=== lamp_guard ===
lamp_guard, congestion heat map:
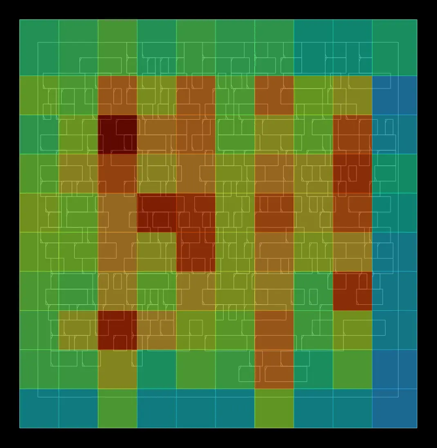

### config.mk
export PLATFORM = sky130hd
export DESIGN_NAME = lamp_guard
export DESIGN_NICKNAME = d
export VERILOG_FILES = /design/src/rtl/lamp_guard.sv
export SDC_FILE = /design/constraint.sdc
export NUM_CORES = 1
export LEC_CHECK = 0
export CELL_PAD_IN_SITES_DETAIL_PLACEMENT = 1
export CELL_PAD_IN_SITES_GLOBAL_PLACEMENT = 1
export CORE_AREA = 3 3 67 69
export DETAILED_ROUTE_END_ITERATION = 7
export DIE_AREA = 0 0 70 72
export PLACE_DENSITY = 0.88
export SLEW_MARGIN = 5
export SYNTH_ARGS = -nofsm -noshare
export SYNTH_HDL_FRONTEND = slang
export SYNTH_SLANG_ARGS = --single-unit
export TNS_END_PERCENT = 50
### constraint.sdc
create_clock -name clk -period 3.95 [get_ports clk]
set_clock_uncertainty 0.2 [all_clocks]
set_input_delay 0.9875 -clock clk [delete_from_list [all_inputs] [get_ports clk]]
set_output_delay 0.9875 -clock clk [all_outputs]
set_load 0.02 [all_outputs]
### src/rtl/lamp_guard.sv
// lamp_guard: safety stage between the traffic light controller and the lamps.
// Build option: define LAMP_GUARD_CAUSE_EN to expose the latched fault_cause output.
//
// state    | meaning
// ST_PASS  | lamps follow the sampled request, safety rules checked every cycle
// ST_FAULT | fault latched, red/green dark, yellow flashing until a clear while dark
module lamp_guard #(
    parameter int MIN_DWELL   = 4,
    parameter int ILLEGAL_CYC = 2,
    parameter int FLASH_HALF  = 8,
    parameter int CNT_W       = 8
) (
    input  logic       clk,
    input  logic       rst,
    input  logic       r_in,
    input  logic       y_in,
    input  logic       g_in,
    input  logic       fault_clr,
    output logic       lamp_r,
    output logic       lamp_y,
    output logic       lamp_g,
    output logic       fault
`ifdef LAMP_GUARD_CAUSE_EN
    ,
    output logic [1:0] fault_cause
`endif
);

    localparam logic [0:0] ST_PASS  = 1'b0;
    localparam logic [0:0] ST_FAULT = 1'b1;

    localparam logic [2:0] ENC_DARK  = 3'd0;
    localparam logic [2:0] ENC_R     = 3'd1;
    localparam logic [2:0] ENC_Y     = 3'd2;
    localparam logic [2:0] ENC_G     = 3'd3;
    localparam logic [2:0] ENC_MULTI = 3'd4;

    localparam logic [1:0] LL_NONE = 2'd0;
    localparam logic [1:0] LL_R    = 2'd1;
    localparam logic [1:0] LL_G    = 2'd3;

    localparam logic [1:0] CA_NONE  = 2'b00;
    localparam logic [1:0] CA_OVL   = 2'b01;
    localparam logic [1:0] CA_SEQ   = 2'b10;
    localparam logic [1:0] CA_DWELL = 2'b11;

    localparam logic [CNT_W-1:0] MIN_C   = CNT_W'(MIN_DWELL);
    localparam logic [CNT_W-1:0] ILL_C   = CNT_W'(ILLEGAL_CYC);
    localparam logic [CNT_W-1:0] FLASH_C = CNT_W'(FLASH_HALF);

    logic [0:0]       r_state;
    logic             r_smp_r, r_smp_y, r_smp_g;
    logic             r_lamp_r, r_lamp_y, r_lamp_g, r_fault;
    logic [1:0]       r_last;
    logic [CNT_W-1:0] r_dwell;
    logic [CNT_W-1:0] r_multi;
    logic [CNT_W-1:0] r_flash;

    logic [2:0]       w_enc;
    logic             w_lit, w_change, w_seq_ok;
    logic             w_overlap, w_seq, w_dwell, w_det;
    logic [1:0]       w_next_col;
    logic [1:0]       w_cause;
    logic [CNT_W-1:0] w_multi_nxt;

    always_comb begin
        w_enc = ENC_MULTI;
        case ({r_smp_r, r_smp_y, r_smp_g})
            3'b000:  w_enc = ENC_DARK;
            3'b100:  w_enc = ENC_R;
            3'b010:  w_enc = ENC_Y;
            3'b001:  w_enc = ENC_G;
            default: w_enc = ENC_MULTI;
        endcase
    end

    // Lit colour codes R/Y/G are 1/2/3, so the legal successor is a wrap-around increment.
    assign w_lit       = (w_enc != ENC_DARK) && (w_enc != ENC_MULTI);
    assign w_change    = w_lit && (r_last != LL_NONE) && (r_last != w_enc[1:0]);
    assign w_next_col  = (r_last == LL_G) ? LL_R : r_last + 2'd1;
    assign w_seq_ok    = (w_enc[1:0] == w_next_col);
    assign w_multi_nxt = r_multi + 1'b1;

    assign w_overlap = (w_enc == ENC_MULTI) && (w_multi_nxt >= ILL_C);
    assign w_seq     = w_change && !w_seq_ok;
    assign w_dwell   = w_change && (r_dwell < MIN_C);

    always_comb begin
        w_cause = CA_NONE;
        if (w_overlap)    w_cause = CA_OVL;
        else if (w_seq)   w_cause = CA_SEQ;
        else if (w_dwell) w_cause = CA_DWELL;
    end

    assign w_det = (w_cause != CA_NONE);

`ifdef LAMP_GUARD_CAUSE_EN
    logic [1:0] r_cause;

    always_ff @(posedge clk) begin
        if (rst)                                                     r_cause <= CA_NONE;
        else if (r_state == ST_PASS && w_det)                        r_cause <= w_cause;
        else if (r_state == ST_FAULT && fault_clr && w_enc == ENC_DARK) r_cause <= CA_NONE;
    end

    assign fault_cause = r_cause;
`endif

    always_ff @(posedge clk) begin
        if (rst) begin
            r_state  <= ST_PASS;
            r_smp_r  <= 1'b0;
            r_smp_y  <= 1'b0;
            r_smp_g  <= 1'b0;
            r_lamp_r <= 1'b0;
            r_lamp_y <= 1'b0;
            r_lamp_g <= 1'b0;
            r_fault  <= 1'b0;
            r_last   <= LL_NONE;
            r_dwell  <= '0;
            r_multi  <= '0;
            r_flash  <= '0;
        end else begin
            r_smp_r <= r_in;
            r_smp_y <= y_in;
            r_smp_g <= g_in;
            if (r_state == ST_PASS) begin
                if (w_det) begin
                    r_state  <= ST_FAULT;
                    r_fault  <= 1'b1;
                    r_lamp_r <= 1'b0;
                    r_lamp_g <= 1'b0;
                    r_lamp_y <= 1'b1;
                    r_flash  <= FLASH_C - 1'b1;
                end else if (w_enc == ENC_DARK) begin
                    r_lamp_r <= 1'b0;
                    r_lamp_y <= 1'b0;
                    r_lamp_g <= 1'b0;
                    r_last   <= LL_NONE;
                    r_dwell  <= '0;
                    r_multi  <= '0;
                end else if (w_enc == ENC_MULTI) begin
                    r_multi <= w_multi_nxt;
                end else begin
                    r_lamp_r <= (w_enc == ENC_R);
                    r_lamp_y <= (w_enc == ENC_Y);
                    r_lamp_g <= (w_enc == ENC_G);
                    r_multi  <= '0;
                    r_last   <= w_enc[1:0];
                    if (w_enc[1:0] == r_last)
                        r_dwell <= (r_dwell >= MIN_C) ? r_dwell : r_dwell + 1'b1;
                    else
                        r_dwell <= CNT_W'(1);
                end
            end else begin
                // A clear only counts while the sampled request is dark; it is not remembered.
                if (fault_clr && w_enc == ENC_DARK) begin
                    r_state  <= ST_PASS;
                    r_fault  <= 1'b0;
                    r_lamp_r <= 1'b0;
                    r_lamp_y <= 1'b0;
                    r_lamp_g <= 1'b0;
                    r_last   <= LL_NONE;
                    r_dwell  <= '0;
                    r_multi  <= '0;
                    r_flash  <= '0;
                end else if (r_flash == '0) begin
                    r_flash  <= FLASH_C - 1'b1;
                    r_lamp_y <= ~r_lamp_y;
                end else begin
                    r_flash <= r_flash - 1'b1;
                end
            end
        end
    end

    assign lamp_r = r_lamp_r;
    assign lamp_y = r_lamp_y;
    assign lamp_g = r_lamp_g;
    assign fault  = r_fault;

endmodule
=== serie_paralelo_sync_flat ===
==> config.mk <==
export PLATFORM = sky130hd
export DESIGN_NAME = serie_paralelo_sync_flat
export DESIGN_NICKNAME = d
export VERILOG_FILES = /design/src/rtl/phy_rx_pkg.sv /design/src/rtl/serie_paralelo_sync_if.sv /design/src/rtl/serie_paralelo_sync_shift_in8.sv /design/src/rtl/serie_paralelo_sync.sv /design/src/flat_wrapper.sv
export SDC_FILE = /design/constraint.sdc
export NUM_CORES = 1
export LEC_CHECK = 0
export CAP_MARGIN = 10
export CORE_UTILIZATION = 35
export DETAILED_ROUTE_END_ITERATION = 12
export SLEW_MARGIN = 20
export SYNTH_ARGS = -nofsm -noshare
export SYNTH_HDL_FRONTEND = slang
export SYNTH_HIERARCHICAL = 1
export SYNTH_SLANG_ARGS = --single-unit
==> constraint.sdc <==
create_clock -name clk_8f -period 2.2 [get_ports clk_8f]
set_clock_uncertainty 0.2 [all_clocks]
set_input_delay 0.22 -clock clk_8f [delete_from_list [all_inputs] [get_ports clk_8f]]
set_output_delay 0.22 -clock clk_8f [all_outputs]
set_load 0.005 [all_outputs]
==> src/rtl/phy_rx_pkg.sv <==
// Shared receive-path definitions: byte width, the idle comma and the
// alignment FSM state encodings. The TX serialiser uses the same comma.
package phy_rx_pkg;

   localparam int BYTE_W = 8;
   localparam logic [BYTE_W-1:0] COMMA_DEFAULT = 8'hBC;

   typedef enum logic [1:0] {
      HUNT   = 2'b00,
      ALIGN  = 2'b01,
      ACTIVE = 2'b10
   } rx_state_e;

endpackage

==> src/rtl/serie_paralelo_sync_if.sv <==
// Serial-in / parallel-out bundle between the bit source and the byte aligner.
interface serie_paralelo_sync_if;
   import phy_rx_pkg::*;

   logic              data_inS;
   logic [BYTE_W-1:0] data_outP;
   logic              valid_out;
   logic              active;
   logic              byte_stb;

   modport master (
      output data_inS,
      input  data_outP,
      input  valid_out,
      input  active,
      input  byte_stb
   );

   modport slave (
      input  data_inS,
      output data_outP,
      output valid_out,
      output active,
      output byte_stb
   );

endinterface

==> src/rtl/serie_paralelo_sync_shift_in8.sv <==
// Serial-in shift register; o_w is the byte ending with the bit sampled this edge.
module shift_in8
   import phy_rx_pkg::*;
(
   input  logic              i_clk,
   input  logic              i_rst_n,
   input  logic              i_bit,
   output logic [BYTE_W-1:0] o_w
);

   // The bit shifted past the window MSB is never consulted again, so only
   // the seven most recent bits are kept as history.
   logic [BYTE_W-2:0] r_sr;

   assign o_w = {r_sr, i_bit};

   always_ff @(posedge i_clk or negedge i_rst_n) begin
      if (!i_rst_n) begin
         r_sr <= '0;
      end else begin
         r_sr <= o_w[BYTE_W-2:0];
      end
   end

endmodule

==> src/rtl/serie_paralelo_sync.sv <==
// Receive byte aligner: locks onto repeated commas, then reassembles MSB-first bytes.
//
//  state  | meaning
//  HUNT   | sliding one bit at a time looking for a comma
//  ALIGN  | comma seen; counting byte-aligned commas towards lock
//  ACTIVE | locked; present one byte per 8-bit boundary (sticky until reset)
module serie_paralelo_sync
   import phy_rx_pkg::*;
#(
   parameter logic [BYTE_W-1:0] COMMA      = COMMA_DEFAULT,
   parameter int                SYNC_COUNT = 4
)
(
   input  logic                  clk_8f,
   input  logic                  reset,
   serie_paralelo_sync_if.slave  bus
);

   localparam logic [2:0] SYNC_TGT = 3'(SYNC_COUNT);

   logic [BYTE_W-1:0] w_win;
   logic              w_is_comma;
   logic              w_boundary;
   logic [2:0]        w_comma_inc;

   rx_state_e         r_state,     w_state_nxt;
   logic [2:0]        r_bit_cnt,   w_bit_cnt_nxt;
   logic [2:0]        r_comma_cnt, w_comma_cnt_nxt;
   logic [BYTE_W-1:0] r_data,      w_data_nxt;
   logic              r_valid,     w_valid_nxt;
   logic              r_active,    w_active_nxt;
   logic              r_stb,       w_stb_nxt;

   shift_in8 u_shift (
      .i_clk   (clk_8f),
      .i_rst_n (reset),
      .i_bit   (bus.data_inS),
      .o_w     (w_win)
   );

   assign w_is_comma  = (w_win == COMMA);
   assign w_boundary  = (r_bit_cnt == 3'd7);
   assign w_comma_inc = r_comma_cnt + 3'd1;

   always_ff @(posedge clk_8f or negedge reset) begin
      if (!reset) begin
         r_state     <= HUNT;
         r_bit_cnt   <= '0;
         r_comma_cnt <= '0;
         r_data      <= '0;
         r_valid     <= 1'b0;
         r_active    <= 1'b0;
         r_stb       <= 1'b0;
      end else begin
         r_state     <= w_state_nxt;
         r_bit_cnt   <= w_bit_cnt_nxt;
         r_comma_cnt <= w_comma_cnt_nxt;
         r_data      <= w_data_nxt;
         r_valid     <= w_valid_nxt;
         r_active    <= w_active_nxt;
         r_stb       <= w_stb_nxt;
      end
   end

   always_comb begin
      w_state_nxt     = r_state;
      w_bit_cnt_nxt   = r_bit_cnt;
      w_comma_cnt_nxt = r_comma_cnt;
      w_data_nxt      = r_data;
      w_valid_nxt     = r_valid;
      w_active_nxt    = r_active;
      w_stb_nxt       = 1'b0;

      case (r_state)
         HUNT: begin
            w_bit_cnt_nxt   = '0;
            w_comma_cnt_nxt = '0;
            if (w_is_comma) begin
               w_comma_cnt_nxt = 3'd1;
               if (SYNC_TGT == 3'd1) begin
                  w_state_nxt  = ACTIVE;
                  w_active_nxt = 1'b1;
               end else begin
                  w_state_nxt  = ALIGN;
               end
            end
         end

         ALIGN: begin
            w_bit_cnt_nxt = r_bit_cnt + 3'd1;
            if (w_boundary) begin
               if (w_is_comma) begin
                  w_comma_cnt_nxt = w_comma_inc;
                  if (w_comma_inc == SYNC_TGT) begin
                     w_state_nxt  = ACTIVE;
                     w_active_nxt = 1'b1;
                  end
               end else begin
                  // A broken comma run restarts the search on the next edge.
                  w_state_nxt     = HUNT;
                  w_comma_cnt_nxt = '0;
                  w_bit_cnt_nxt   = '0;
               end
            end
         end

         ACTIVE: begin
            w_bit_cnt_nxt = r_bit_cnt + 3'd1;
            if (w_boundary) begin
               w_data_nxt  = w_win;
               w_valid_nxt = !w_is_comma;
               w_stb_nxt   = 1'b1;
            end
         end

         default: begin
            w_state_nxt     = HUNT;
            w_bit_cnt_nxt   = '0;
            w_comma_cnt_nxt = '0;
         end
      endcase
   end

   assign bus.data_outP = r_data;
   assign bus.valid_out = r_valid;
   assign bus.active    = r_active;
   assign bus.byte_stb  = r_stb;

endmodule

==> src/flat_wrapper.sv <==
// flat-port wrapper written by rule: the top's interface ports become plain ports
module serie_paralelo_sync_flat import phy_rx_pkg::*;
#(
   parameter logic [BYTE_W-1:0] COMMA      = COMMA_DEFAULT,
   parameter int                SYNC_COUNT = 4
)
  (clk_8f, reset, bus_data_inS, bus_data_outP, bus_valid_out, bus_active, bus_byte_stb);
  serie_paralelo_sync_if bus_i ();
  input  logic clk_8f;
  input  logic reset;
  input wire logic [$bits(bus_i.data_inS)-1:0] bus_data_inS;
  output wire logic [$bits(bus_i.data_outP)-1:0] bus_data_outP;
  output wire logic [$bits(bus_i.valid_out)-1:0] bus_valid_out;
  output wire logic [$bits(bus_i.active)-1:0] bus_active;
  output wire logic [$bits(bus_i.byte_stb)-1:0] bus_byte_stb;
  assign bus_i.data_inS = bus_data_inS;
  assign bus_data_outP = bus_i.data_outP;
  assign bus_valid_out = bus_i.valid_out;
  assign bus_active = bus_i.active;
  assign bus_byte_stb = bus_i.byte_stb;
  serie_paralelo_sync #(.COMMA(COMMA), .SYNC_COUNT(SYNC_COUNT)) u_core (.clk_8f(clk_8f), .reset(reset), .bus(bus_i));
endmodule
=== idma_eh_arbiter ===
--- src/rtl/idma_eh_arbiter.sv ---
//------------------------------------------------------------------------------
// idma_eh_arbiter: round-robin merge of per-channel iDMA error-handler responses
// with a single outstanding error and decision routing back to the channel.
// Revision: 1.0
//------------------------------------------------------------------------------
`default_nettype none

package idma_pkg;
   typedef struct packed {
      logic        error;
      logic        last;
      logic [31:0] pld;
   } idma_rsp_t;

   typedef logic idma_eh_req_t;

   localparam idma_eh_req_t CONTINUE = 1'b0;
   localparam idma_eh_req_t ABORT    = 1'b1;
endpackage

module idma_eh_arbiter #(
   parameter int unsigned NumChannels   = 4,
   parameter int unsigned TimeoutCycles = 0,
   parameter type         idma_rsp_t    = idma_pkg::idma_rsp_t,
   parameter type         idma_eh_req_t = idma_pkg::idma_eh_req_t,
   localparam int unsigned CW           = (NumChannels > 1) ? $clog2(NumChannels) : 1
) (
   input  logic                             clk_i,
   input  logic                             rst_i,
   input  idma_rsp_t    [NumChannels-1:0]   ch_rsp_i,
   input  logic         [NumChannels-1:0]   ch_rsp_valid_i,
   output logic         [NumChannels-1:0]   ch_rsp_ready_o,
   output idma_eh_req_t [NumChannels-1:0]   ch_eh_o,
   output logic         [NumChannels-1:0]   ch_eh_valid_o,
   input  logic         [NumChannels-1:0]   ch_eh_ready_i,
   output idma_rsp_t                        rsp_o,
   output logic         [CW-1:0]            rsp_chan_o,
   output logic                             rsp_valid_o,
   input  logic                             rsp_ready_i,
   input  idma_eh_req_t                     eh_i,
   input  logic                             eh_valid_i,
   output logic                             eh_ready_o,
   output logic                             timeout_o,
   output logic                             busy_o
);

   localparam int unsigned   TW       = (TimeoutCycles > 0) ? $clog2(TimeoutCycles + 1) : 1;
   localparam logic [TW-1:0] TMO_LAST = (TimeoutCycles > 0) ? TW'(TimeoutCycles - 1) : '0;
   localparam logic [TW-1:0] TMO_MAX  = '1;

   typedef enum logic [1:0] {
      IDLE     = 2'd0,
      ERR_WAIT = 2'd1,
      ERR_FWD  = 2'd2
   } state_t;

   state_t          r_state;
   logic [CW-1:0]   r_lock;
   idma_eh_req_t    r_dec;
   logic [CW-1:0]   r_rr;
   logic [TW-1:0]   r_tmo;
   logic            r_hold;
   logic [CW-1:0]   r_hold_ch;

   logic [NumChannels-1:0] w_elig;
   logic [CW-1:0]          w_gnt;
   logic                   w_gnt_vld;
   logic                   w_hs;
   logic                   w_tmo_hit;

   // Modular channel index that stays correct for non-power-of-2 channel counts.
   function automatic logic [CW-1:0] f_wrap(input logic [CW-1:0] base, input int unsigned ofs);
      int unsigned s;
      s = 32'(base) + ofs;
      if (s >= NumChannels) s = s - NumChannels;
      return CW'(s);
   endfunction

   always_comb begin
      for (int i = 0; i < NumChannels; i++) begin
         w_elig[i] = ch_rsp_valid_i[i];
         if (r_state != IDLE && (r_lock == CW'(i) || ch_rsp_i[i].error)) w_elig[i] = 1'b0;
      end
   end

   // A stalled grant is pinned so the presented response cannot change under the consumer.
   always_comb begin
      w_gnt     = '0;
      w_gnt_vld = 1'b0;
      if (r_hold) begin
         w_gnt     = r_hold_ch;
         w_gnt_vld = ch_rsp_valid_i[r_hold_ch];
      end else begin
         for (int unsigned k = 0; k < NumChannels; k++) begin
            if (!w_gnt_vld && w_elig[f_wrap(r_rr, k)]) begin
               w_gnt_vld = 1'b1;
               w_gnt     = f_wrap(r_rr, k);
            end
         end
      end
   end

   assign w_hs        = w_gnt_vld && rsp_ready_i;
   assign rsp_valid_o = w_gnt_vld;
   assign rsp_o       = w_gnt_vld ? ch_rsp_i[w_gnt] : '0;
   assign rsp_chan_o  = w_gnt_vld ? w_gnt : '0;

   always_comb begin
      for (int i = 0; i < NumChannels; i++) begin
         ch_rsp_ready_o[i] = w_hs && (w_gnt == CW'(i));
         ch_eh_valid_o[i]  = (r_state == ERR_FWD) && (r_lock == CW'(i));
         ch_eh_o[i]        = ch_eh_valid_o[i] ? r_dec : '0;
      end
   end

   assign w_tmo_hit  = (TimeoutCycles != 0) && (r_state == ERR_WAIT) && !eh_valid_i
                       && (r_tmo == TMO_LAST);
   assign timeout_o  = w_tmo_hit;
   assign eh_ready_o = (r_state == ERR_WAIT);
   assign busy_o     = (r_state != IDLE);

   always_ff @(posedge clk_i or posedge rst_i) begin
      if (rst_i) begin
         r_state   <= IDLE;
         r_lock    <= '0;
         r_dec     <= '0;
         r_rr      <= '0;
         r_tmo     <= '0;
         r_hold    <= 1'b0;
         r_hold_ch <= '0;
      end else begin
         if (w_hs) r_rr <= f_wrap(w_gnt, 1);
         r_hold <= w_gnt_vld && !rsp_ready_i;
         if (w_gnt_vld && !rsp_ready_i) r_hold_ch <= w_gnt;

         case (r_state)
            IDLE: begin
               if (w_hs && rsp_o.error) begin
                  r_lock  <= w_gnt;
                  r_tmo   <= '0;
                  r_state <= ERR_WAIT;
               end
            end
            ERR_WAIT: begin
               if (eh_valid_i) begin
                  r_dec   <= eh_i;
                  r_state <= ERR_FWD;
               end else if (w_tmo_hit) begin
                  r_dec   <= idma_eh_req_t'(idma_pkg::ABORT);
                  r_state <= ERR_FWD;
               end else if (r_tmo != TMO_MAX) begin
                  r_tmo <= r_tmo + 1'b1;
               end
            end
            ERR_FWD: begin
               if (ch_eh_ready_i[r_lock]) r_state <= IDLE;
            end
            default: r_state <= IDLE;
         endcase
      end
   end

endmodule

`default_nettype wire

--- config.mk ---
export PLATFORM = sky130hd
export DESIGN_NAME = idma_eh_arbiter
export DESIGN_NICKNAME = d
export VERILOG_FILES = /design/src/rtl/idma_eh_arbiter.sv
export SDC_FILE = /design/constraint.sdc
export NUM_CORES = 1
export LEC_CHECK = 0
export ABC_AREA = 0
export CAP_MARGIN = 20
export CORE_AREA = 8 8 95 97
export DETAILED_ROUTE_END_ITERATION = 16
export DIE_AREA = 0 0 103 105
export PLACE_DENSITY_LB_ADDON = 0.15
export SLEW_MARGIN = 20
export SYNTH_ARGS = -nofsm -noshare
export SYNTH_HDL_FRONTEND = slang
export SYNTH_SLANG_ARGS = --single-unit
--- constraint.sdc ---
create_clock -name clk_i -period 3.4 [get_ports clk_i]
set_input_delay 0.85 -clock clk_i [delete_from_list [all_inputs] [get_ports clk_i]]
set_output_delay 0.85 -clock clk_i [all_outputs]
set_load 0.05 [all_outputs]

==> layout pictures side by side <==
Clock network drawn from the DEF.
picture 1
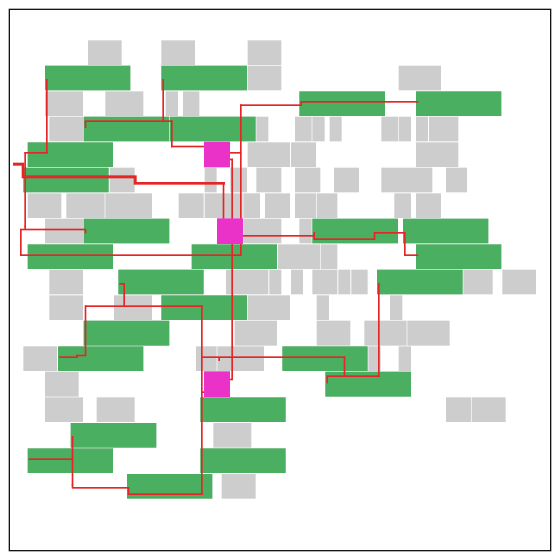
picture 2
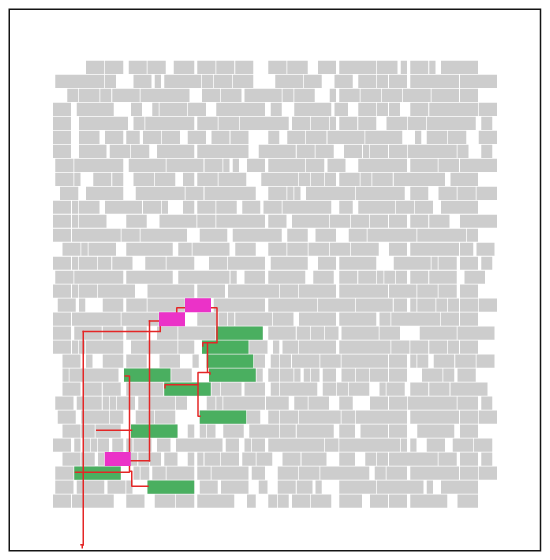
picture 3
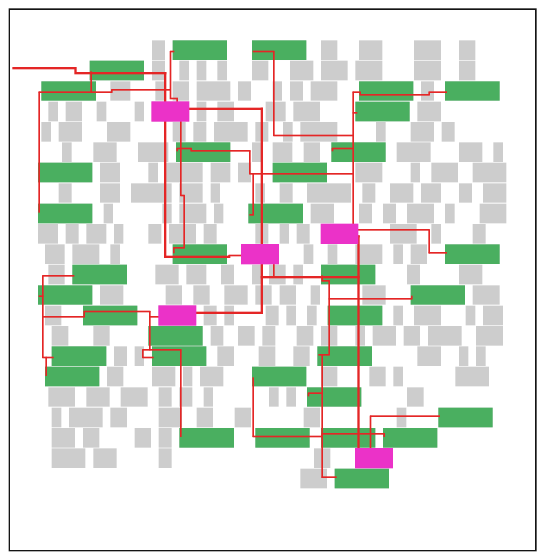
Picture 2 comes from idma_eh_arbiter.
Picture 3 comes from lamp_guard.
Picture 1 comes from serie_paralelo_sync_flat.

serie_paralelo_sync_flat, cells colored by class:
Bar = 20 µm.
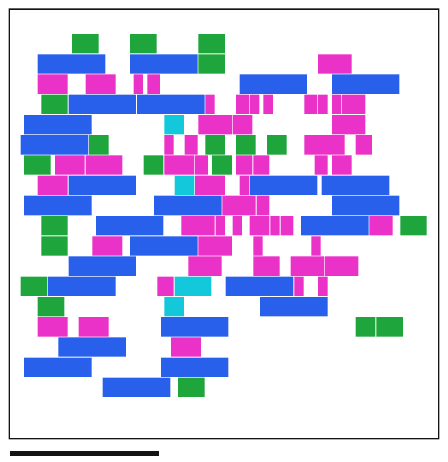
Cyan is clock drivers and dummy loads, cells 4, share of their area 2.8%. Blue is flip-flops, cells 26, share of their area 50%. Magenta is all other logic, cells 54, share of their area 33%. Green is other buffers and delay cells, cells 20, share of their area 14%.
fraction of area in registers: 48.8%
area of all placed cells without fillers: 1330 µm²
floorplan core area: 2830 µm²
num rows: 19

==> run notes, serie_paralelo_sync_flat <==
Implementation summary

The antenna cell count is 0. The highest attainable clock frequency is 473 MHz. Entering global routing, the biggest net connects 27 pins. The layout cell share with drive strength beyond 1 is about 23%. The accumulated negative setup slack is 0 ns. When the netlist entered floorplanning its net count stood at approximately 93. The first global-routing pass estimated 3060 µm of wire. OpenSTA, run right after detailed placement, puts the worst setup slack at -0.179 ns.

The run finished with clean final reports. Per the GRT congestion report, total overflow comes to 0. The layout buffer count excluding clock buffers is 20. Summed over all nets, wire length on met3 after detailed routing comes to about 53 µm. The cell at the root of the clock tree is sky130_fd_sc_hd__clkbuf_4. The OpenROAD warning count is 30.

The largest cell class by area is registers. The reg-to-reg endpoint is u_core/r_state[0]. STA classifies the critical path startpoint as a flip-flop.

The overall fraction of global-route tracks in use is roughly an eighth. The critical path runs through a total of 4 cells. The TritonCTS sink count is 26.

The clock-pin transition on the worst setup and hold timing paths is about 0.14 ns. The clock latency on the worst-skew pair is slightly above 0.3 ns. The layer with the highest usage is met1. The endpoint type of the worst setup path is a flip-flop. The worst hold margin is about 0.057 ns. The detailed router finished its first iteration with 2 violations.
## serie_paralelo_sync_flat: kinds of logic (layout without fill, tap and decap cells)
group                      after synthesis  in the layout  synth area share, %
AOI/OAI and AO/OA                       13             13                 8.45
xor gates and xnor gates                 1              1                0.810
adders and majority gates                8              8                 9.26
buffers and inverters                    8             30                 3.12
DFF                                     26             26                 60.2
muxes                                    9              9                 9.38
and+or+nand+nor                         17             17                 8.80
## serie_paralelo_sync_flat: timing repair
item                       CTS  global route
resized                      0             2
buffers inserted             0             1
setup endpoints to repair    0             2
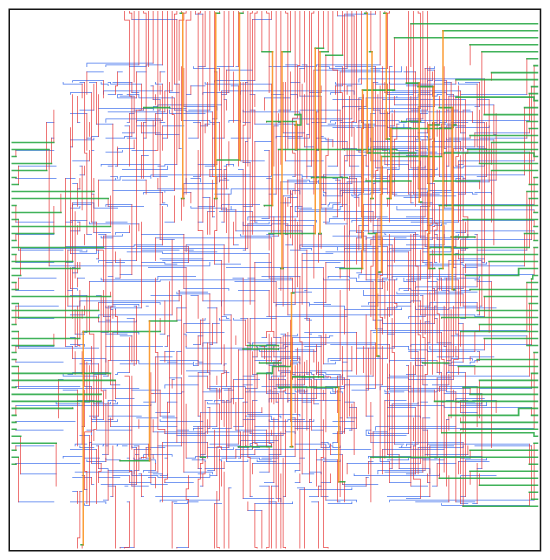
idma_eh_arbiter: metal layers overlaid
Green is met3, wire length 1280 µm. Red is met2, wire length 7640 µm. Blue is met1, wire length 5280 µm. Orange is met4, wire length 692 µm.
wire length per cell: 23.4 µm
final wirelength: 14900 µm
Global Route Usage Sum: 24.4%

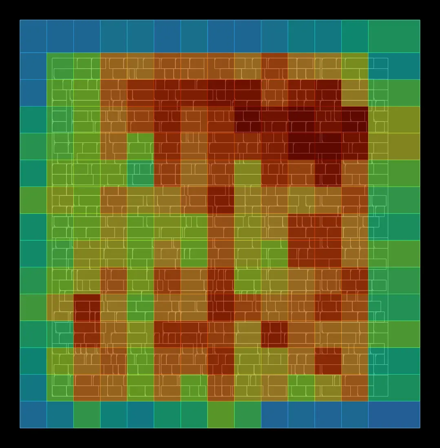
idma_eh_arbiter: congestion heat map
met3 track demand over resource: 6.90%
routing layer with the top usage in global route: met2
met2 Resource Use GR: 43.5%

==> run notes, idma_eh_arbiter <==
Implementation summary

The total number of H-tree levels is 1. According to the tapcell log, the count of inserted taps is approximately 100. The antenna cell count is 0. The number of clock buffers in the layout is 4. Entering global routing, the biggest net connects 26 pins. The checks that failed: setup timing. The detail route stage leaves a number of antenna-violating nets equal to 0.

TritonCTS created 3 clock buffers. The flow ran to the end, but the final reports show violations. The critical path in the final layout is reported with a setup slack of -0.664 ns. The area taken by sequential standard cells is reported as 250 µm². The number of setup violations in the final report is 41. The worst-case setup slack after placement is -0.998 ns.

The die area is 10800 µm². By instance count after routing, the leading logic cell type is sky130_fd_sc_hd__clkdlybuf4s50_1.

Cells with a size suffix above 1 make up about 54% of the layout. The final design utilization is 87.9%. The via count of the first global-routing pass came to around 3800.
[idma_eh_arbiter: metal layers]
metal,GRT usage [%],part of all wire [%],vias up
li1,-,-,1531
met4,11.5,4.6,0
met1,25.4,35,1615
met2,43.5,51,198
met5,0,0,-
met3,6.90,8.6,48
[idma_eh_arbiter: flip-flops by register name, summed over array words and instances (netlist names)]
signal	cells
r_rr	2
r_lock	2
r_state	2
r_dec	1
r_hold_ch	2
r_hold	1
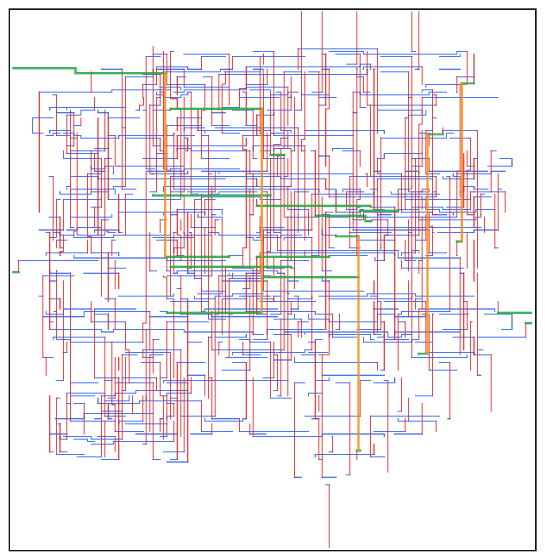
lamp_guard: metal layers overlaid
Red is met2, wire length 2410 µm. Green is met3, wire length 153 µm. Blue is met1, wire length 2170 µm. Orange is met4, wire length 131 µm.
wire length per cell: 17.5 µm
Global Route Usage Sum: 20.7%
number of vias after detailed routing: 1677
final wirelength: 4860 µm

Notes on 'congestion heat map' of lamp_guard above:
core utilization of the finished layout: 52.3%
met3 track demand over resource: 3.46%
met2 Resource Use GR: 34.9%

==> run notes, lamp_guard <==
Implementation summary

After layout, the inverter instance count without clock inverters stands at 14. The top cell type by area accounts for between 30 and 40% of the synthesized area. STA lists the maximum fanout along the critical path as 12. In the final layout, the multi-input gates occupy around 1100 µm². The worst hold margin is 0.267 ns. The worst-case setup slack after placement is around 0.89 ns. For reference, the final report shows the max-slew violation count at 0. Of the total synthesized cell area, the portion taken by AND, OR, NAND and NOR gates is 25.1%.

The number of clock buffers in the layout is 6. The run finished with clean final reports. The critical path in the final layout is reported with a setup slack of 1.01 ns. The first-pass GRT wire length is 8310 µm. The clock passes through at most 2 buffers. The overall die height is about 72 µm. Per the CTS log, the root buffer master is sky130_fd_sc_hd__clkbuf_8.

The netlist area before placement is about 1900 µm². The area figure in the yosys stat output is 1870 µm². The layout buffer count excluding clock buffers is 11. The report counts max-capacitance violations totalling 0.
==> lamp_guard: worst paths after layout <==
kind         cells after the start        from          to  slack (ns)
min                              1  r_dwell[7]  r_dwell[7]        0.27
max reg2reg                      8  r_multi[1]  r_flash[5]        1.01
max                              8  r_multi[1]  r_flash[5]        1.01
min reg2reg                      1  r_dwell[7]  r_dwell[7]        0.27

=== ps2_key_sequencer_flat ===
ps2_key_sequencer_flat, clock network drawn from the DEF:
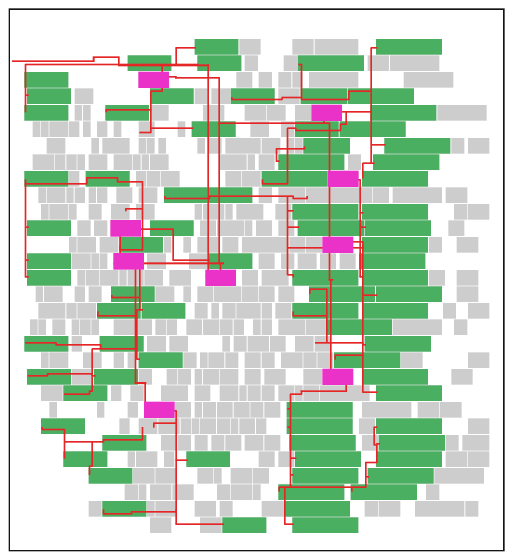

$ cat config.mk
export PLATFORM = sky130hd
export DESIGN_NAME = ps2_key_sequencer_flat
export DESIGN_NICKNAME = d
export VERILOG_FILES = /design/src/rtl/ps2_key_sequencer_pkg.sv /design/src/rtl/ps2_key_sequencer_if.sv /design/src/rtl/ps2_key_sequencer_fifo.sv /design/src/rtl/ps2_key_sequencer.sv /design/src/flat_wrapper.sv
export SDC_FILE = /design/constraint.sdc
export NUM_CORES = 1
export LEC_CHECK = 0
export CAP_MARGIN = 15
export CORE_ASPECT_RATIO = 1.1
export CORE_MARGIN = 2
export CORE_UTILIZATION = 56
export DETAILED_ROUTE_END_ITERATION = 7
export PLACE_DENSITY = 0.85
export SLEW_MARGIN = 0
export SYNTH_ARGS = -nofsm -noshare
export SYNTH_HDL_FRONTEND = slang
export SYNTH_SLANG_ARGS = --single-unit
$ cat constraint.sdc
create_clock -name clock -period 2.5 [get_ports clock]
set_clock_uncertainty 0.2 [all_clocks]
set_input_delay 0.25 -clock clock [delete_from_list [all_inputs] [get_ports clock]]
set_output_delay 0.25 -clock clock [all_outputs]
set_load 0.005 [all_outputs]
$ cat src/rtl/ps2_key_sequencer_pkg.sv
// Shared types and constants for the PS/2 scan-code sequencer: prefix state,
// event record layout, drop-list bytes and the tracked game-key table.
package ps2_seq_pkg;

    typedef enum logic [1:0] {
        ST_IDLE,
        ST_EXT,
        ST_BRK,
        ST_EXT_BRK
    } state_t;

    localparam logic [7:0] PFX_EXT      = 8'hE0;
    localparam logic [7:0] PFX_BRK      = 8'hF0;
    localparam logic [7:0] PFX_PAUSE    = 8'hE1;
    localparam logic [7:0] FAKE_SHIFT_L = 8'h12;
    localparam logic [7:0] FAKE_SHIFT_R = 8'h59;

    typedef struct packed {
        logic       rel;
        logic       ext;
        logic [7:0] code;
    } event_t;

    localparam int unsigned NUM_KEYS = 8;

    // {ext, code} of each tracked key; bit index in held follows this order
    localparam logic [8:0] KEY_UP    = 9'h175;
    localparam logic [8:0] KEY_DOWN  = 9'h172;
    localparam logic [8:0] KEY_LEFT  = 9'h16B;
    localparam logic [8:0] KEY_RIGHT = 9'h174;
    localparam logic [8:0] KEY_SPACE = 9'h029;
    localparam logic [8:0] KEY_ENTER = 9'h05A;
    localparam logic [8:0] KEY_ESC   = 9'h076;
    localparam logic [8:0] KEY_W     = 9'h01D;

    // Controller chatter and pause-sequence bytes that never form key events
    function automatic logic is_dropped(input logic [7:0] b);
        return b inside {PFX_PAUSE, 8'hAA, 8'hFA, 8'hEE, 8'hFC, 8'h00, 8'hFF};
    endfunction

    function automatic logic is_fake_shift(input logic [7:0] b);
        return (b == FAKE_SHIFT_L) || (b == FAKE_SHIFT_R);
    endfunction

    function automatic logic [NUM_KEYS-1:0] key_mask(input logic ext, input logic [7:0] code);
        logic [NUM_KEYS-1:0] m;
        m = '0;
        case ({ext, code})
            KEY_UP:    m[0] = 1'b1;
            KEY_DOWN:  m[1] = 1'b1;
            KEY_LEFT:  m[2] = 1'b1;
            KEY_RIGHT: m[3] = 1'b1;
            KEY_SPACE: m[4] = 1'b1;
            KEY_ENTER: m[5] = 1'b1;
            KEY_ESC:   m[6] = 1'b1;
            KEY_W:     m[7] = 1'b1;
            default:   ;
        endcase
        return m;
    endfunction

endpackage

$ cat src/rtl/ps2_key_sequencer_if.sv
// Byte-in / event-out handshake bundle of the scan-code sequencer.
interface ps2_key_sequencer_if;
    logic       byte_valid;
    logic [7:0] byte_data;
    logic       evt_valid;
    logic       evt_ready;
    logic [7:0] evt_code;
    logic       evt_ext;
    logic       evt_release;

    modport master (
        output byte_valid, byte_data, evt_ready,
        input  evt_valid, evt_code, evt_ext, evt_release
    );

    modport slave (
        input  byte_valid, byte_data, evt_ready,
        output evt_valid, evt_code, evt_ext, evt_release
    );
endinterface

$ cat src/rtl/ps2_key_sequencer_fifo.sv
// Show-ahead event FIFO; a push into a full FIFO succeeds only when a pop
// frees a slot in the same cycle. Head reads as zero while empty.
module ps2_event_fifo
    import ps2_seq_pkg::*;
#(
    parameter int unsigned DEPTH = 4
) (
    input  logic   clock,
    input  logic   resetn,
    input  logic   push,
    input  event_t din,
    input  logic   pop,
    output event_t dout,
    output logic   full,
    output logic   empty
);
    localparam int unsigned AW = $clog2(DEPTH);

    logic [AW:0] wr_ptr;
    logic [AW:0] rd_ptr;
    event_t      mem [DEPTH];
    logic        do_pop;
    logic        do_push;

    assign empty   = (wr_ptr == rd_ptr);
    assign full    = (wr_ptr[AW] != rd_ptr[AW]) && (wr_ptr[AW-1:0] == rd_ptr[AW-1:0]);
    assign do_pop  = pop & ~empty;
    assign do_push = push & (~full | do_pop);
    assign dout    = empty ? '0 : mem[rd_ptr[AW-1:0]];

    always_ff @(posedge clock) begin
        if (!resetn) begin
            wr_ptr <= '0;
            rd_ptr <= '0;
        end else begin
            if (do_push) wr_ptr <= wr_ptr + 1'b1;
            if (do_pop)  rd_ptr <= rd_ptr + 1'b1;
        end
    end

    always_ff @(posedge clock) begin
        if (do_push) mem[wr_ptr[AW-1:0]] <= din;
    end
endmodule

$ cat src/rtl/ps2_key_sequencer.sv
// PS/2 scan-code sequencer: prefix FSM, held-key bitmap, event FIFO.
// Optional: define PS2_REPEAT_FILTER_EN to suppress typematic repeat makes.
module ps2_key_sequencer
    import ps2_seq_pkg::*;
#(
    parameter int unsigned FIFO_DEPTH     = 4,
    parameter int unsigned TIMEOUT_CYCLES = 1_000_000
) (
    input  logic                 clock,
    input  logic                 resetn,
    ps2_key_sequencer_if.slave   bus,
    output logic [NUM_KEYS-1:0]  held,
    output logic                 overflow,
    input  logic                 clear_overflow
);
    localparam int unsigned TW = (TIMEOUT_CYCLES > 1) ? $clog2(TIMEOUT_CYCLES) : 1;

    state_t              state;
    state_t              state_nxt;
    logic [TW-1:0]       cnt;
    logic                emit;
    event_t              evt;
    logic [NUM_KEYS-1:0] hit;
    logic                suppress;
    logic                push;
    logic                pop;
    logic                drop;
    logic                full;
    logic                empty;
    event_t              head;

`ifdef PS2_REPEAT_FILTER_EN
    logic [8:0]          last_make;
    logic                last_make_valid;
`endif

    always_comb begin
        state_nxt = state;
        emit      = 1'b0;
        evt       = '0;
        evt.code  = bus.byte_data;
        if (bus.byte_valid) begin
            case (state)
                ST_IDLE: begin
                    if (bus.byte_data == PFX_EXT)      state_nxt = ST_EXT;
                    else if (bus.byte_data == PFX_BRK) state_nxt = ST_BRK;
                    else if (!is_dropped(bus.byte_data)) emit = 1'b1;
                end
                ST_EXT: begin
                    if (bus.byte_data == PFX_BRK) begin
                        state_nxt = ST_EXT_BRK;
                    end else begin
                        state_nxt = ST_IDLE;
                        evt.ext   = 1'b1;
                        emit      = !is_fake_shift(bus.byte_data);
                    end
                end
                ST_BRK: begin
                    state_nxt = ST_IDLE;
                    evt.rel   = 1'b1;
                    emit      = 1'b1;
                end
                ST_EXT_BRK: begin
                    state_nxt = ST_IDLE;
                    evt.rel   = 1'b1;
                    evt.ext   = 1'b1;
                    emit      = 1'b1;
                end
                default: state_nxt = ST_IDLE;
            endcase
        end else if (state != ST_IDLE && cnt == TW'(TIMEOUT_CYCLES - 1)) begin
            state_nxt = ST_IDLE;
        end
    end

    assign hit = key_mask(evt.ext, evt.code);

`ifdef PS2_REPEAT_FILTER_EN
    // Tracked keys consult held; anything else consults the last emitted make
    assign suppress = emit & ~evt.rel &
                      ((|hit) ? (|(hit & held))
                              : (last_make_valid && last_make == {evt.ext, evt.code}));
`else
    assign suppress = 1'b0;
`endif

    assign push = emit & ~suppress;
    assign pop  = bus.evt_ready & ~empty;
    assign drop = push & full & ~pop;

    always_ff @(posedge clock) begin
        if (!resetn) begin
            state           <= ST_IDLE;
            cnt             <= '0;
            held            <= '0;
            overflow        <= 1'b0;
`ifdef PS2_REPEAT_FILTER_EN
            last_make       <= '0;
            last_make_valid <= 1'b0;
`endif
        end else begin
            state <= state_nxt;
            if (bus.byte_valid || state == ST_IDLE || state_nxt == ST_IDLE) cnt <= '0;
            else                                                            cnt <= cnt + TW'(1);

            if (emit && evt.rel) held <= held & ~hit;
            else if (emit)       held <= held | hit;

            if (drop)                overflow <= 1'b1;
            else if (clear_overflow) overflow <= 1'b0;
`ifdef PS2_REPEAT_FILTER_EN
            if (push && !evt.rel) begin
                last_make       <= {evt.ext, evt.code};
                last_make_valid <= 1'b1;
            end else if (emit && evt.rel && last_make == {evt.ext, evt.code}) begin
                last_make_valid <= 1'b0;
            end
`endif
        end
    end

    ps2_event_fifo #(
        .DEPTH (FIFO_DEPTH)
    ) u_fifo (
        .clock  (clock),
        .resetn (resetn),
        .push   (push),
        .din    (evt),
        .pop    (pop),
        .dout   (head),
        .full   (full),
        .empty  (empty)
    );

    assign bus.evt_valid   = ~empty;
    assign bus.evt_code    = head.code;
    assign bus.evt_ext     = head.ext;
    assign bus.evt_release = head.rel;
endmodule

$ cat src/flat_wrapper.sv
// flat-port wrapper written by rule: the top's interface ports become plain ports
module ps2_key_sequencer_flat import ps2_seq_pkg::*;
#(
    parameter int unsigned FIFO_DEPTH     = 4,
    parameter int unsigned TIMEOUT_CYCLES = 1_000_000
)
  (clock, resetn, held, overflow, clear_overflow, bus_byte_valid, bus_byte_data, bus_evt_ready, bus_evt_valid, bus_evt_code, bus_evt_ext, bus_evt_release);
  ps2_key_sequencer_if bus_i ();
  input  logic clock;
  input  logic resetn;
  output logic [NUM_KEYS-1:0] held;
  output logic overflow;
  input  logic clear_overflow;
  input wire logic [$bits(bus_i.byte_valid)-1:0] bus_byte_valid;
  input wire logic [$bits(bus_i.byte_data)-1:0] bus_byte_data;
  input wire logic [$bits(bus_i.evt_ready)-1:0] bus_evt_ready;
  output wire logic [$bits(bus_i.evt_valid)-1:0] bus_evt_valid;
  output wire logic [$bits(bus_i.evt_code)-1:0] bus_evt_code;
  output wire logic [$bits(bus_i.evt_ext)-1:0] bus_evt_ext;
  output wire logic [$bits(bus_i.evt_release)-1:0] bus_evt_release;
  assign bus_i.byte_valid = bus_byte_valid;
  assign bus_i.byte_data = bus_byte_data;
  assign bus_i.evt_ready = bus_evt_ready;
  assign bus_evt_valid = bus_i.evt_valid;
  assign bus_evt_code = bus_i.evt_code;
  assign bus_evt_ext = bus_i.evt_ext;
  assign bus_evt_release = bus_i.evt_release;
  ps2_key_sequencer #(.FIFO_DEPTH(FIFO_DEPTH), .TIMEOUT_CYCLES(TIMEOUT_CYCLES)) u_core (.clock(clock), .resetn(resetn), .bus(bus_i), .held(held), .overflow(overflow), .clear_overflow(clear_overflow));
endmodule
=== vram_arbiter_flat ===
[src/rtl/vram_arb_pkg.sv]
// Shared types and default sizing for the text-mode VRAM arbiter.
package vram_arb_pkg;

  localparam int unsigned VRAM_AW       = 13;
  localparam int unsigned VRAM_DW       = 8;
  localparam int unsigned VRAM_MAX_WAIT = 4;
  localparam int unsigned VRAM_WW       = 3;

  typedef enum logic [1:0] {
    OWN_NONE = 2'd0,
    OWN_VGA  = 2'd1,
    OWN_CPU  = 2'd2
  } own_t;

endpackage

[src/rtl/vram_arb_if.sv]
// CPU, VGA and VRAM-side signals of the arbiter, bundled as one interface.
interface vram_arb_if #(
  parameter int unsigned AW = vram_arb_pkg::VRAM_AW,
  parameter int unsigned DW = vram_arb_pkg::VRAM_DW
) ();

  logic          cpu_req;
  logic          cpu_we;
  logic [AW-1:0] cpu_addr;
  logic [DW-1:0] cpu_wdata;
  logic          cpu_ack;
  logic          cpu_rvalid;
  logic [DW-1:0] cpu_rdata;

  logic          vga_req;
  logic [AW-1:0] vga_addr;
  logic          vga_ack;
  logic          vga_rvalid;
  logic [DW-1:0] vga_rdata;

  logic          ram_en;
  logic          ram_we;
  logic [AW-1:0] ram_addr;
  logic [DW-1:0] ram_wdata;
  logic [DW-1:0] ram_rdata;

  modport slave (
    input  cpu_req, cpu_we, cpu_addr, cpu_wdata, vga_req, vga_addr, ram_rdata,
    output cpu_ack, cpu_rvalid, cpu_rdata, vga_ack, vga_rvalid, vga_rdata,
           ram_en, ram_we, ram_addr, ram_wdata
  );

  modport master (
    output cpu_req, cpu_we, cpu_addr, cpu_wdata, vga_req, vga_addr, ram_rdata,
    input  cpu_ack, cpu_rvalid, cpu_rdata, vga_ack, vga_rvalid, vga_rdata,
           ram_en, ram_we, ram_addr, ram_wdata
  );

endinterface

[src/rtl/arb_wait_counter.sv]
// Counts consecutive cycles a pending CPU request loses; force_cpu is set
// once MAX_WAIT losses have accumulated so the next arbitration goes to the CPU.
module arb_wait_counter #(
  parameter int unsigned MAX_WAIT = 4,
  parameter int unsigned WW       = 3
) (
  input  logic clk,
  input  logic rst,
  input  logic cpu_req,
  input  logic cpu_ack,
  output logic force_cpu
);

  logic [WW-1:0] cnt;
  logic [WW-1:0] cnt_n;

  always_comb begin
    cnt_n = cnt;
    if (!cpu_req || cpu_ack) begin
      cnt_n = '0;
    end else if (cnt != WW'(MAX_WAIT)) begin
      cnt_n = cnt + WW'(1);
    end
  end

  // force_cpu is kept as a flop tracking cnt == MAX_WAIT
  always_ff @(posedge clk) begin
    if (rst) begin
      cnt       <= '0;
      force_cpu <= 1'b0;
    end else begin
      cnt       <= cnt_n;
      force_cpu <= (cnt_n == WW'(MAX_WAIT));
    end
  end

endmodule

[src/rtl/vram_arbiter.sv]
// Single-port VRAM arbiter: VGA fetch has priority, CPU is guaranteed a grant
// after MAX_WAIT lost cycles; read data returns two cycles after acceptance.
module vram_arbiter
  import vram_arb_pkg::*;
#(
  parameter int unsigned MAX_WAIT = VRAM_MAX_WAIT,
  parameter int unsigned WW       = VRAM_WW
) (
  input  logic           clk,
  input  logic           rst,
  vram_arb_if.slave      bus
);

  logic force_cpu;
  logic vga_win;
  logic cpu_win;
  own_t tag1_q;
  own_t tag2_q;
  own_t tag1_n;
  own_t tag2_n;

  // Combinational arbitration; nothing is granted while in reset
  always_comb begin
    vga_win = 1'b0;
    cpu_win = 1'b0;
    if (!rst) begin
      vga_win = bus.vga_req && !(force_cpu && bus.cpu_req);
      cpu_win = bus.cpu_req && !vga_win;
    end
  end

  assign bus.vga_ack = vga_win;
  assign bus.cpu_ack = cpu_win;

  arb_wait_counter #(
    .MAX_WAIT (MAX_WAIT),
    .WW       (WW)
  ) u_wait (
    .clk       (clk),
    .rst       (rst),
    .cpu_req   (bus.cpu_req),
    .cpu_ack   (cpu_win),
    .force_cpu (force_cpu)
  );

  // Owner tags track which requester a read in flight belongs to
  always_ff @(posedge clk) begin
    if (rst) begin
      tag1_q <= OWN_NONE;
      tag2_q <= OWN_NONE;
    end else begin
      tag1_q <= tag1_n;
      tag2_q <= tag2_n;
    end
  end

  always_comb begin
    tag1_n = OWN_NONE;
    tag2_n = tag1_q;
    if (vga_win) begin
      tag1_n = OWN_VGA;
    end else if (cpu_win && !bus.cpu_we) begin
      tag1_n = OWN_CPU;
    end
  end

  // Registered RAM command; address and write data hold when idle
  always_ff @(posedge clk) begin
    if (rst) begin
      bus.ram_en    <= 1'b0;
      bus.ram_we    <= 1'b0;
      bus.ram_addr  <= '0;
      bus.ram_wdata <= '0;
    end else if (vga_win) begin
      bus.ram_en    <= 1'b1;
      bus.ram_we    <= 1'b0;
      bus.ram_addr  <= bus.vga_addr;
    end else if (cpu_win) begin
      bus.ram_en    <= 1'b1;
      bus.ram_we    <= bus.cpu_we;
      bus.ram_addr  <= bus.cpu_addr;
      bus.ram_wdata <= bus.cpu_wdata;
    end else begin
      bus.ram_en    <= 1'b0;
      bus.ram_we    <= 1'b0;
    end
  end

  assign bus.cpu_rvalid = (tag2_q == OWN_CPU);
  assign bus.vga_rvalid = (tag2_q == OWN_VGA);
  assign bus.cpu_rdata  = bus.ram_rdata;
  assign bus.vga_rdata  = bus.ram_rdata;

endmodule
[src/flat_wrapper.sv]
// flat-port wrapper written by rule: the top's interface ports become plain ports
module vram_arbiter_flat import vram_arb_pkg::*;
#(
  parameter int unsigned MAX_WAIT = VRAM_MAX_WAIT,
  parameter int unsigned WW       = VRAM_WW
)
  (clk, rst, bus_cpu_req, bus_cpu_we, bus_cpu_addr, bus_cpu_wdata, bus_vga_req, bus_vga_addr, bus_ram_rdata, bus_cpu_ack, bus_cpu_rvalid, bus_cpu_rdata, bus_vga_ack, bus_vga_rvalid, bus_vga_rdata, bus_ram_en, bus_ram_we, bus_ram_addr, bus_ram_wdata);
  vram_arb_if bus_i ();
  input  logic clk;
  input  logic rst;
  input wire logic [$bits(bus_i.cpu_req)-1:0] bus_cpu_req;
  input wire logic [$bits(bus_i.cpu_we)-1:0] bus_cpu_we;
  input wire logic [$bits(bus_i.cpu_addr)-1:0] bus_cpu_addr;
  input wire logic [$bits(bus_i.cpu_wdata)-1:0] bus_cpu_wdata;
  input wire logic [$bits(bus_i.vga_req)-1:0] bus_vga_req;
  input wire logic [$bits(bus_i.vga_addr)-1:0] bus_vga_addr;
  input wire logic [$bits(bus_i.ram_rdata)-1:0] bus_ram_rdata;
  output wire logic [$bits(bus_i.cpu_ack)-1:0] bus_cpu_ack;
  output wire logic [$bits(bus_i.cpu_rvalid)-1:0] bus_cpu_rvalid;
  output wire logic [$bits(bus_i.cpu_rdata)-1:0] bus_cpu_rdata;
  output wire logic [$bits(bus_i.vga_ack)-1:0] bus_vga_ack;
  output wire logic [$bits(bus_i.vga_rvalid)-1:0] bus_vga_rvalid;
  output wire logic [$bits(bus_i.vga_rdata)-1:0] bus_vga_rdata;
  output wire logic [$bits(bus_i.ram_en)-1:0] bus_ram_en;
  output wire logic [$bits(bus_i.ram_we)-1:0] bus_ram_we;
  output wire logic [$bits(bus_i.ram_addr)-1:0] bus_ram_addr;
  output wire logic [$bits(bus_i.ram_wdata)-1:0] bus_ram_wdata;
  assign bus_i.cpu_req = bus_cpu_req;
  assign bus_i.cpu_we = bus_cpu_we;
  assign bus_i.cpu_addr = bus_cpu_addr;
  assign bus_i.cpu_wdata = bus_cpu_wdata;
  assign bus_i.vga_req = bus_vga_req;
  assign bus_i.vga_addr = bus_vga_addr;
  assign bus_i.ram_rdata = bus_ram_rdata;
  assign bus_cpu_ack = bus_i.cpu_ack;
  assign bus_cpu_rvalid = bus_i.cpu_rvalid;
  assign bus_cpu_rdata = bus_i.cpu_rdata;
  assign bus_vga_ack = bus_i.vga_ack;
  assign bus_vga_rvalid = bus_i.vga_rvalid;
  assign bus_vga_rdata = bus_i.vga_rdata;
  assign bus_ram_en = bus_i.ram_en;
  assign bus_ram_we = bus_i.ram_we;
  assign bus_ram_addr = bus_i.ram_addr;
  assign bus_ram_wdata = bus_i.ram_wdata;
  vram_arbiter #(.MAX_WAIT(MAX_WAIT), .WW(WW)) u_core (.clk(clk), .rst(rst), .bus(bus_i));
endmodule
[config.mk]
export PLATFORM = sky130hd
export DESIGN_NAME = vram_arbiter_flat
export DESIGN_NICKNAME = d
export VERILOG_FILES = /design/src/rtl/vram_arb_pkg.sv /design/src/rtl/vram_arb_if.sv /design/src/rtl/arb_wait_counter.sv /design/src/rtl/vram_arbiter.sv /design/src/flat_wrapper.sv
export SDC_FILE = /design/constraint.sdc
export NUM_CORES = 1
export LEC_CHECK = 0
export CORE_ASPECT_RATIO = 1.25
export CORE_UTILIZATION = 42
export CTS_BUF_LIST = sky130_fd_sc_hd__clkbuf_8
export DETAILED_ROUTE_END_ITERATION = 10
export PLACE_DENSITY_LB_ADDON = 0.1
export SLEW_MARGIN = 20
export SYNTH_ARGS = -nofsm -noshare
export SYNTH_HDL_FRONTEND = slang
export SYNTH_HIERARCHICAL = 1
export SYNTH_SLANG_ARGS = --single-unit
[constraint.sdc]
create_clock -name clk -period 3.8 [get_ports clk]
set_input_delay 0.38 -clock clk [delete_from_list [all_inputs] [get_ports clk]]
set_output_delay 0.38 -clock clk [all_outputs]
set_load 0.01 [all_outputs]
=== systolic_feed_controller ===
$ cat src/rtl/systolic_feed_controller.sv
// Sequencer for one systolic-array pass: weight preload, activation streaming, skew drain.
// Optional stall-cycle counter is built when FEED_CTRL_PERF_CNT_EN is defined.
module systolic_feed_controller #(
    parameter int unsigned SYS_ROWS = 4,
    parameter int unsigned SYS_COLS = 4,
    parameter int unsigned LEN_W    = 16,
    parameter int unsigned TILE_W   = 8
) (
    input  logic                                    clk,
    input  logic                                    rst,
    input  logic                                    start,
    input  logic [LEN_W-1:0]                        cfg_len,
    input  logic [TILE_W-1:0]                       cfg_tiles,
    input  logic                                    out_ready,
    output logic                                    buf_read,
    output logic                                    w_load,
    output logic [((SYS_ROWS > 1) ? $clog2(SYS_ROWS) : 1)-1:0] w_row,
    output logic                                    acc_clear,
    output logic [TILE_W-1:0]                       tile_idx,
    output logic                                    busy,
    output logic                                    done,
    output logic [31:0]                             perf_cycles
);

    localparam int unsigned ROW_W     = (SYS_ROWS > 1) ? $clog2(SYS_ROWS) : 1;
    localparam int unsigned DRAIN_CYC = SYS_ROWS + SYS_COLS - 1;
    localparam int unsigned DRAIN_W   = $clog2(DRAIN_CYC + 1);

    typedef enum logic [2:0] {
        StIdle,
        StLoadW,
        StStream,
        StDrain,
        StDone
    } state_e;

    state_e              state_q, state_d;
    logic [LEN_W-1:0]    len_q, len_d;
    logic [TILE_W-1:0]   tiles_q, tiles_d;
    logic [TILE_W-1:0]   tile_q, tile_d;
    logic [LEN_W-1:0]    vec_q, vec_d;
    logic [DRAIN_W-1:0]  drain_q, drain_d;
    logic [ROW_W-1:0]    w_row_q, w_row_d;
    logic                buf_read_q, buf_read_d;
    logic                w_load_q, w_load_d;
    logic                acc_clear_q, acc_clear_d;
    logic                busy_q, busy_d;
    logic                done_q, done_d;

    always_comb begin
        state_d     = state_q;
        len_d       = len_q;
        tiles_d     = tiles_q;
        tile_d      = tile_q;
        vec_d       = vec_q;
        drain_d     = drain_q;
        w_row_d     = '0;
        buf_read_d  = 1'b0;
        w_load_d    = 1'b0;
        acc_clear_d = 1'b0;
        done_d      = 1'b0;

        unique case (state_q)
            StIdle: begin
                if (start) begin
                    len_d   = cfg_len;
                    tiles_d = cfg_tiles;
                    tile_d  = '0;
                    if (cfg_len == '0 || cfg_tiles == '0) begin
                        state_d = StDone;
                    end else begin
                        state_d  = StLoadW;
                        w_load_d = 1'b1;
                    end
                end
            end
            StLoadW: begin
                if (w_row_q == ROW_W'(SYS_ROWS - 1)) begin
                    // The first read strobe is issued alongside the clear pulse.
                    state_d     = StStream;
                    acc_clear_d = 1'b1;
                    buf_read_d  = out_ready;
                    vec_d       = LEN_W'(out_ready);
                end else begin
                    w_load_d = 1'b1;
                    w_row_d  = w_row_q + ROW_W'(1);
                end
            end
            StStream: begin
                // vec_q counts strobes already issued; stop once the last one is on the wire.
                if (vec_q == len_q) begin
                    state_d = StDrain;
                    drain_d = '0;
                end else begin
                    buf_read_d = out_ready;
                    vec_d      = vec_q + LEN_W'(out_ready);
                end
            end
            StDrain: begin
                if (drain_q == DRAIN_W'(DRAIN_CYC - 1)) begin
                    if (tile_q == tiles_q - TILE_W'(1)) begin
                        state_d = StDone;
                    end else begin
                        state_d  = StLoadW;
                        tile_d   = tile_q + TILE_W'(1);
                        w_load_d = 1'b1;
                    end
                end else begin
                    drain_d = drain_q + DRAIN_W'(1);
                end
            end
            StDone: begin
                state_d = StIdle;
                done_d  = 1'b1;
            end
            default: state_d = StIdle;
        endcase

        busy_d = (state_d != StIdle);
    end

    always_ff @(posedge clk) begin
        if (rst) begin
            state_q     <= StIdle;
            len_q       <= '0;
            tiles_q     <= '0;
            tile_q      <= '0;
            vec_q       <= '0;
            drain_q     <= '0;
            w_row_q     <= '0;
            buf_read_q  <= 1'b0;
            w_load_q    <= 1'b0;
            acc_clear_q <= 1'b0;
            busy_q      <= 1'b0;
            done_q      <= 1'b0;
        end else begin
            state_q     <= state_d;
            len_q       <= len_d;
            tiles_q     <= tiles_d;
            tile_q      <= tile_d;
            vec_q       <= vec_d;
            drain_q     <= drain_d;
            w_row_q     <= w_row_d;
            buf_read_q  <= buf_read_d;
            w_load_q    <= w_load_d;
            acc_clear_q <= acc_clear_d;
            busy_q      <= busy_d;
            done_q      <= done_d;
        end
    end

`ifdef FEED_CTRL_PERF_CNT_EN
    logic [31:0] perf_q, perf_d;

    always_comb begin
        perf_d = perf_q;
        if (state_q == StIdle && start) begin
            perf_d = '0;
        end else if (state_q == StStream && !out_ready && perf_q != '1) begin
            perf_d = perf_q + 32'd1;
        end
    end

    always_ff @(posedge clk) begin
        if (rst) begin
            perf_q <= '0;
        end else begin
            perf_q <= perf_d;
        end
    end

    assign perf_cycles = perf_q;
`else
    assign perf_cycles = '0;
`endif

    assign buf_read  = buf_read_q;
    assign w_load    = w_load_q;
    assign w_row     = w_row_q;
    assign acc_clear = acc_clear_q;
    assign tile_idx  = tile_q;
    assign busy      = busy_q;
    assign done      = done_q;

endmodule

$ cat config.mk
export PLATFORM = sky130hd
export DESIGN_NAME = systolic_feed_controller
export DESIGN_NICKNAME = d
export VERILOG_FILES = /design/src/rtl/systolic_feed_controller.sv
export SDC_FILE = /design/constraint.sdc
export NUM_CORES = 1
export LEC_CHECK = 0
export CAP_MARGIN = 30
export CORE_ASPECT_RATIO = 0.7
export CORE_MARGIN = 4
export CORE_UTILIZATION = 55
export DETAILED_ROUTE_END_ITERATION = 6
export PLACE_DENSITY = 0.86
export SLEW_MARGIN = 0
export SYNTH_ARGS = -nofsm -noshare
export SYNTH_HDL_FRONTEND = slang
export SYNTH_SLANG_ARGS = --single-unit
$ cat constraint.sdc
create_clock -name clk -period 6.7 [get_ports clk]
set_clock_uncertainty 0.1 [all_clocks]
set_input_delay 1.34 -clock clk [delete_from_list [all_inputs] [get_ports clk]]
set_output_delay 1.34 -clock clk [all_outputs]
set_load 0.02 [all_outputs]
=== fb_pixel_writer ===
===== src/rtl/fb_pkg.sv =====
// Shared definitions for the framebuffer pixel writer.
// Holds the write FSM state encoding, the address/pixel widths and a
// helper that maps the byte-address LSB onto the active-low SRAM byte lanes.
package fb_pkg;

    localparam int FB_ADDR_W   = 19;
    localparam int SRAM_ADDR_W = 18;
    localparam int PIX_W       = 8;
    localparam int ENTRY_W     = FB_ADDR_W + PIX_W;

    typedef enum logic [1:0] {
        FSM_IDLE    = 2'd0,
        FSM_SETUP   = 2'd1,
        FSM_STROBE  = 2'd2,
        FSM_RECOVER = 2'd3
    } fsm_state_t;

    // Returns {ub, lb}, active low. Odd byte addresses live in the upper lane.
    function automatic logic [1:0] lane_sel(input logic addr_lsb);
        return addr_lsb ? 2'b01 : 2'b10;
    endfunction

endpackage


===== src/rtl/sync_fifo.sv =====
// Single-clock FIFO with occupancy counter.
// Ports: clk, n_reset (async active-low), i_push/i_din write side,
// i_pop/o_dout read side (o_dout shows the head combinationally),
// o_full, o_empty, o_level (occupancy, 0..DEPTH).
// Push while full and pop while empty are ignored.
module sync_fifo #(
    parameter int WIDTH = 27,
    parameter int DEPTH = 8,
    parameter int LVL_W = 4
) (
    input  logic             clk,
    input  logic             n_reset,
    input  logic             i_push,
    input  logic [WIDTH-1:0] i_din,
    input  logic             i_pop,
    output logic [WIDTH-1:0] o_dout,
    output logic             o_full,
    output logic             o_empty,
    output logic [LVL_W-1:0] o_level
);

    localparam int PTR_W = $clog2(DEPTH);

    logic [WIDTH-1:0] r_mem [DEPTH];
    logic [PTR_W-1:0] r_wr_ptr;
    logic [PTR_W-1:0] r_rd_ptr;
    logic [LVL_W-1:0] r_level;
    logic             w_do_push;
    logic             w_do_pop;

    assign o_full    = (r_level == LVL_W'(DEPTH));
    assign o_empty   = (r_level == '0);
    assign o_level   = r_level;
    assign o_dout    = r_mem[r_rd_ptr];
    assign w_do_push = i_push & ~o_full;
    assign w_do_pop  = i_pop & ~o_empty;

    // Storage needs no reset: flushing is done by clearing pointers and level.
    always_ff @(posedge clk) begin
        if (w_do_push) begin
            r_mem[r_wr_ptr] <= i_din;
        end
    end

    always_ff @(posedge clk or negedge n_reset) begin
        if (!n_reset) begin
            r_wr_ptr <= '0;
            r_rd_ptr <= '0;
            r_level  <= '0;
        end else begin
            if (w_do_push) begin
                r_wr_ptr <= r_wr_ptr + PTR_W'(1);
            end
            if (w_do_pop) begin
                r_rd_ptr <= r_rd_ptr + PTR_W'(1);
            end
            case ({w_do_push, w_do_pop})
                2'b10:   r_level <= r_level + LVL_W'(1);
                2'b01:   r_level <= r_level - LVL_W'(1);
                default: r_level <= r_level;
            endcase
        end
    end

endmodule


===== src/rtl/fb_pixel_writer.sv =====
// Framebuffer pixel writer: buffers byte-addressed RGB332 pixel writes and
// commits them to the 16-bit SRAM only while the top level grants the bus.
// Ports: clk, n_reset (async active-low); bus_free (bus grant);
// wr_valid/wr_ready/wr_addr/wr_data (pixel write request);
// sram_own, sramAddr, sramDataOut, sram_we, sram_oe, sram_ub, sram_lb (SRAM side);
// fifo_level (queued pixels), write_count (completed writes, wraps at 2^16).
//
// state       | meaning
// ------------+----------------------------------------------------------
// FSM_IDLE    | bus released, strobes inactive, output regs hold
// FSM_SETUP   | bus owned, address/data/lanes settle, we high
// FSM_STROBE  | we low for one cycle
// FSM_RECOVER | we high, everything held; next entry may be popped
module fb_pixel_writer
    import fb_pkg::*;
#(
    parameter int FIFO_DEPTH = 8,
    parameter int LVL_W      = 4
) (
    input  logic                   clk,
    input  logic                   n_reset,
    input  logic                   bus_free,
    input  logic                   wr_valid,
    output logic                   wr_ready,
    input  logic [FB_ADDR_W-1:0]   wr_addr,
    input  logic [PIX_W-1:0]       wr_data,
    output logic                   sram_own,
    output logic [SRAM_ADDR_W-1:0] sramAddr,
    output logic [15:0]            sramDataOut,
    output logic                   sram_we,
    output logic                   sram_oe,
    output logic                   sram_ub,
    output logic                   sram_lb,
    output logic [LVL_W-1:0]       fifo_level,
    output logic [15:0]            write_count
);

    fsm_state_t r_state;
    fsm_state_t w_next_state;

    logic                   w_full;
    logic                   w_empty;
    logic                   w_pop;
    logic [ENTRY_W-1:0]     w_head;
    logic [SRAM_ADDR_W-1:0] r_addr;
    logic [PIX_W-1:0]       r_data;
    logic                   r_ub;
    logic                   r_lb;
    logic [15:0]            r_write_count;

    assign wr_ready = ~w_full;

    sync_fifo #(
        .WIDTH (ENTRY_W),
        .DEPTH (FIFO_DEPTH),
        .LVL_W (LVL_W)
    ) u_fifo (
        .clk     (clk),
        .n_reset (n_reset),
        .i_push  (wr_valid),
        .i_din   ({wr_addr, wr_data}),
        .i_pop   (w_pop),
        .o_dout  (w_head),
        .o_full  (w_full),
        .o_empty (w_empty),
        .o_level (fifo_level)
    );

    always_ff @(posedge clk or negedge n_reset) begin
        if (!n_reset) begin
            r_state <= FSM_IDLE;
        end else begin
            r_state <= w_next_state;
        end
    end

    // bus_free is only looked at in IDLE and RECOVER, so a started write
    // always runs to completion.
    always_comb begin
        w_next_state = r_state;
        w_pop        = 1'b0;
        case (r_state)
            FSM_IDLE: begin
                if (!w_empty && bus_free) begin
                    w_next_state = FSM_SETUP;
                    w_pop        = 1'b1;
                end
            end
            FSM_SETUP:  w_next_state = FSM_STROBE;
            FSM_STROBE: w_next_state = FSM_RECOVER;
            FSM_RECOVER: begin
                if (!w_empty && bus_free) begin
                    w_next_state = FSM_SETUP;
                    w_pop        = 1'b1;
                end else begin
                    w_next_state = FSM_IDLE;
                end
            end
            default: w_next_state = FSM_IDLE;
        endcase
    end

    // Strobes decode directly from the state register so an async reset
    // releases the bus without waiting for a clock edge.
    always_comb begin
        sram_own = (r_state != FSM_IDLE);
        sram_we  = (r_state != FSM_STROBE);
        sram_ub  = sram_own ? r_ub : 1'b1;
        sram_lb  = sram_own ? r_lb : 1'b1;
    end

    assign sram_oe     = 1'b1;
    assign sramAddr    = r_addr;
    assign sramDataOut = {r_data, r_data};
    assign write_count = r_write_count;

    // Head entry layout: {addr[18:0], data[7:0]}.
    always_ff @(posedge clk or negedge n_reset) begin
        if (!n_reset) begin
            r_addr        <= '0;
            r_data        <= '0;
            r_ub          <= 1'b1;
            r_lb          <= 1'b1;
            r_write_count <= '0;
        end else begin
            if (w_pop) begin
                r_addr       <= w_head[ENTRY_W-1:PIX_W+1];
                r_data       <= w_head[PIX_W-1:0];
                {r_ub, r_lb} <= lane_sel(w_head[PIX_W]);
            end
            if (r_state == FSM_STROBE) begin
                r_write_count <= r_write_count + 16'd1;
            end
        end
    end

endmodule

===== config.mk =====
export PLATFORM = sky130hd
export DESIGN_NAME = fb_pixel_writer
export DESIGN_NICKNAME = d
export VERILOG_FILES = /design/src/rtl/fb_pkg.sv /design/src/rtl/sync_fifo.sv /design/src/rtl/fb_pixel_writer.sv
export SDC_FILE = /design/constraint.sdc
export NUM_CORES = 1
export LEC_CHECK = 0
export CAP_MARGIN = 20
export CORE_MARGIN = 2
export CORE_UTILIZATION = 45
export CTS_CLUSTER_DIAMETER = 30
export DETAILED_ROUTE_END_ITERATION = 6
export HOLD_SLACK_MARGIN = 0.05
export PLACE_DENSITY_LB_ADDON = 0.15
export SYNTH_ARGS = -nofsm -noshare
export SYNTH_HDL_FRONTEND = slang
export SYNTH_SLANG_ARGS = --single-unit
export TNS_END_PERCENT = 20

===== constraint.sdc =====
create_clock -name clk -period 8.2 [get_ports clk]
set_input_delay 2.05 -clock clk [delete_from_list [all_inputs] [get_ports clk]]
set_output_delay 2.05 -clock clk [all_outputs]
set_load 0.005 [all_outputs]

ps2_key_sequencer_flat, PDN straps and rails:
Bar = 20 µm. Pins as bars on the die edge. Tap cells in gray.
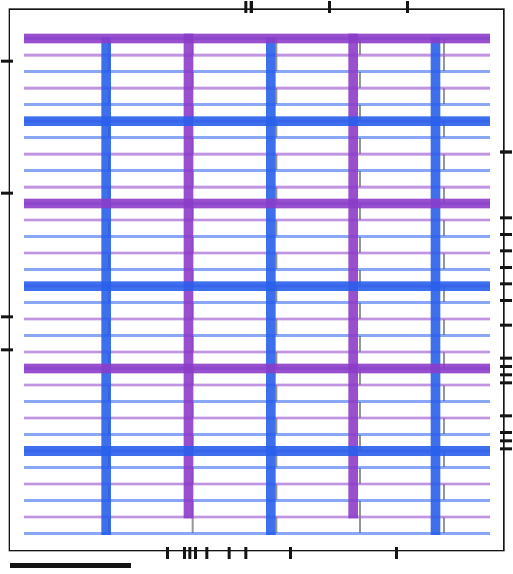
Purple is VDD. Blue is VSS.
31 met1 rails follow the rows. 80 tap cells. 5 straps on met4. 6 straps on met5.
floorplan core area: 6270 µm²
peak supply drop: 0.363 mV
width of the die: 81.3 µm
height of the die: 89.0 µm

## Picture notes: 'clock network drawn from the DEF' of ps2_key_sequencer_flat
Green is flip-flops, count 79. Red is clock wires, length 833 µm. Magenta is cells driving clock nets, count 9.
Position of the flops: spread over the die.
Clk pwr share: 31.9%
reported clock group power: 0.000933 W
clock insertion delay at the later pin of the skew report: 0.35 ns

==> run notes, ps2_key_sequencer_flat <==
Implementation summary

The layout sequential cell count is between 70 and 80. The total power density per cell area is between 600 and 700 nW/µm². The multi-input logic cell count is 211. The final critical path takes up between 90% and 100% of the cycle. The hold path depth is 1. The layer with the highest usage is met2. The via count of the first global-routing pass is about 2700.

The biggest area consumer among synthesized cells is sky130_fd_sc_hd__edfxtp_1. The arrival time of the worst setup path is roughly 2.0 ns. The cell at the root of the clock tree is sky130_fd_sc_hd__clkbuf_8.

The run finished with clean final reports. Among cell families on the critical path, the largest total delay comes from buffers and inverters. Per the synthesis report, the number of distinct cell types is roughly 50. In this run, the synthesized area fraction spent on and/or/nand/nor cells is recorded as 23.5%.

The number of clock buffers in the layout is 10. In this run the critical path is formed by buf_12, mux4_2, and2_1, clkdlybuf4s50_1. The biggest slice of the area belongs to registers. The met3 demand-to-capacity share in global routing is 4.65%. The post-synthesis area per instance is 11.6 µm². Synthesis produced a netlist with a net count of about 340. The final weighted congestion recorded by global placement is ~0.90. Per STA, the endpoint of the critical path is bus_evt_release. Across the run, the number of max-cap violations was 0. The instance count on the critical path is 4. The most frequently placed logic cell in the final layout is sky130_fd_sc_hd__edfxtp_1. The final count of hold timing violations is 0.

The half-perimeter wire length after detailed placement is approximately 5600 µm. Per the detail_route report, the via count comes to about 2600. Input and output buffers added on the ports amount to 32.
[ps2_key_sequencer_flat: where the power goes]
group	leakage, nW	total, W	switching (W)	internal, W
logic	0.847	0.000551	0.000218	0.000334
registers	0.691	0.00144	0.0000339	0.00141
clock network	0.0891	0.000933	0.000467	0.000466
total	1.63	0.00293	0.000719	0.00221
[ps2_key_sequencer_flat: metrics by stage]
stage	power [W]	cell area, µm²
final	0.00293	4530
after detailed placement	0.00199	4290
after floorplan	0.00173	3680
after global placement	0.00196	4290
after CTS	0.00293	4510
after global routing	0.00304	4530
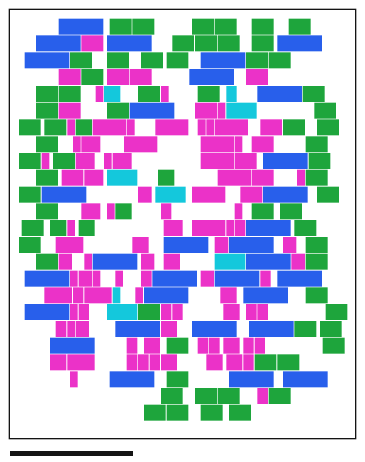
vram_arbiter_flat: cells colored by class
Bar = 20 µm.
Blue is flip-flops, cells 31, share of their area 30%. Cyan is clock drivers and dummy loads, cells 8, share of their area 4.1%. Magenta is all other logic, cells 97, share of their area 33%. Green is other buffers and delay cells, cells 70, share of their area 33%.
floorplan core area: 3480 µm²
num rows: 24
area of all placed cells without fillers: 2140 µm²

==> run notes, vram_arbiter_flat <==
Implementation summary

The run finished with clean final reports. The part of the total power dissipated in sequential elements is between 40% and 50%. The stat command in Yosys gives a chip area of ~1500 µm². Leaving out buffers and inverters, the combinational logic in the layout accounts for 642 µm². The synthesized instance count is 156. The clock latency on the worst-skew pair is 0.27 ns. Between clock sinks in the finished design, the worst skew comes to between 0.002 and 0.003 ns. The average wire length per cell after detail routing is ~14 µm. Hold analysis shows the worst path with a depth of 1. The antenna violation net count after detailed routing is 0. In the Yosys report the total cell count is 156. The longest incremental delay of any stage on the critical path is reported as 0.64 ns. The area taken by sequential standard cells is reported as 621 µm². The instance count on the critical path is 5. The script computed the net switching share of total power as 25.1%.

Detailed routing inserted a total of ~1300 vias. The number of buffers inserted during clock tree synthesis is 5. The worst setup path is launched from a primary input. The synthesized design devotes to its leading area cell type between 40% and 50% of total area. The report shows a maximum critical-path fanout of 15. The number of register bits inferred by synthesis is 31.

The sequential cell area fraction in the yosys report is 40.7%. CTS reports a maximum clock tree buffer depth of 2.
## vram_arbiter_flat: layer usage
layer | global-route usage, % | wire, µm | up-vias | share of wire [%]
met4 | 7.05 | 27 | 0 | 0.76
met5 | 0 | 0 | - | 0
li1 | - | - | 649 | -
met1 | 21.6 | 1480 | 587 | 42
met3 | 6.53 | 217 | 4 | 6.1
met2 | 32.8 | 1810 | 44 | 51
## vram_arbiter_flat: logic make-up (layout without fill, tap and decap cells)
family	count (synthesis)	count (layout)	share of synthesized area, %
compound gates	44	44	25.6
fa+ha+maj	2	2	1.64
buf+inv	44	94	17.2
flops	31	31	40.7
simple gates	35	35	14.9
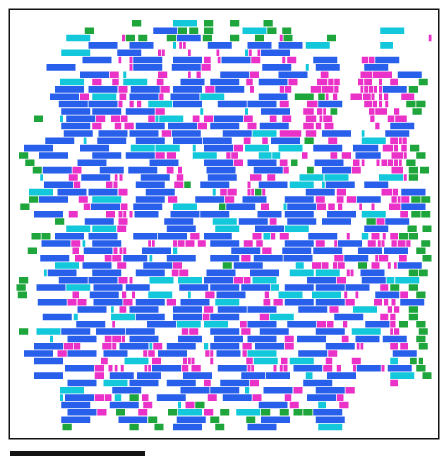
fb_pixel_writer: cells colored by class
Bar = 50 µm.
Magenta is all other logic, cells 358, share of their area 20%. Green is other buffers and delay cells, cells 98, share of their area 7.3%. Blue is flip-flops, cells 272, share of their area 59%. Cyan is clock drivers and dummy loads, cells 101, share of their area 13%.
core utilization of the finished layout: 58.4%
area of all placed cells without fillers: 13700 µm²

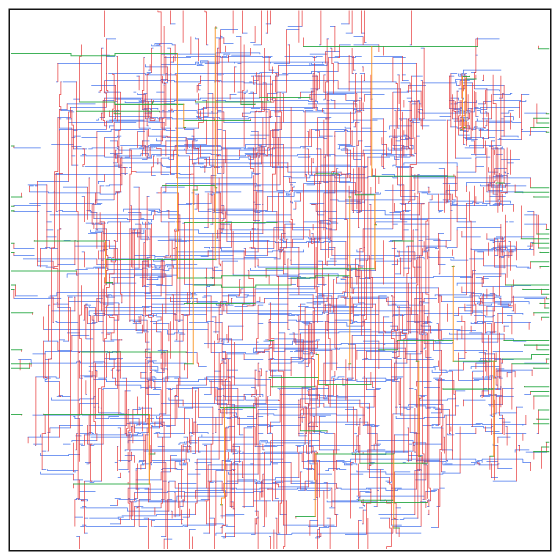
fb_pixel_writer: metal layers overlaid
Blue is met1, wire length 9440 µm. Orange is met4, wire length 525 µm. Green is met3, wire length 1020 µm. Red is met2, wire length 10900 µm.
wire length per cell: 19.0 µm
number of vias after detailed routing: 5924

==> run notes, fb_pixel_writer <==
Implementation summary

The flow ran to the end, and the final reports show no timing, DRC or antenna violations. The register with the most flip-flops is u_fifo.r_mem. The number of buffer cells added on primary ports is approximately 89. The capture endpoint of the worst hold path is r_lb. In this run the most used layer during global routing was met2.

The later pin in the worst-skew pair is clocked with a latency of about 0.54 ns. The antenna cell count is 0. The xor and xnor area share after synthesis is 1.63%.

The clock group total power is approximately 0.0021 W. The multi-input logic cell count is about 350. Summed over all failing endpoints, the final setup total negative slack is 0 ns.

The and-or/or-and share of the synthesized area is roughly 4.3%. The cell kind with the greatest summed area is registers. Per the run report, area growth between synthesis and finish was 27.3%. For this run, the leading register cell type out of synthesis is sky130_fd_sc_hd__edfxtp_1.

The number of ports placed on the die boundary is around 91. The clock-pin transition on the worst setup and hold timing paths is roughly 0.04 ns. The detailed placer reported the number of placed instances as around 1000. The initial cell density of the core is 45.8%.

The data required time reported for the critical path is between 8 and 9 ns. The post-layout worst setup margin is about 3.2 ns. The core area is roughly 23000 µm². STA classifies the critical path startpoint as a primary input.
-- fb_pixel_writer: critical path, stage by stage --
cell                              delay, ns
sky130_fd_sc_hd__clkdlybuf4s50_1       0.41
sky130_fd_sc_hd__or3b_4                0.56
sky130_fd_sc_hd__clkinv_2              0.63
sky130_fd_sc_hd__ha_1                  0.55
sky130_fd_sc_hd__ha_1                  0.30
sky130_fd_sc_hd__a21oi_1               0.22
sky130_fd_sc_hd__o21ai_0               0.14
sky130_fd_sc_hd__o311ai_0              0.42
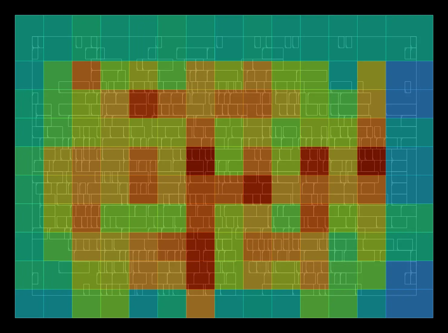
systolic_feed_controller: congestion heat map
met2 Resource Use GR: 32.4%
routing layer with the top usage in global route: met2

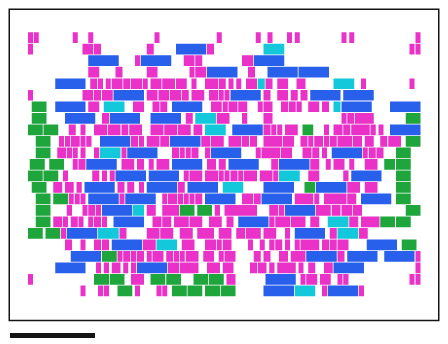
systolic_feed_controller: cells colored by class
Bar = 20 µm.
Green is other buffers and delay cells, cells 45, share of their area 12%. Magenta is all other logic, cells 330, share of their area 51%. Cyan is clock drivers and dummy loads, cells 16, share of their area 5.2%. Blue is flip-flops, cells 61, share of their area 32%.
area of all placed cells without fillers: 3860 µm²
floorplan core area: 5810 µm²
core utilization of the finished layout: 66.4%

==> run notes, systolic_feed_controller <==
Implementation summary

The tightest hold path in the finished design has a slack of approximately 0.35 ns. The synthesized instance count is 413. Counting the warning lines in the Yosys log gives 0. The instance count on the critical path is 4.

The routed metal-1 wire length is roughly 3400 µm. The half-perimeter wire length after detailed placement is between 5000 and 6000 µm. Looking at the area split, the leading class of cells is multi-input combinational cells.

In the global route stage, overall resource usage came out at about a fifth. After synthesis, the design contains about 410 cells according to Yosys. The delay of the slowest cell on the worst path is 0.94 ns.

The cell leakage power is approximately 1.5 nW. For the worst-skew pair, the clock arrives at the later sink with an insertion delay of 0.34 ns. The most frequently placed logic cell in the final layout is sky130_fd_sc_hd__nand2_1. The total congestion overflow is 0. Per the timing report, the most critical flop-to-flop path originates at tiles_q[0].

The max-slew check reports its worst relative slack as 57.3%. The run finished with clean final reports. The biggest slice of the total power is consumed by sequential cells.
==> systolic_feed_controller: cells by family (layout without fill, tap and decap cells) <==
kind of cell,count (synthesis),count (layout),share of synthesized area (%)
AND/OR/NAND/NOR,164,164,24.7
AND-OR/OR-AND,85,85,16.5
other,1,32,0.112
flip-flops,61,61,36.6
adder cells (fa/ha/maj),7,7,2.62
buffers and inverters,64,72,11.2
XOR/XNOR,27,27,7.08
multiplexers,4,4,1.20
==> systolic_feed_controller: routing by layer <==
layer / up-vias / track usage [%]
met4: 0 / 6.93
met3: 13 / 6.78
met1: 1410 / 28.9
li1: 1471 / -
met2: 130 / 32.4
met5: - / 0

==> gallery <==
Clock network drawn from the DEF.
Plate I
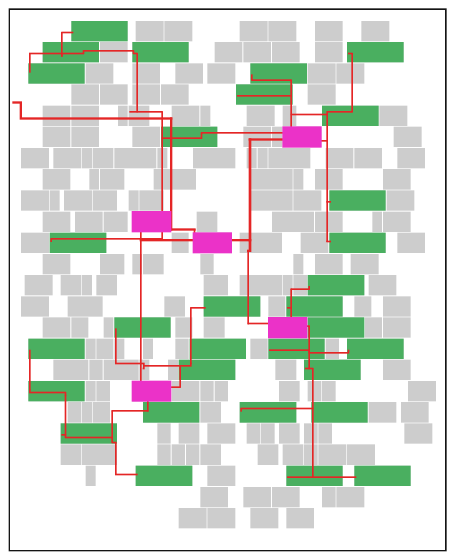
Plate II
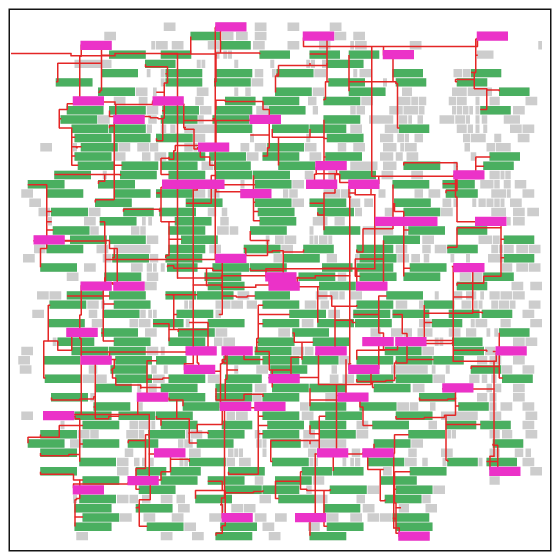
Plate III
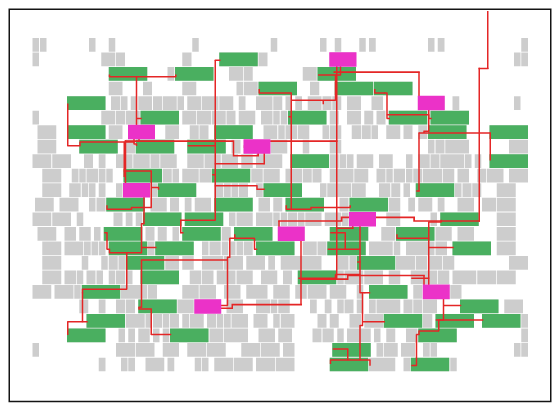
Plate III is systolic_feed_controller.
Plate II is fb_pixel_writer.
Plate I is vram_arbiter_flat.
Of these, fewest sequential cells: Plate I
Of these, most sequential cells: Plate II


=== wb_stage ===
[src/rtl/cpu_defs_pkg.sv]
// Shared CPU definitions: datapath width, load-type codes and writeback state encoding.
package cpu_defs;

  localparam int XLEN = 32;

  localparam logic [2:0] LOAD_LW  = 3'd0;
  localparam logic [2:0] LOAD_LB  = 3'd1;
  localparam logic [2:0] LOAD_LBU = 3'd2;
  localparam logic [2:0] LOAD_LH  = 3'd3;
  localparam logic [2:0] LOAD_LHU = 3'd4;

  typedef enum logic [1:0] {
    WB_EMPTY     = 2'd0,
    WB_HOLD      = 2'd1,
    WB_WAIT_LOAD = 2'd2
  } wb_state_e;

endpackage

[src/rtl/load_align.sv]
// Load data alignment: selects the byte/half addressed by the load offset and extends it.
module load_align
  import cpu_defs::*;
(
  input  logic [31:0] rdata,
  input  logic [1:0]  off,
  input  logic [2:0]  op,
  output logic [31:0] value
);

  logic [7:0]  byte_s;
  logic [15:0] half_s;

  // Lane select then extend; off[0] is ignored for halves since misalignment traps upstream.
  always_comb begin
    byte_s = 8'h00;
    half_s = 16'h0000;
    value  = rdata;
    case (off)
      2'd0:    byte_s = rdata[7:0];
      2'd1:    byte_s = rdata[15:8];
      2'd2:    byte_s = rdata[23:16];
      2'd3:    byte_s = rdata[31:24];
      default: byte_s = rdata[7:0];
    endcase
    if (off[1]) begin
      half_s = rdata[31:16];
    end else begin
      half_s = rdata[15:0];
    end
    case (op)
      LOAD_LB:  value = {{24{byte_s[7]}}, byte_s};
      LOAD_LBU: value = {24'h000000, byte_s};
      LOAD_LH:  value = {{16{half_s[15]}}, half_s};
      LOAD_LHU: value = {16'h0000, half_s};
      default:  value = rdata;
    endcase
  end

endmodule

[src/rtl/wb_stage.sv]
// MIPS writeback stage: one-entry holding register with valid/allowin handshake,
// variable-latency load completion, register-file write, forwarding and retire counting.
module wb_stage
  import cpu_defs::*;
#(
  parameter int XLEN  = cpu_defs::XLEN,
  parameter int CNT_W = 32
) (
  input  logic             clk,
  input  logic             rst,
  input  logic             ms_valid,
  output logic             ws_allowin,
  input  logic [XLEN-1:0]  ms_pc,
  input  logic [4:0]       ms_dest,
  input  logic             ms_reg_write,
  input  logic [XLEN-1:0]  ms_result,
  input  logic             ms_is_load,
  input  logic [2:0]       ms_load_op,
  input  logic             data_rvalid,
  input  logic [XLEN-1:0]  data_rdata,
  output logic             rf_wen,
  output logic [4:0]       rf_waddr,
  output logic [XLEN-1:0]  rf_wdata,
  output logic             fwd_valid,
  output logic             fwd_pending,
  output logic [4:0]       fwd_dest,
  output logic [XLEN-1:0]  fwd_data,
  output logic [XLEN-1:0]  debug_wb_pc,
  output logic [CNT_W-1:0] retire_cnt
);

  wb_state_e        state_r;
  wb_state_e        state_nxt_s;
  logic [XLEN-1:0]  pc_r;
  logic [4:0]       dest_r;
  logic             reg_write_r;
  logic [XLEN-1:0]  result_r;
  logic [2:0]       load_op_r;
  logic [CNT_W-1:0] cnt_r;

  logic             ws_valid_s;
  logic             held_load_s;
  logic             ready_go_s;
  logic             accept_s;
  logic             writes_rf_s;
  logic [XLEN-1:0]  aligned_s;
  logic [XLEN-1:0]  wdata_s;

  load_align u_load_align (
    .rdata (data_rdata),
    .off   (result_r[1:0]),
    .op    (load_op_r),
    .value (aligned_s)
  );

  // Handshake decode and next state; a commit with a same-cycle accept jumps straight to the new instruction's state.
  always_comb begin
    ws_valid_s  = 1'b0;
    held_load_s = 1'b0;
    state_nxt_s = state_r;
    case (state_r)
      WB_EMPTY: begin
        ws_valid_s  = 1'b0;
        held_load_s = 1'b0;
      end
      WB_HOLD: begin
        ws_valid_s  = 1'b1;
        held_load_s = 1'b0;
      end
      WB_WAIT_LOAD: begin
        ws_valid_s  = 1'b1;
        held_load_s = 1'b1;
      end
      default: begin
        ws_valid_s  = 1'b0;
        held_load_s = 1'b0;
      end
    endcase
    ready_go_s = ws_valid_s && (!held_load_s || data_rvalid);
    ws_allowin = !ws_valid_s || ready_go_s;
    accept_s   = ms_valid && ws_allowin;
    if (accept_s) begin
      if (ms_is_load) begin
        state_nxt_s = WB_WAIT_LOAD;
      end else begin
        state_nxt_s = WB_HOLD;
      end
    end else if (ready_go_s || !ws_valid_s) begin
      state_nxt_s = WB_EMPTY;
    end else begin
      state_nxt_s = state_r;
    end
  end

  // State register.
  always_ff @(posedge clk or posedge rst) begin
    if (rst) begin
      state_r <= WB_EMPTY;
    end else begin
      state_r <= state_nxt_s;
    end
  end

  // Stage payload captured on accept.
  always_ff @(posedge clk or posedge rst) begin
    if (rst) begin
      pc_r        <= {XLEN{1'b0}};
      dest_r      <= 5'd0;
      reg_write_r <= 1'b0;
      result_r    <= {XLEN{1'b0}};
      load_op_r   <= 3'd0;
    end else if (accept_s) begin
      pc_r        <= ms_pc;
      dest_r      <= ms_dest;
      reg_write_r <= ms_reg_write;
      result_r    <= ms_result;
      load_op_r   <= ms_load_op;
    end
  end

  // Retired-instruction counter; every commit counts, wrapping naturally.
  always_ff @(posedge clk or posedge rst) begin
    if (rst) begin
      cnt_r <= {CNT_W{1'b0}};
    end else if (ready_go_s) begin
      cnt_r <= cnt_r + {{(CNT_W-1){1'b0}}, 1'b1};
    end
  end

  // Commit and forwarding outputs are combinational so a ready instruction writes in its own cycle.
  always_comb begin
    writes_rf_s = reg_write_r && (dest_r != 5'd0);
    if (held_load_s) begin
      wdata_s = aligned_s;
    end else begin
      wdata_s = result_r;
    end
    rf_wen      = ready_go_s && writes_rf_s;
    rf_waddr    = dest_r;
    rf_wdata    = wdata_s;
    fwd_valid   = ws_valid_s && writes_rf_s;
    fwd_pending = ws_valid_s && writes_rf_s && held_load_s && !data_rvalid;
    fwd_dest    = dest_r;
    fwd_data    = wdata_s;
    debug_wb_pc = pc_r;
    retire_cnt  = cnt_r;
  end

endmodule

[config.mk]
export PLATFORM = sky130hd
export DESIGN_NAME = wb_stage
export DESIGN_NICKNAME = d
export VERILOG_FILES = /design/src/rtl/cpu_defs_pkg.sv /design/src/rtl/load_align.sv /design/src/rtl/wb_stage.sv
export SDC_FILE = /design/constraint.sdc
export NUM_CORES = 1
export LEC_CHECK = 0
export CORE_AREA = 3 3 182 113
export DETAILED_ROUTE_END_ITERATION = 12
export DIE_AREA = 0 0 185 116
export PLACE_DENSITY_LB_ADDON = 0.3
export SETUP_SLACK_MARGIN = 0.05
export SKIP_LAST_GASP = 1
export SLEW_MARGIN = 10
export SYNTH_ARGS = -nofsm -noshare
export SYNTH_HDL_FRONTEND = slang
export SYNTH_SLANG_ARGS = --single-unit
[constraint.sdc]
create_clock -name clk -period 8 [get_ports clk]
set_input_delay 1.6 -clock clk [delete_from_list [all_inputs] [get_ports clk]]
set_output_delay 1.6 -clock clk [all_outputs]
set_load 0.05 [all_outputs]
=== mem_arbiter ===
==> src/rtl/mem_pkg.sv <==
// rtl/mem_pkg.sv - shared encodings for the byte-serial memory arbiter
package mem_pkg;

  localparam logic [1:0] SZ_B = 2'd0;
  localparam logic [1:0] SZ_H = 2'd1;
  localparam logic [1:0] SZ_W = 2'd2;

  localparam logic [1:0] IO_ADDR_HI = 2'b11;

  typedef enum logic [1:0] {
    ST_IDLE = 2'd0,
    ST_RD   = 2'd1,
    ST_WR   = 2'd2,
    ST_DONE = 2'd3
  } state_t;

  // Size code 3 is treated as a full word.
  function automatic logic [2:0] size_to_bytes(input logic [1:0] size);
    case (size)
      SZ_B:    return 3'd1;
      SZ_H:    return 3'd2;
      SZ_W:    return 3'd4;
      default: return 3'd4;
    endcase
  endfunction

endpackage

==> src/rtl/rr_arbiter.sv <==
// rtl/rr_arbiter.sv - combinational round-robin pick of the first request after last
module rr_arbiter
  import mem_pkg::*;
#(
  parameter int NUM_PORTS = 3,
  parameter int PW        = (NUM_PORTS > 1) ? $clog2(NUM_PORTS) : 1
) (
  input  logic [NUM_PORTS-1:0] req,
  input  logic [PW-1:0]        last,
  output logic [NUM_PORTS-1:0] grant,
  output logic [PW-1:0]        grant_idx,
  output logic                 any
);

  always_comb begin
    int idx;
    idx       = 0;
    grant     = '0;
    grant_idx = '0;
    any       = 1'b0;
    // Scan starting one past the previous winner so it is considered last.
    for (int off = 1; off <= NUM_PORTS; off++) begin
      idx = (int'(last) + off) % NUM_PORTS;
      if (!any && req[idx]) begin
        any        = 1'b1;
        grant[idx] = 1'b1;
        grant_idx  = PW'(idx);
      end
    end
  end

endmodule

==> src/rtl/mem_arbiter.sv <==
// rtl/mem_arbiter.sv - N-port round-robin controller for a byte-serial 8-bit memory bus
module mem_arbiter
  import mem_pkg::*;
#(
  parameter int                   NUM_PORTS  = 3,
  parameter logic [NUM_PORTS-1:0] FLUSH_MASK = NUM_PORTS'(3'b011),
  parameter logic [1:0]           IO_HI      = IO_ADDR_HI
) (
  input  logic                   clk_in,
  input  logic                   rst_in,
  input  logic                   rdy_in,
  input  logic                   flush,
  input  logic [NUM_PORTS-1:0]   req_en,
  input  logic [32*NUM_PORTS-1:0] req_addr,
  input  logic [NUM_PORTS-1:0]   req_write,
  input  logic [2*NUM_PORTS-1:0] req_size,
  input  logic [NUM_PORTS-1:0]   req_signed,
  input  logic [32*NUM_PORTS-1:0] req_wdata,
  output logic [NUM_PORTS-1:0]   resp_rdy,
  output logic [32*NUM_PORTS-1:0] resp_data,
  input  logic [7:0]             mem_din,
  output logic [7:0]             mem_dout,
  output logic [31:0]            mem_a,
  output logic                   mem_wr,
  input  logic                   io_buffer_full
);

  localparam int PW = (NUM_PORTS > 1) ? $clog2(NUM_PORTS) : 1;

  state_t state, state_n;

  logic [2:0]    cnt;
  logic [PW-1:0] rr_last;
  logic [PW-1:0] cur_port;
  logic [31:0]   cur_addr;
  logic [31:0]   cur_wdata;
  logic [1:0]    cur_size;
  logic          cur_signed;
  logic          cur_write;
  logic [31:0]   rbuf;
  logic [31:0]   held [NUM_PORTS];

  logic [NUM_PORTS-1:0] eligible;
  logic [NUM_PORTS-1:0] grant;
  logic [PW-1:0]        grant_idx;
  logic                 grant_any;

  logic [31:0] sel_addr;
  logic [31:0] sel_wdata;
  logic [1:0]  sel_size;
  logic        sel_signed;
  logic        sel_write;

  logic [2:0]  nbytes;
  logic [1:0]  rd_idx;
  logic        kill;
  logic        stall;
  logic        mem_wr_raw;
  logic [31:0] ext_data;

  assign eligible = req_en & ~resp_rdy & ~(flush ? FLUSH_MASK : '0);

  rr_arbiter #(
    .NUM_PORTS (NUM_PORTS),
    .PW        (PW)
  ) u_rr (
    .req       (eligible),
    .last      (rr_last),
    .grant     (grant),
    .grant_idx (grant_idx),
    .any       (grant_any)
  );

  always_comb begin
    sel_addr   = '0;
    sel_wdata  = '0;
    sel_size   = '0;
    sel_signed = 1'b0;
    sel_write  = 1'b0;
    for (int p = 0; p < NUM_PORTS; p++) begin
      if (grant[p]) begin
        sel_addr   = req_addr[32*p +: 32];
        sel_wdata  = req_wdata[32*p +: 32];
        sel_size   = req_size[2*p +: 2];
        sel_signed = req_signed[p];
        sel_write  = req_write[p];
      end
    end
  end

  assign nbytes = size_to_bytes(cur_size);
  assign rd_idx = 2'(cnt - 3'd1);

  // Only reads of flushable ports are cancelled; writes always complete.
  assign kill  = flush && FLUSH_MASK[cur_port] && !cur_write &&
                 (state == ST_RD || state == ST_DONE);
  assign stall = (state == ST_WR) && (cur_addr[17:16] == IO_HI) && io_buffer_full;

  always_comb begin
    case (cur_size)
      SZ_B:    ext_data = {{24{cur_signed & rbuf[7]}}, rbuf[7:0]};
      SZ_H:    ext_data = {{16{cur_signed & rbuf[15]}}, rbuf[15:0]};
      default: ext_data = rbuf;
    endcase
  end

  always_ff @(posedge clk_in) begin
    if (!rst_in) begin
      state <= ST_IDLE;
    end else if (rdy_in) begin
      state <= state_n;
    end
  end

  always_comb begin
    state_n = state;
    case (state)
      ST_IDLE: if (grant_any) state_n = sel_write ? ST_WR : ST_RD;
      ST_RD: begin
        if (kill) state_n = ST_IDLE;
        else if (cnt == nbytes) state_n = ST_DONE;
      end
      ST_WR:   if (!stall && cnt == nbytes - 3'd1) state_n = ST_DONE;
      ST_DONE: state_n = ST_IDLE;
      default: state_n = ST_IDLE;
    endcase
  end

  always_ff @(posedge clk_in) begin
    if (!rst_in) begin
      cnt        <= '0;
      rr_last    <= PW'(NUM_PORTS - 1);
      cur_port   <= '0;
      cur_addr   <= '0;
      cur_wdata  <= '0;
      cur_size   <= '0;
      cur_signed <= 1'b0;
      cur_write  <= 1'b0;
      rbuf       <= '0;
      for (int p = 0; p < NUM_PORTS; p++) held[p] <= '0;
    end else if (rdy_in) begin
      case (state)
        ST_IDLE: begin
          if (grant_any) begin
            rr_last    <= grant_idx;
            cur_port   <= grant_idx;
            cur_addr   <= sel_addr;
            cur_wdata  <= sel_wdata;
            cur_size   <= sel_size;
            cur_signed <= sel_signed;
            cur_write  <= sel_write;
            cnt        <= '0;
            rbuf       <= '0;
          end
        end
        ST_RD: begin
          // Byte k of the read is on mem_din in the cycle after address k was issued.
          if (!kill) begin
            if (cnt != 3'd0) rbuf[{rd_idx, 3'b000} +: 8] <= mem_din;
            cnt <= cnt + 3'd1;
          end
        end
        ST_WR: begin
          if (!stall) cnt <= cnt + 3'd1;
        end
        ST_DONE: begin
          if (!kill && !cur_write) held[cur_port] <= ext_data;
        end
        default: ;
      endcase
    end
  end

  always_comb begin
    mem_a      = '0;
    mem_dout   = '0;
    mem_wr_raw = 1'b0;
    resp_rdy   = '0;
    for (int p = 0; p < NUM_PORTS; p++) resp_data[32*p +: 32] = held[p];
    case (state)
      ST_RD: begin
        if (cnt < nbytes) mem_a = cur_addr + {29'd0, cnt};
      end
      ST_WR: begin
        if (!stall) begin
          mem_wr_raw = 1'b1;
          mem_a      = cur_addr + {29'd0, cnt};
          mem_dout   = cur_wdata[{cnt[1:0], 3'b000} +: 8];
        end
      end
      ST_DONE: begin
        if (rdy_in && !kill) begin
          resp_rdy[cur_port] = 1'b1;
          if (!cur_write) resp_data[32*int'(cur_port) +: 32] = ext_data;
        end
      end
      default: ;
    endcase
  end

  assign mem_wr = mem_wr_raw & rdy_in;

endmodule

==> config.mk <==
export PLATFORM = sky130hd
export DESIGN_NAME = mem_arbiter
export DESIGN_NICKNAME = d
export VERILOG_FILES = /design/src/rtl/mem_pkg.sv /design/src/rtl/rr_arbiter.sv /design/src/rtl/mem_arbiter.sv
export SDC_FILE = /design/constraint.sdc
export NUM_CORES = 1
export LEC_CHECK = 0
export ABC_CLOCK_PERIOD_IN_PS = 4100
export CAP_MARGIN = 20
export CORE_UTILIZATION = 43
export CTS_CLUSTER_DIAMETER = 150
export DETAILED_ROUTE_END_ITERATION = 6
export GPL_ROUTABILITY_DRIVEN = 0
export PLACE_DENSITY = 0.75
export SLEW_MARGIN = 20
export SYNTH_ARGS = -nofsm -noshare
export SYNTH_HDL_FRONTEND = slang
export SYNTH_SLANG_ARGS = --single-unit
==> constraint.sdc <==
create_clock -name clk_in -period 4.1 [get_ports clk_in]
set_input_delay 0.615 -clock clk_in [delete_from_list [all_inputs] [get_ports clk_in]]
set_output_delay 0.615 -clock clk_in [all_outputs]
set_load 0.01 [all_outputs]

==> layout pictures side by side <==
Congestion heat map.
image #1
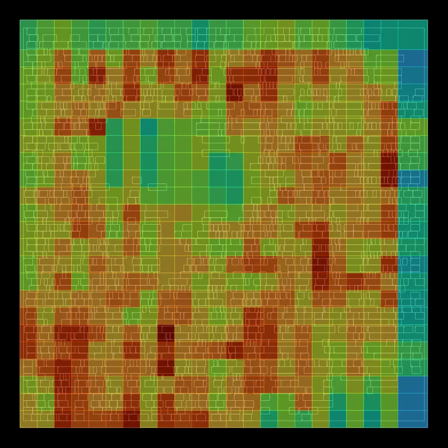
image #2
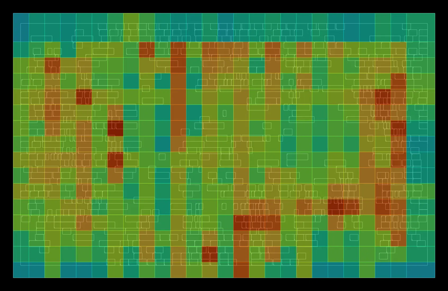
For wb_stage, see image #2.
For mem_arbiter, see image #1.

wb_stage, cells colored by class:
Bar = 50 µm.
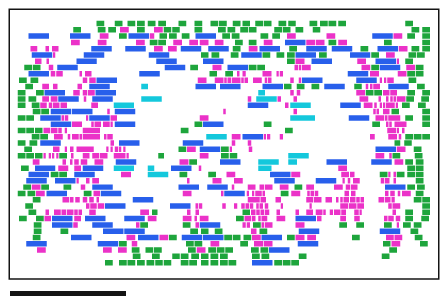
Magenta is all other logic, cells 347, share of their area 32%. Cyan is clock drivers and dummy loads, cells 15, share of their area 3.8%. Blue is flip-flops, cells 107, share of their area 33%. Green is other buffers and delay cells, cells 254, share of their area 31%.
fraction of area in registers: 31.8%
area of all placed cells without fillers: 8420 µm²
floorplan core area: 18900 µm²
num rows: 39

==> run notes, wb_stage <==
Implementation summary

The OpenROAD warning count is 27. The flow ran to the end, and the final reports show no timing, DRC or antenna violations. At floorplan, the net count of the design was reported as ~630. The via count of the first global-routing pass is approximately 4900.

The post-route netlist has 15.4% of its cells at a drive strength greater than 1. In the post-route analysis, the smallest setup slack over all paths is 1.92 ns. The final period utilization is approximately three quarters. The type recorded for the worst min-delay path is reg -> reg. The count of maximum capacitance violations is 0. Ranked by instance count, the synthesized netlist is headed by 107 x sky130_fd_sc_hd__dfrtp_1, 76 x sky130_fd_sc_hd__mux2_2, 47 x sky130_fd_sc_hd__nor2_1.

The post-layout minimum cycle time is slightly above 6 ns. The most numerous cell on the critical path is sky130_fd_sc_hd__clkdlybuf4s50_1. Across all hold checks on the routed design, the worst slack comes to about 0.49 ns. The worst-case setup slack after placement is around 2 ns.

On the final layout, the worst clock skew is around 0.0098 ns. Counting endpoints that fail hold in the final report gives 0. CTS reports a maximum clock tree buffer depth of 2. Per STA, the worst path is made up of clkdlybuf4s50_1, mux2_2, mux2i_1, a221o_1, and2_1, a221oi_1, clkdlybuf4s50_1. After its last routability iteration, the placer logged a weighted congestion of 0.896. Clock tree synthesis selected as its root buffer the cell sky130_fd_sc_hd__clkbuf_16. Buffers inserted during clock tree synthesis total 9. According to the floorplan report, the die width is 185 µm. The number of setup violations in the final report is 0. Summing all multiplexer cells gives an area fraction of 18.1%.
==> wb_stage: registers in the layout, indices dropped and copies added (netlist names) <==
signal       flops
debug_wb_pc     32
load_op_r        3
state_r          2
reg_write_r      1
fwd_dest         5
result_r        32
retire_cnt      32
==> wb_stage: layer usage <==
metal	routed length [µm]	vias up	GRT usage, %
li1	-	2181	-
met1	8200	2311	23.2
met2	8350	226	27.0
met3	1800	17	5.33
met4	117	4	2.30
met5	27	-	0
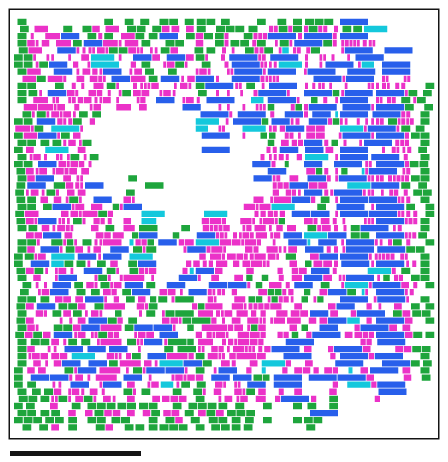
mem_arbiter: cells colored by class
Bar = 50 µm.
Green is other buffers and delay cells, cells 408, share of their area 26%. Cyan is clock drivers and dummy loads, cells 40, share of their area 4.8%. Blue is flip-flops, cells 204, share of their area 32%. Magenta is all other logic, cells 916, share of their area 37%.
floorplan core area: 25400 µm²
num rows: 58

==> run notes, mem_arbiter <==
Implementation summary

The post-layout worst setup margin is slightly below 0.08 ns. At the worst endpoint, the arrival time is 3.41 ns. Between the synthesized netlist and the finished layout, the area growth was recorded as 43.5%. The mux cell area share after synthesis is 1.69%. In the detailed route, the total length drawn on met2 is 19300 µm. The run reported a max-capacitance violation count of 0. The final layout contains a sequential cell count of around 200.

At the placement stage, the worst setup path has a slack of roughly 0.032 ns. The number of nets in the layout is approximately 1800. The number of clock buffers in the layout is 33. TritonCTS built the clock tree. The fraction of synthesis flops using an asynchronous set or reset pin is 0%.

The number of DRC markers in iteration 0 is 829. The script reports the combined buffer and inverter count of the critical path as 2. According to the CTS report, the clock sink count is 204. The run finished with clean final reports. In the hold timing report, the worst path depth is 2.

The instance count on the critical path is 9. The worst setup path is captured at an output port. The highest attainable clock frequency is between 200 and 250 MHz.

Summing the areas of all compound-gate instances in the mapped netlist gives a little under a quarter of the synthesized area.
mem_arbiter: sequential cells by signal, indices dropped and copies added, names as in the netlist:
name and flops:
held 96, cur_addr 32, cur_wdata 32, rbuf 32, cnt 3, cur_size 2, rr_last 2, state 2
cur_port 1, cur_signed 1, cur_write 1
mem_arbiter: through the flow:
step / hold WS, ns / util [%]
2_1_floorplan: 0.436 / -
3_3_place_gp: 0.446 / 60.3
4_1_cts: 0.466 / 63.3
6_report: 0.466 / 63.5
3_5_place_dp: 0.454 / 60.3
5_1_grt: 0.482 / 63.5

=== snn_step_sched ===
`src/rtl/snn_step_sched.sv`:
```
// Timestep scheduler for a bank of single-synapse integrate-and-fire neurons.
// Optional spike counter output enabled by defining SNN_SPIKE_COUNT_EN.
module snn_step_sched #(
   parameter int  NUM_NEURONS = 8,
   parameter int  TIMESTEPS   = 16,
   localparam int STEP_W      = ($clog2(TIMESTEPS) > 0) ? $clog2(TIMESTEPS) : 1,
   localparam int CNT_W       = $clog2(NUM_NEURONS * TIMESTEPS + 1)
) (
   input  logic                   clk_i,
   input  logic                   rst_ni,
   input  logic                   start_i,
   input  logic                   cfg_valid_i,
   output logic                   cfg_ready_o,
   input  logic [NUM_NEURONS-1:0] cfg_syn_i,
   input  logic                   in_valid_i,
   output logic                   in_ready_o,
   input  logic [NUM_NEURONS-1:0] in_axon_i,
   output logic                   out_valid_o,
   input  logic                   out_ready_i,
   output logic [NUM_NEURONS-1:0] out_spike_o,
   output logic [STEP_W-1:0]      out_step_o,
   output logic                   busy_o,
   output logic                   done_o,
   output logic                   neuron_rst_o,
   output logic [NUM_NEURONS-1:0] neuron_syn_o,
   output logic [NUM_NEURONS-1:0] neuron_axon_o,
   input  logic [NUM_NEURONS-1:0] neuron_spike_i
`ifdef SNN_SPIKE_COUNT_EN
   ,
   output logic [CNT_W-1:0]       spike_count_o
`endif
);

   localparam logic [2:0] S_IDLE    = 3'd0;
   localparam logic [2:0] S_CONFIG  = 3'd1;
   localparam logic [2:0] S_WAIT    = 3'd2;
   localparam logic [2:0] S_FIRE    = 3'd3;
   localparam logic [2:0] S_SETTLE  = 3'd4;
   localparam logic [2:0] S_CAPTURE = 3'd5;
   localparam logic [2:0] S_EMIT    = 3'd6;
   localparam logic [2:0] S_DONE    = 3'd7;

   logic [2:0]             state_q;
   logic [STEP_W-1:0]      step_q;
   logic [NUM_NEURONS-1:0] syn_q;
   logic [NUM_NEURONS-1:0] axon_q;
   logic [NUM_NEURONS-1:0] spike_q;
   logic [STEP_W-1:0]      out_step_q;
   logic                   last_step;

   assign last_step = (step_q == STEP_W'(TIMESTEPS - 1));

   // Handshake strobes decode straight from state, so at most one is ever high.
   assign cfg_ready_o   = (state_q == S_CONFIG);
   assign in_ready_o    = (state_q == S_WAIT);
   assign out_valid_o   = (state_q == S_EMIT);
   assign done_o        = (state_q == S_DONE);
   assign busy_o        = (state_q != S_IDLE);
   assign neuron_rst_o  = (state_q == S_IDLE) || (state_q == S_CONFIG) || (state_q == S_DONE);
   assign neuron_syn_o  = syn_q;
   assign neuron_axon_o = axon_q;
   assign out_spike_o   = spike_q;
   assign out_step_o    = out_step_q;

   always_ff @(posedge clk_i) begin
      if (!rst_ni) begin
         state_q    <= S_IDLE;
         step_q     <= '0;
         syn_q      <= '0;
         axon_q     <= '0;
         spike_q    <= '0;
         out_step_q <= '0;
      end else begin
         case (state_q)
            S_IDLE: if (start_i) state_q <= S_CONFIG;
            S_CONFIG: begin
               if (cfg_valid_i) begin
                  syn_q   <= cfg_syn_i;
                  step_q  <= '0;
                  state_q <= S_WAIT;
               end
            end
            S_WAIT: begin
               if (in_valid_i) begin
                  axon_q  <= in_axon_i;
                  state_q <= S_FIRE;
               end
            end
            S_FIRE: begin
               axon_q  <= '0;
               state_q <= S_SETTLE;
            end
            S_SETTLE: state_q <= S_CAPTURE;
            S_CAPTURE: begin
               spike_q    <= neuron_spike_i;
               out_step_q <= step_q;
               state_q    <= S_EMIT;
            end
            S_EMIT: begin
               if (out_ready_i) begin
                  if (last_step) begin
                     state_q <= S_DONE;
                  end else begin
                     step_q  <= step_q + STEP_W'(1);
                     state_q <= S_WAIT;
                  end
               end
            end
            S_DONE: state_q <= S_IDLE;
            default: state_q <= S_IDLE;
         endcase
      end
   end

`ifdef SNN_SPIKE_COUNT_EN
   logic [CNT_W-1:0] pop;
   logic [CNT_W-1:0] count_q;

   always_comb begin
      pop = '0;
      for (int unsigned i = 0; i < NUM_NEURONS; i++) begin
         pop = pop + CNT_W'(neuron_spike_i[i]);
      end
   end

   always_ff @(posedge clk_i) begin
      if (!rst_ni) begin
         count_q <= '0;
      end else if (state_q == S_CONFIG && cfg_valid_i) begin
         count_q <= '0;
      end else if (state_q == S_CAPTURE) begin
         count_q <= count_q + pop;
      end
   end

   assign spike_count_o = count_q;
`endif

endmodule
```
`config.mk`:
```
export PLATFORM = sky130hd
export DESIGN_NAME = snn_step_sched
export DESIGN_NICKNAME = d
export VERILOG_FILES = /design/src/rtl/snn_step_sched.sv
export SDC_FILE = /design/constraint.sdc
export NUM_CORES = 1
export LEC_CHECK = 0
export CAP_MARGIN = 25
export CORE_ASPECT_RATIO = 0.9
export CORE_UTILIZATION = 30
export DETAILED_ROUTE_END_ITERATION = 8
export GPL_TIMING_DRIVEN = 0
export SLEW_MARGIN = 20
export SYNTH_ARGS = -nofsm -noshare
export SYNTH_HDL_FRONTEND = slang
export SYNTH_SLANG_ARGS = --single-unit
```
`constraint.sdc`:
```
create_clock -name clk_i -period 1.7 [get_ports clk_i]
set_input_delay 0.17 -clock clk_i [delete_from_list [all_inputs] [get_ports clk_i]]
set_output_delay 0.17 -clock clk_i [all_outputs]
set_load 0.01 [all_outputs]
```
=== washer_panel_conditioner_flat ===
$ cat src/rtl/washer_panel_conditioner_if.sv
// washer_panel_conditioner_if: raw panel inputs and conditioned washer controls
interface washer_panel_conditioner_if;
  logic       start_btn;
  logic       door_sw;
  logic [1:0] load_sw;
  logic       busy;
  logic       Start;
  logic       Door;
  logic [1:0] load;
  logic       start_rejected;
  modport master (output start_btn, door_sw, load_sw, busy, input Start, Door, load, start_rejected);
  modport slave (input start_btn, door_sw, load_sw, busy, output Start, Door, load, start_rejected);
endinterface

$ cat src/rtl/washer_panel_conditioner.sv
// washer_panel_conditioner: synchronise, debounce and condition front-panel inputs for washerTop
module washer_panel_conditioner #(
  parameter int DB_CYCLES = 4,
  parameter int CNT_W     = 8
) (
  input logic                       clk,
  input logic                       reset,
  washer_panel_conditioner_if.slave pnl
);
  localparam logic [CNT_W-1:0] LAST = CNT_W'(DB_CYCLES - 1);
  logic [3:0]       raw;
  logic [3:0]       sync1_q, sync2_q, stable_q, stable_d;
  logic [CNT_W-1:0] cnt_q [4];
  logic [CNT_W-1:0] cnt_d [4];
  logic             prev_q, busy_q, start_q, rej_q;
  logic [1:0]       load_q;
  assign raw = {pnl.start_btn, pnl.door_sw, pnl.load_sw};
  // per-bit debounce: count consecutive disagreeing cycles, flip on the last one
  always_comb begin
    stable_d = stable_q;
    cnt_d = cnt_q;
    for (int i = 0; i < 4; i++) begin
      stable_d[i] = (sync2_q[i] != stable_q[i] && cnt_q[i] == LAST) ? ~stable_q[i] : stable_q[i];
      cnt_d[i] = (sync2_q[i] == stable_q[i] || cnt_q[i] == LAST) ? '0 : cnt_q[i] + CNT_W'(1);
    end
  end
  // synchronisers, debounce state, start edge detect with busy captured at the rising edge, load hold
  always_ff @(posedge clk) begin
    if (reset) begin
      sync1_q <= '0;
      sync2_q <= '0;
      stable_q <= '0;
      cnt_q <= '{default: '0};
      prev_q <= 1'b0;
      busy_q <= 1'b0;
      start_q <= 1'b0;
      rej_q <= 1'b0;
      load_q <= 2'b00;
    end else begin
      sync1_q <= raw;
      sync2_q <= sync1_q;
      stable_q <= stable_d;
      cnt_q <= cnt_d;
      prev_q <= stable_q[3];
      busy_q <= pnl.busy;
      start_q <= stable_q[3] & ~prev_q & ~busy_q;
      rej_q <= stable_q[3] & ~prev_q & busy_q;
      load_q <= pnl.busy ? load_q : stable_q[1:0];
    end
  end
  assign pnl.Start = start_q;
  assign pnl.start_rejected = rej_q;
  assign pnl.Door = stable_q[2];
  assign pnl.load = load_q;
endmodule

$ cat src/flat_wrapper.sv
// flat-port wrapper written by rule: the top's interface ports become plain ports
module washer_panel_conditioner_flat 
#(
  parameter int DB_CYCLES = 4,
  parameter int CNT_W     = 8
)
  (clk, reset, pnl_start_btn, pnl_door_sw, pnl_load_sw, pnl_busy, pnl_Start, pnl_Door, pnl_load, pnl_start_rejected);
  washer_panel_conditioner_if pnl_i ();
  input logic clk;
  input logic reset;
  input wire logic [$bits(pnl_i.start_btn)-1:0] pnl_start_btn;
  input wire logic [$bits(pnl_i.door_sw)-1:0] pnl_door_sw;
  input wire logic [$bits(pnl_i.load_sw)-1:0] pnl_load_sw;
  input wire logic [$bits(pnl_i.busy)-1:0] pnl_busy;
  output wire logic [$bits(pnl_i.Start)-1:0] pnl_Start;
  output wire logic [$bits(pnl_i.Door)-1:0] pnl_Door;
  output wire logic [$bits(pnl_i.load)-1:0] pnl_load;
  output wire logic [$bits(pnl_i.start_rejected)-1:0] pnl_start_rejected;
  assign pnl_i.start_btn = pnl_start_btn;
  assign pnl_i.door_sw = pnl_door_sw;
  assign pnl_i.load_sw = pnl_load_sw;
  assign pnl_i.busy = pnl_busy;
  assign pnl_Start = pnl_i.Start;
  assign pnl_Door = pnl_i.Door;
  assign pnl_load = pnl_i.load;
  assign pnl_start_rejected = pnl_i.start_rejected;
  washer_panel_conditioner #(.DB_CYCLES(DB_CYCLES), .CNT_W(CNT_W)) u_core (.clk(clk), .reset(reset), .pnl(pnl_i));
endmodule
$ cat config.mk
export PLATFORM = sky130hd
export DESIGN_NAME = washer_panel_conditioner_flat
export DESIGN_NICKNAME = d
export VERILOG_FILES = /design/src/rtl/washer_panel_conditioner_if.sv /design/src/rtl/washer_panel_conditioner.sv /design/src/flat_wrapper.sv
export SDC_FILE = /design/constraint.sdc
export NUM_CORES = 1
export LEC_CHECK = 0
export ABC_AREA = 0
export CAP_MARGIN = 20
export CORE_MARGIN = 3
export CORE_UTILIZATION = 57
export DETAILED_ROUTE_END_ITERATION = 10
export PLACE_DENSITY = 0.81
export SLEW_MARGIN = 25
export SYNTH_ARGS = -nofsm -noshare
export SYNTH_HDL_FRONTEND = slang
export SYNTH_SLANG_ARGS = --single-unit
$ cat constraint.sdc
create_clock -name clk -period 1.8 [get_ports clk]
set_input_delay 0.18 -clock clk [delete_from_list [all_inputs] [get_ports clk]]
set_output_delay 0.18 -clock clk [all_outputs]
set_load 0.005 [all_outputs]
washer_panel_conditioner_flat, PDN straps and rails:
Bar = 20 µm. Pins as bars on the die edge. Tap cells in gray.
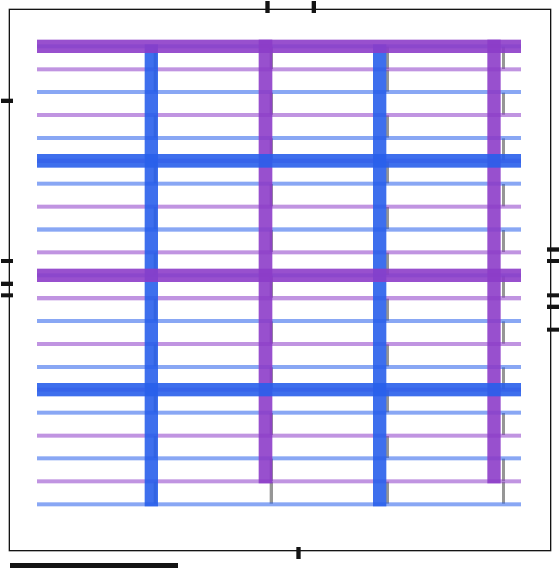
Blue is VSS. Purple is VDD.
4 straps on met5. The core has 20 rows.
height of the die: 64.2 µm
floorplan core area: 3130 µm²
width of the die: 64.2 µm
peak supply drop: 0.509 mV

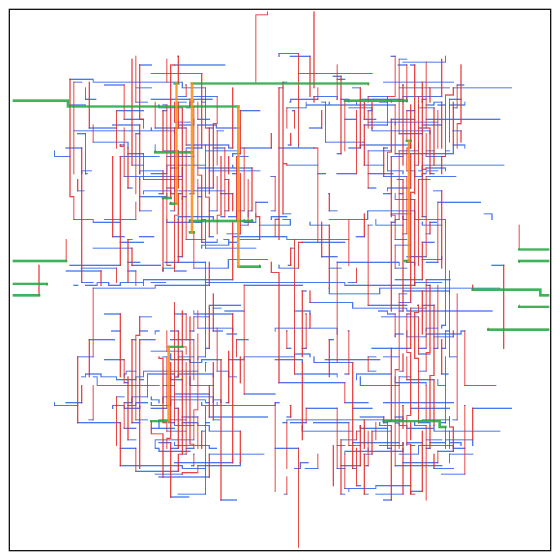
washer_panel_conditioner_flat: metal layers overlaid
Green is met3, wire length 124 µm. Blue is met1, wire length 1350 µm. Red is met2, wire length 1800 µm. Orange is met4, wire length 74.1 µm.
wire length per cell: 12.7 µm
number of vias after detailed routing: 1464

==> run notes, washer_panel_conditioner_flat <==
Implementation summary

The run finished with clean final reports. The netlist area before placement is 1930 µm². Looking at the group totals, the largest power group turns out to be sequential cells.

Sequential cells account for between 60% and 70% of the total power. The simple-gate portion of the synthesized area is between 20% and 30%. The cell-mix breakdown from Yosys lists the adder-cell area share as 2.60%.

For this design the total switching power over the nets is around 0.00033 W. The path class of the tightest hold or removal check is in -> reg. The sequential power reported by the tool is 0.00112 W. The DRC violation total left in the routed layout is recorded as 0.

The slowest library cell on the worst path is sky130_fd_sc_hd__or4b_4. For this run, the number of Yosys warnings is 0. Per STA, the startpoint of the critical path is u_core.cnt_q[16]. The number of setup violations in the final report is 0. The largest fanout on the critical path is 5. Among all cell types in the netlist, the one instantiated most often is sky130_fd_sc_hd__dfxtp_1.

The die area is just over 4000 µm². Per the synthesis report, the dominant area consumer among library cells is sky130_fd_sc_hd__dfxtp_1. Combinational cells account for a little under 3% of the total power.

The count of hold buffers inserted by post-cts repair is 0. The post-detailed-routing wire length is about 3300 µm. The relative slew slack is between 70% and 80%. The accumulated negative setup slack is 0 ns. TritonCTS built the clock tree. The kind of cell adding the most delay to the critical path is simple AND/OR/NAND/NOR gates.
-- washer_panel_conditioner_flat: per-layer routing --
metal | wire [µm] | vias up | track usage, %
met5 | 0 | - | 0
met1 | 1350 | 687 | 19.1
met2 | 1800 | 29 | 33.5
met3 | 124 | 11 | 4.57
met4 | 74 | 0 | 11.6
li1 | - | 737 | -
-- washer_panel_conditioner_flat: cell type report --
type,instances,area (µm²)
multi-input cells,141,882
well taps,44,55.1
inverters,9,33.8
fillers,247,986
clock buffers,7,45.0
flip-flops and latches,50,1000
repair buffers,13,125
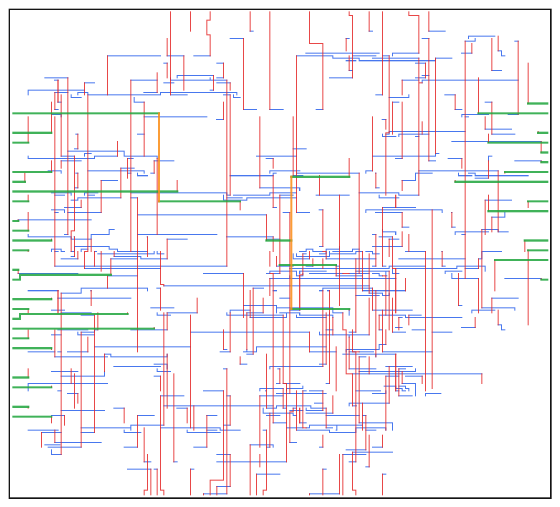
snn_step_sched: metal layers overlaid
Green is met3, wire length 255 µm. Orange is met4, wire length 30.6 µm. Red is met2, wire length 1480 µm. Blue is met1, wire length 1480 µm.
wire length per cell: 11.3 µm
final wirelength: 3250 µm
Global Route Usage Sum: 13.9%
number of vias after detailed routing: 1307

==> run notes, snn_step_sched <==
Implementation summary

The worst-case setup slack after placement is ~0.038 ns. For this run the top cell type by instance count after synthesis was sky130_fd_sc_hd__dfxtp_1. For this run, the number of standard cells in the final layout without fillers is approximately 290. According to the timing report, the critical path is launched from state_q[0]. The multi-input logic area is around 670 µm². The die area is slightly above 5000 µm². In this run the register-to-register setup slack is 0.19 ns. The report shows a maximum critical-path fanout of 10.

The timing report shows that the slowest cell on the worst path is sky130_fd_sc_hd__or3_1. Checking hold timing, the worst path is listed with class in -> reg. The biggest area consumer among synthesized cells is sky130_fd_sc_hd__dfxtp_1.

The OpenROAD warning count is 26. The data-path buffer share of cell area in the final layout is between 30 and 40%. The post-CTS hold buffer count recorded in the log is 0. After synthesis the cells add up to about 1400 µm².

The layout cell share with drive strength beyond 1 is 9.33%. The logic share of the area is roughly 30%. The run finished with clean final reports. The largest share of the power goes to sequential cells. The half-perimeter wire length after detailed placement is 2320 µm. The post-route clock skew is 0.00404 ns. The endpoint identified for the worst register-to-register timing path is step_q[0].
-- snn_step_sched: registers in the layout (all words and copies together), names as in the netlist --
register and cells:
out_step_o 4, state_q 3, out_spike_o 8, step_q 4, neuron_syn_o 8, neuron_axon_o 8
-- snn_step_sched: routing by layer --
| layer | GRT usage [%] | routed length [µm] | vias up |
|---|---|---|---|
| met4 | 4.25 | 30 | 0 |
| met3 | 6.87 | 255 | 5 |
| met2 | 21.1 | 1480 | 42 |
| met1 | 17.1 | 1480 | 587 |
| met5 | 0 | 0 | - |
| li1 | - | - | 673 |


==> screenshots <==
Clock network drawn from the DEF.
panel A
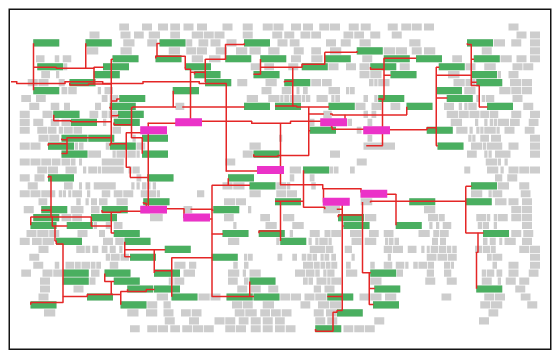
panel B
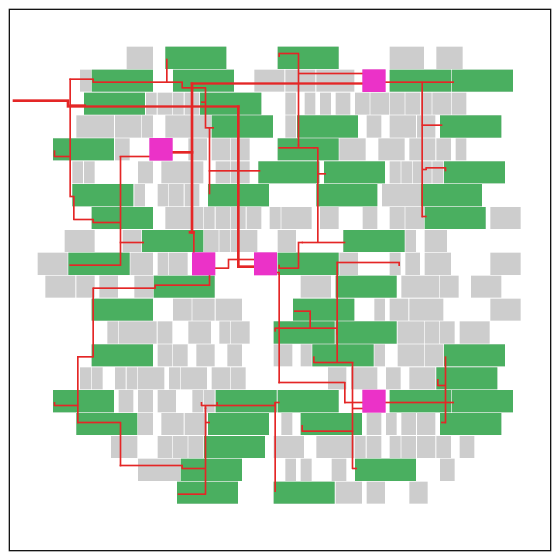
panel C
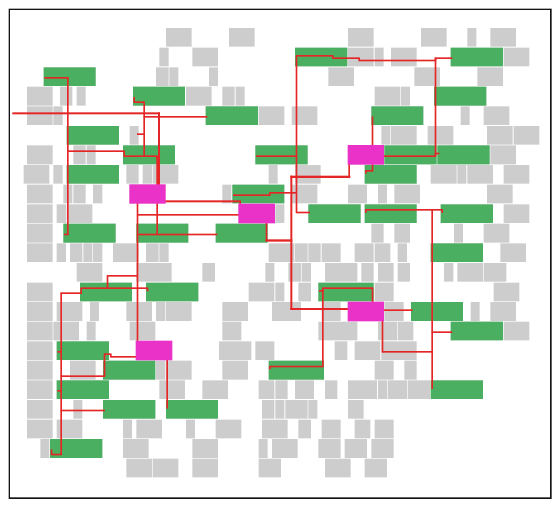
panel D
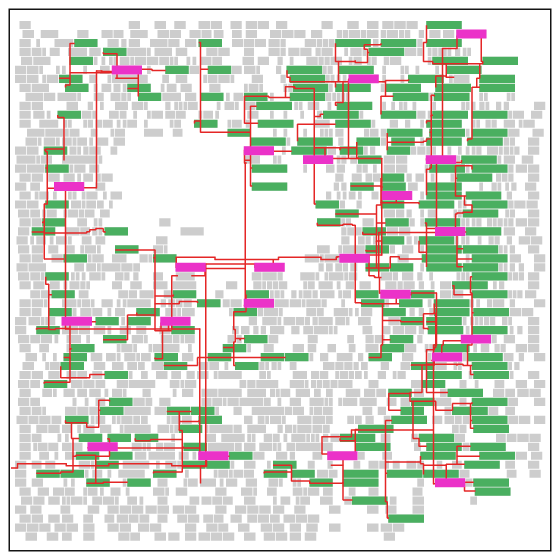
| from | picture |
|---|---|
| snn_step_sched | panel C |
| mem_arbiter | panel D |
| washer_panel_conditioner_flat | panel B |
| wb_stage | panel A |

Key to panel D:
Magenta is cells driving clock nets, count 22. Green is flip-flops, count 204. Red is clock wires, length 2520 µm.
There are 23 routed clock nets. Position of the flops: spread over the die.


==> notes/layouts.md <==
Pictures saved along the way, in no particular order.

PDN straps and rails.
(a)
Bar = 20 µm. Pins as bars on the die edge. Tap cells in gray.
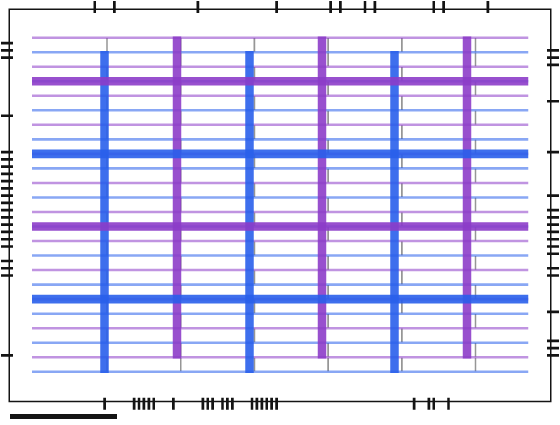
(b)
Bar = 20 µm. Pins as bars on the die edge. Tap cells in gray.
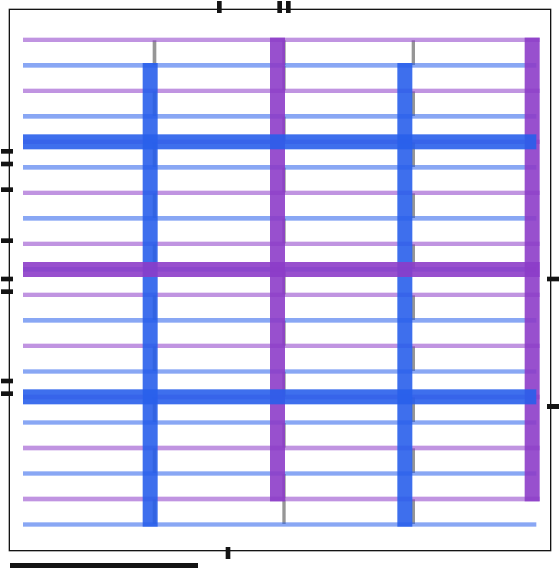
(c)
Bar = 20 µm. Pins as bars on the die edge. Tap cells in gray.
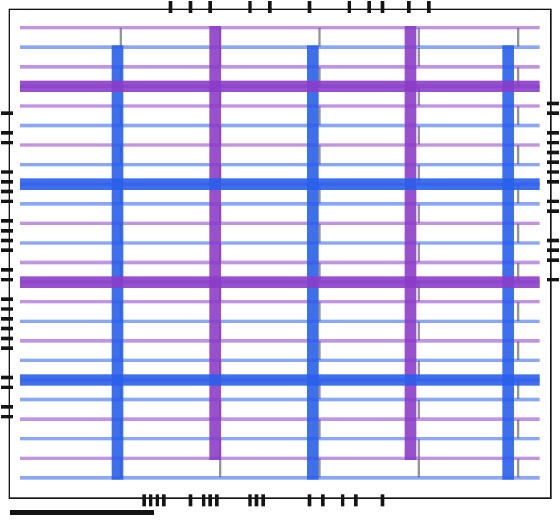
(d)
Bar = 20 µm. Pins as bars on the die edge. Tap cells in gray.
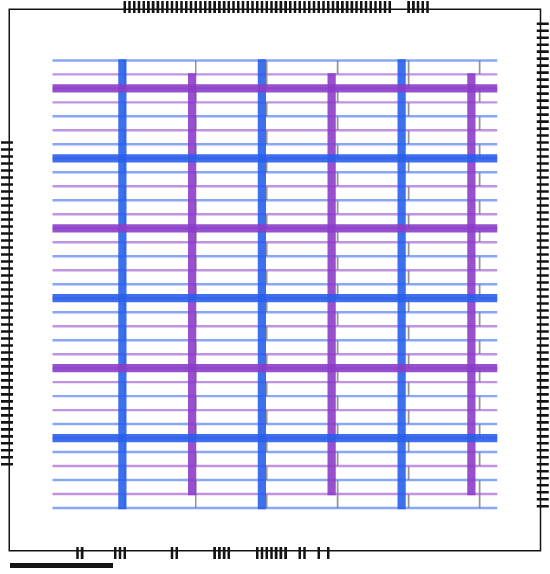
(e)
Bar = 50 µm. Pins as bars on the die edge. Tap cells in gray.
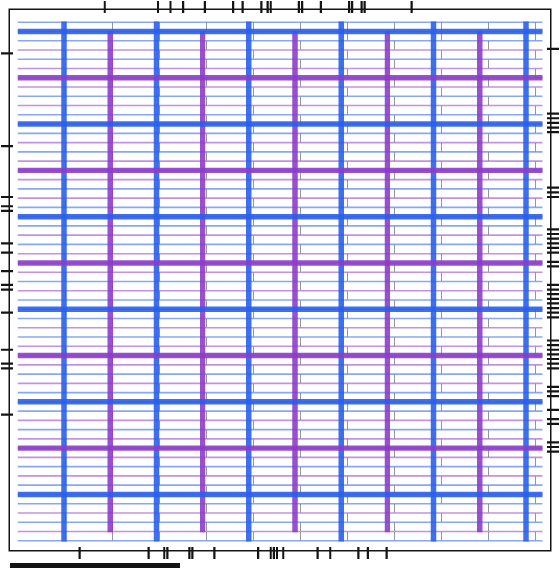
(f)
Bar = 50 µm. Pins as bars on the die edge. Tap cells in gray.
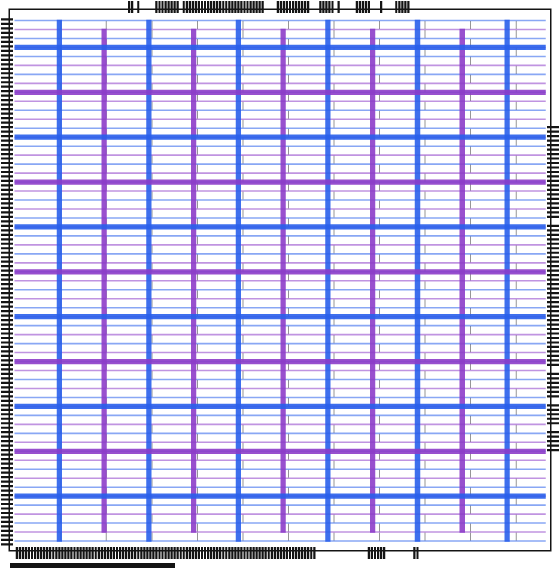
| from | picture |
|---|---|
| fb_pixel_writer | (e) |
| idma_eh_arbiter | (d) |
| mem_arbiter | (f) |
| systolic_feed_controller | (a) |
| serie_paralelo_sync_flat | (b) |
| snn_step_sched | (c) |

Key to (c):
Blue is VSS. Purple is VDD.
5 straps on met4. 24 met1 rails follow the rows. 62 tap cells.

Power is estimated from default activity; no workload was simulated.
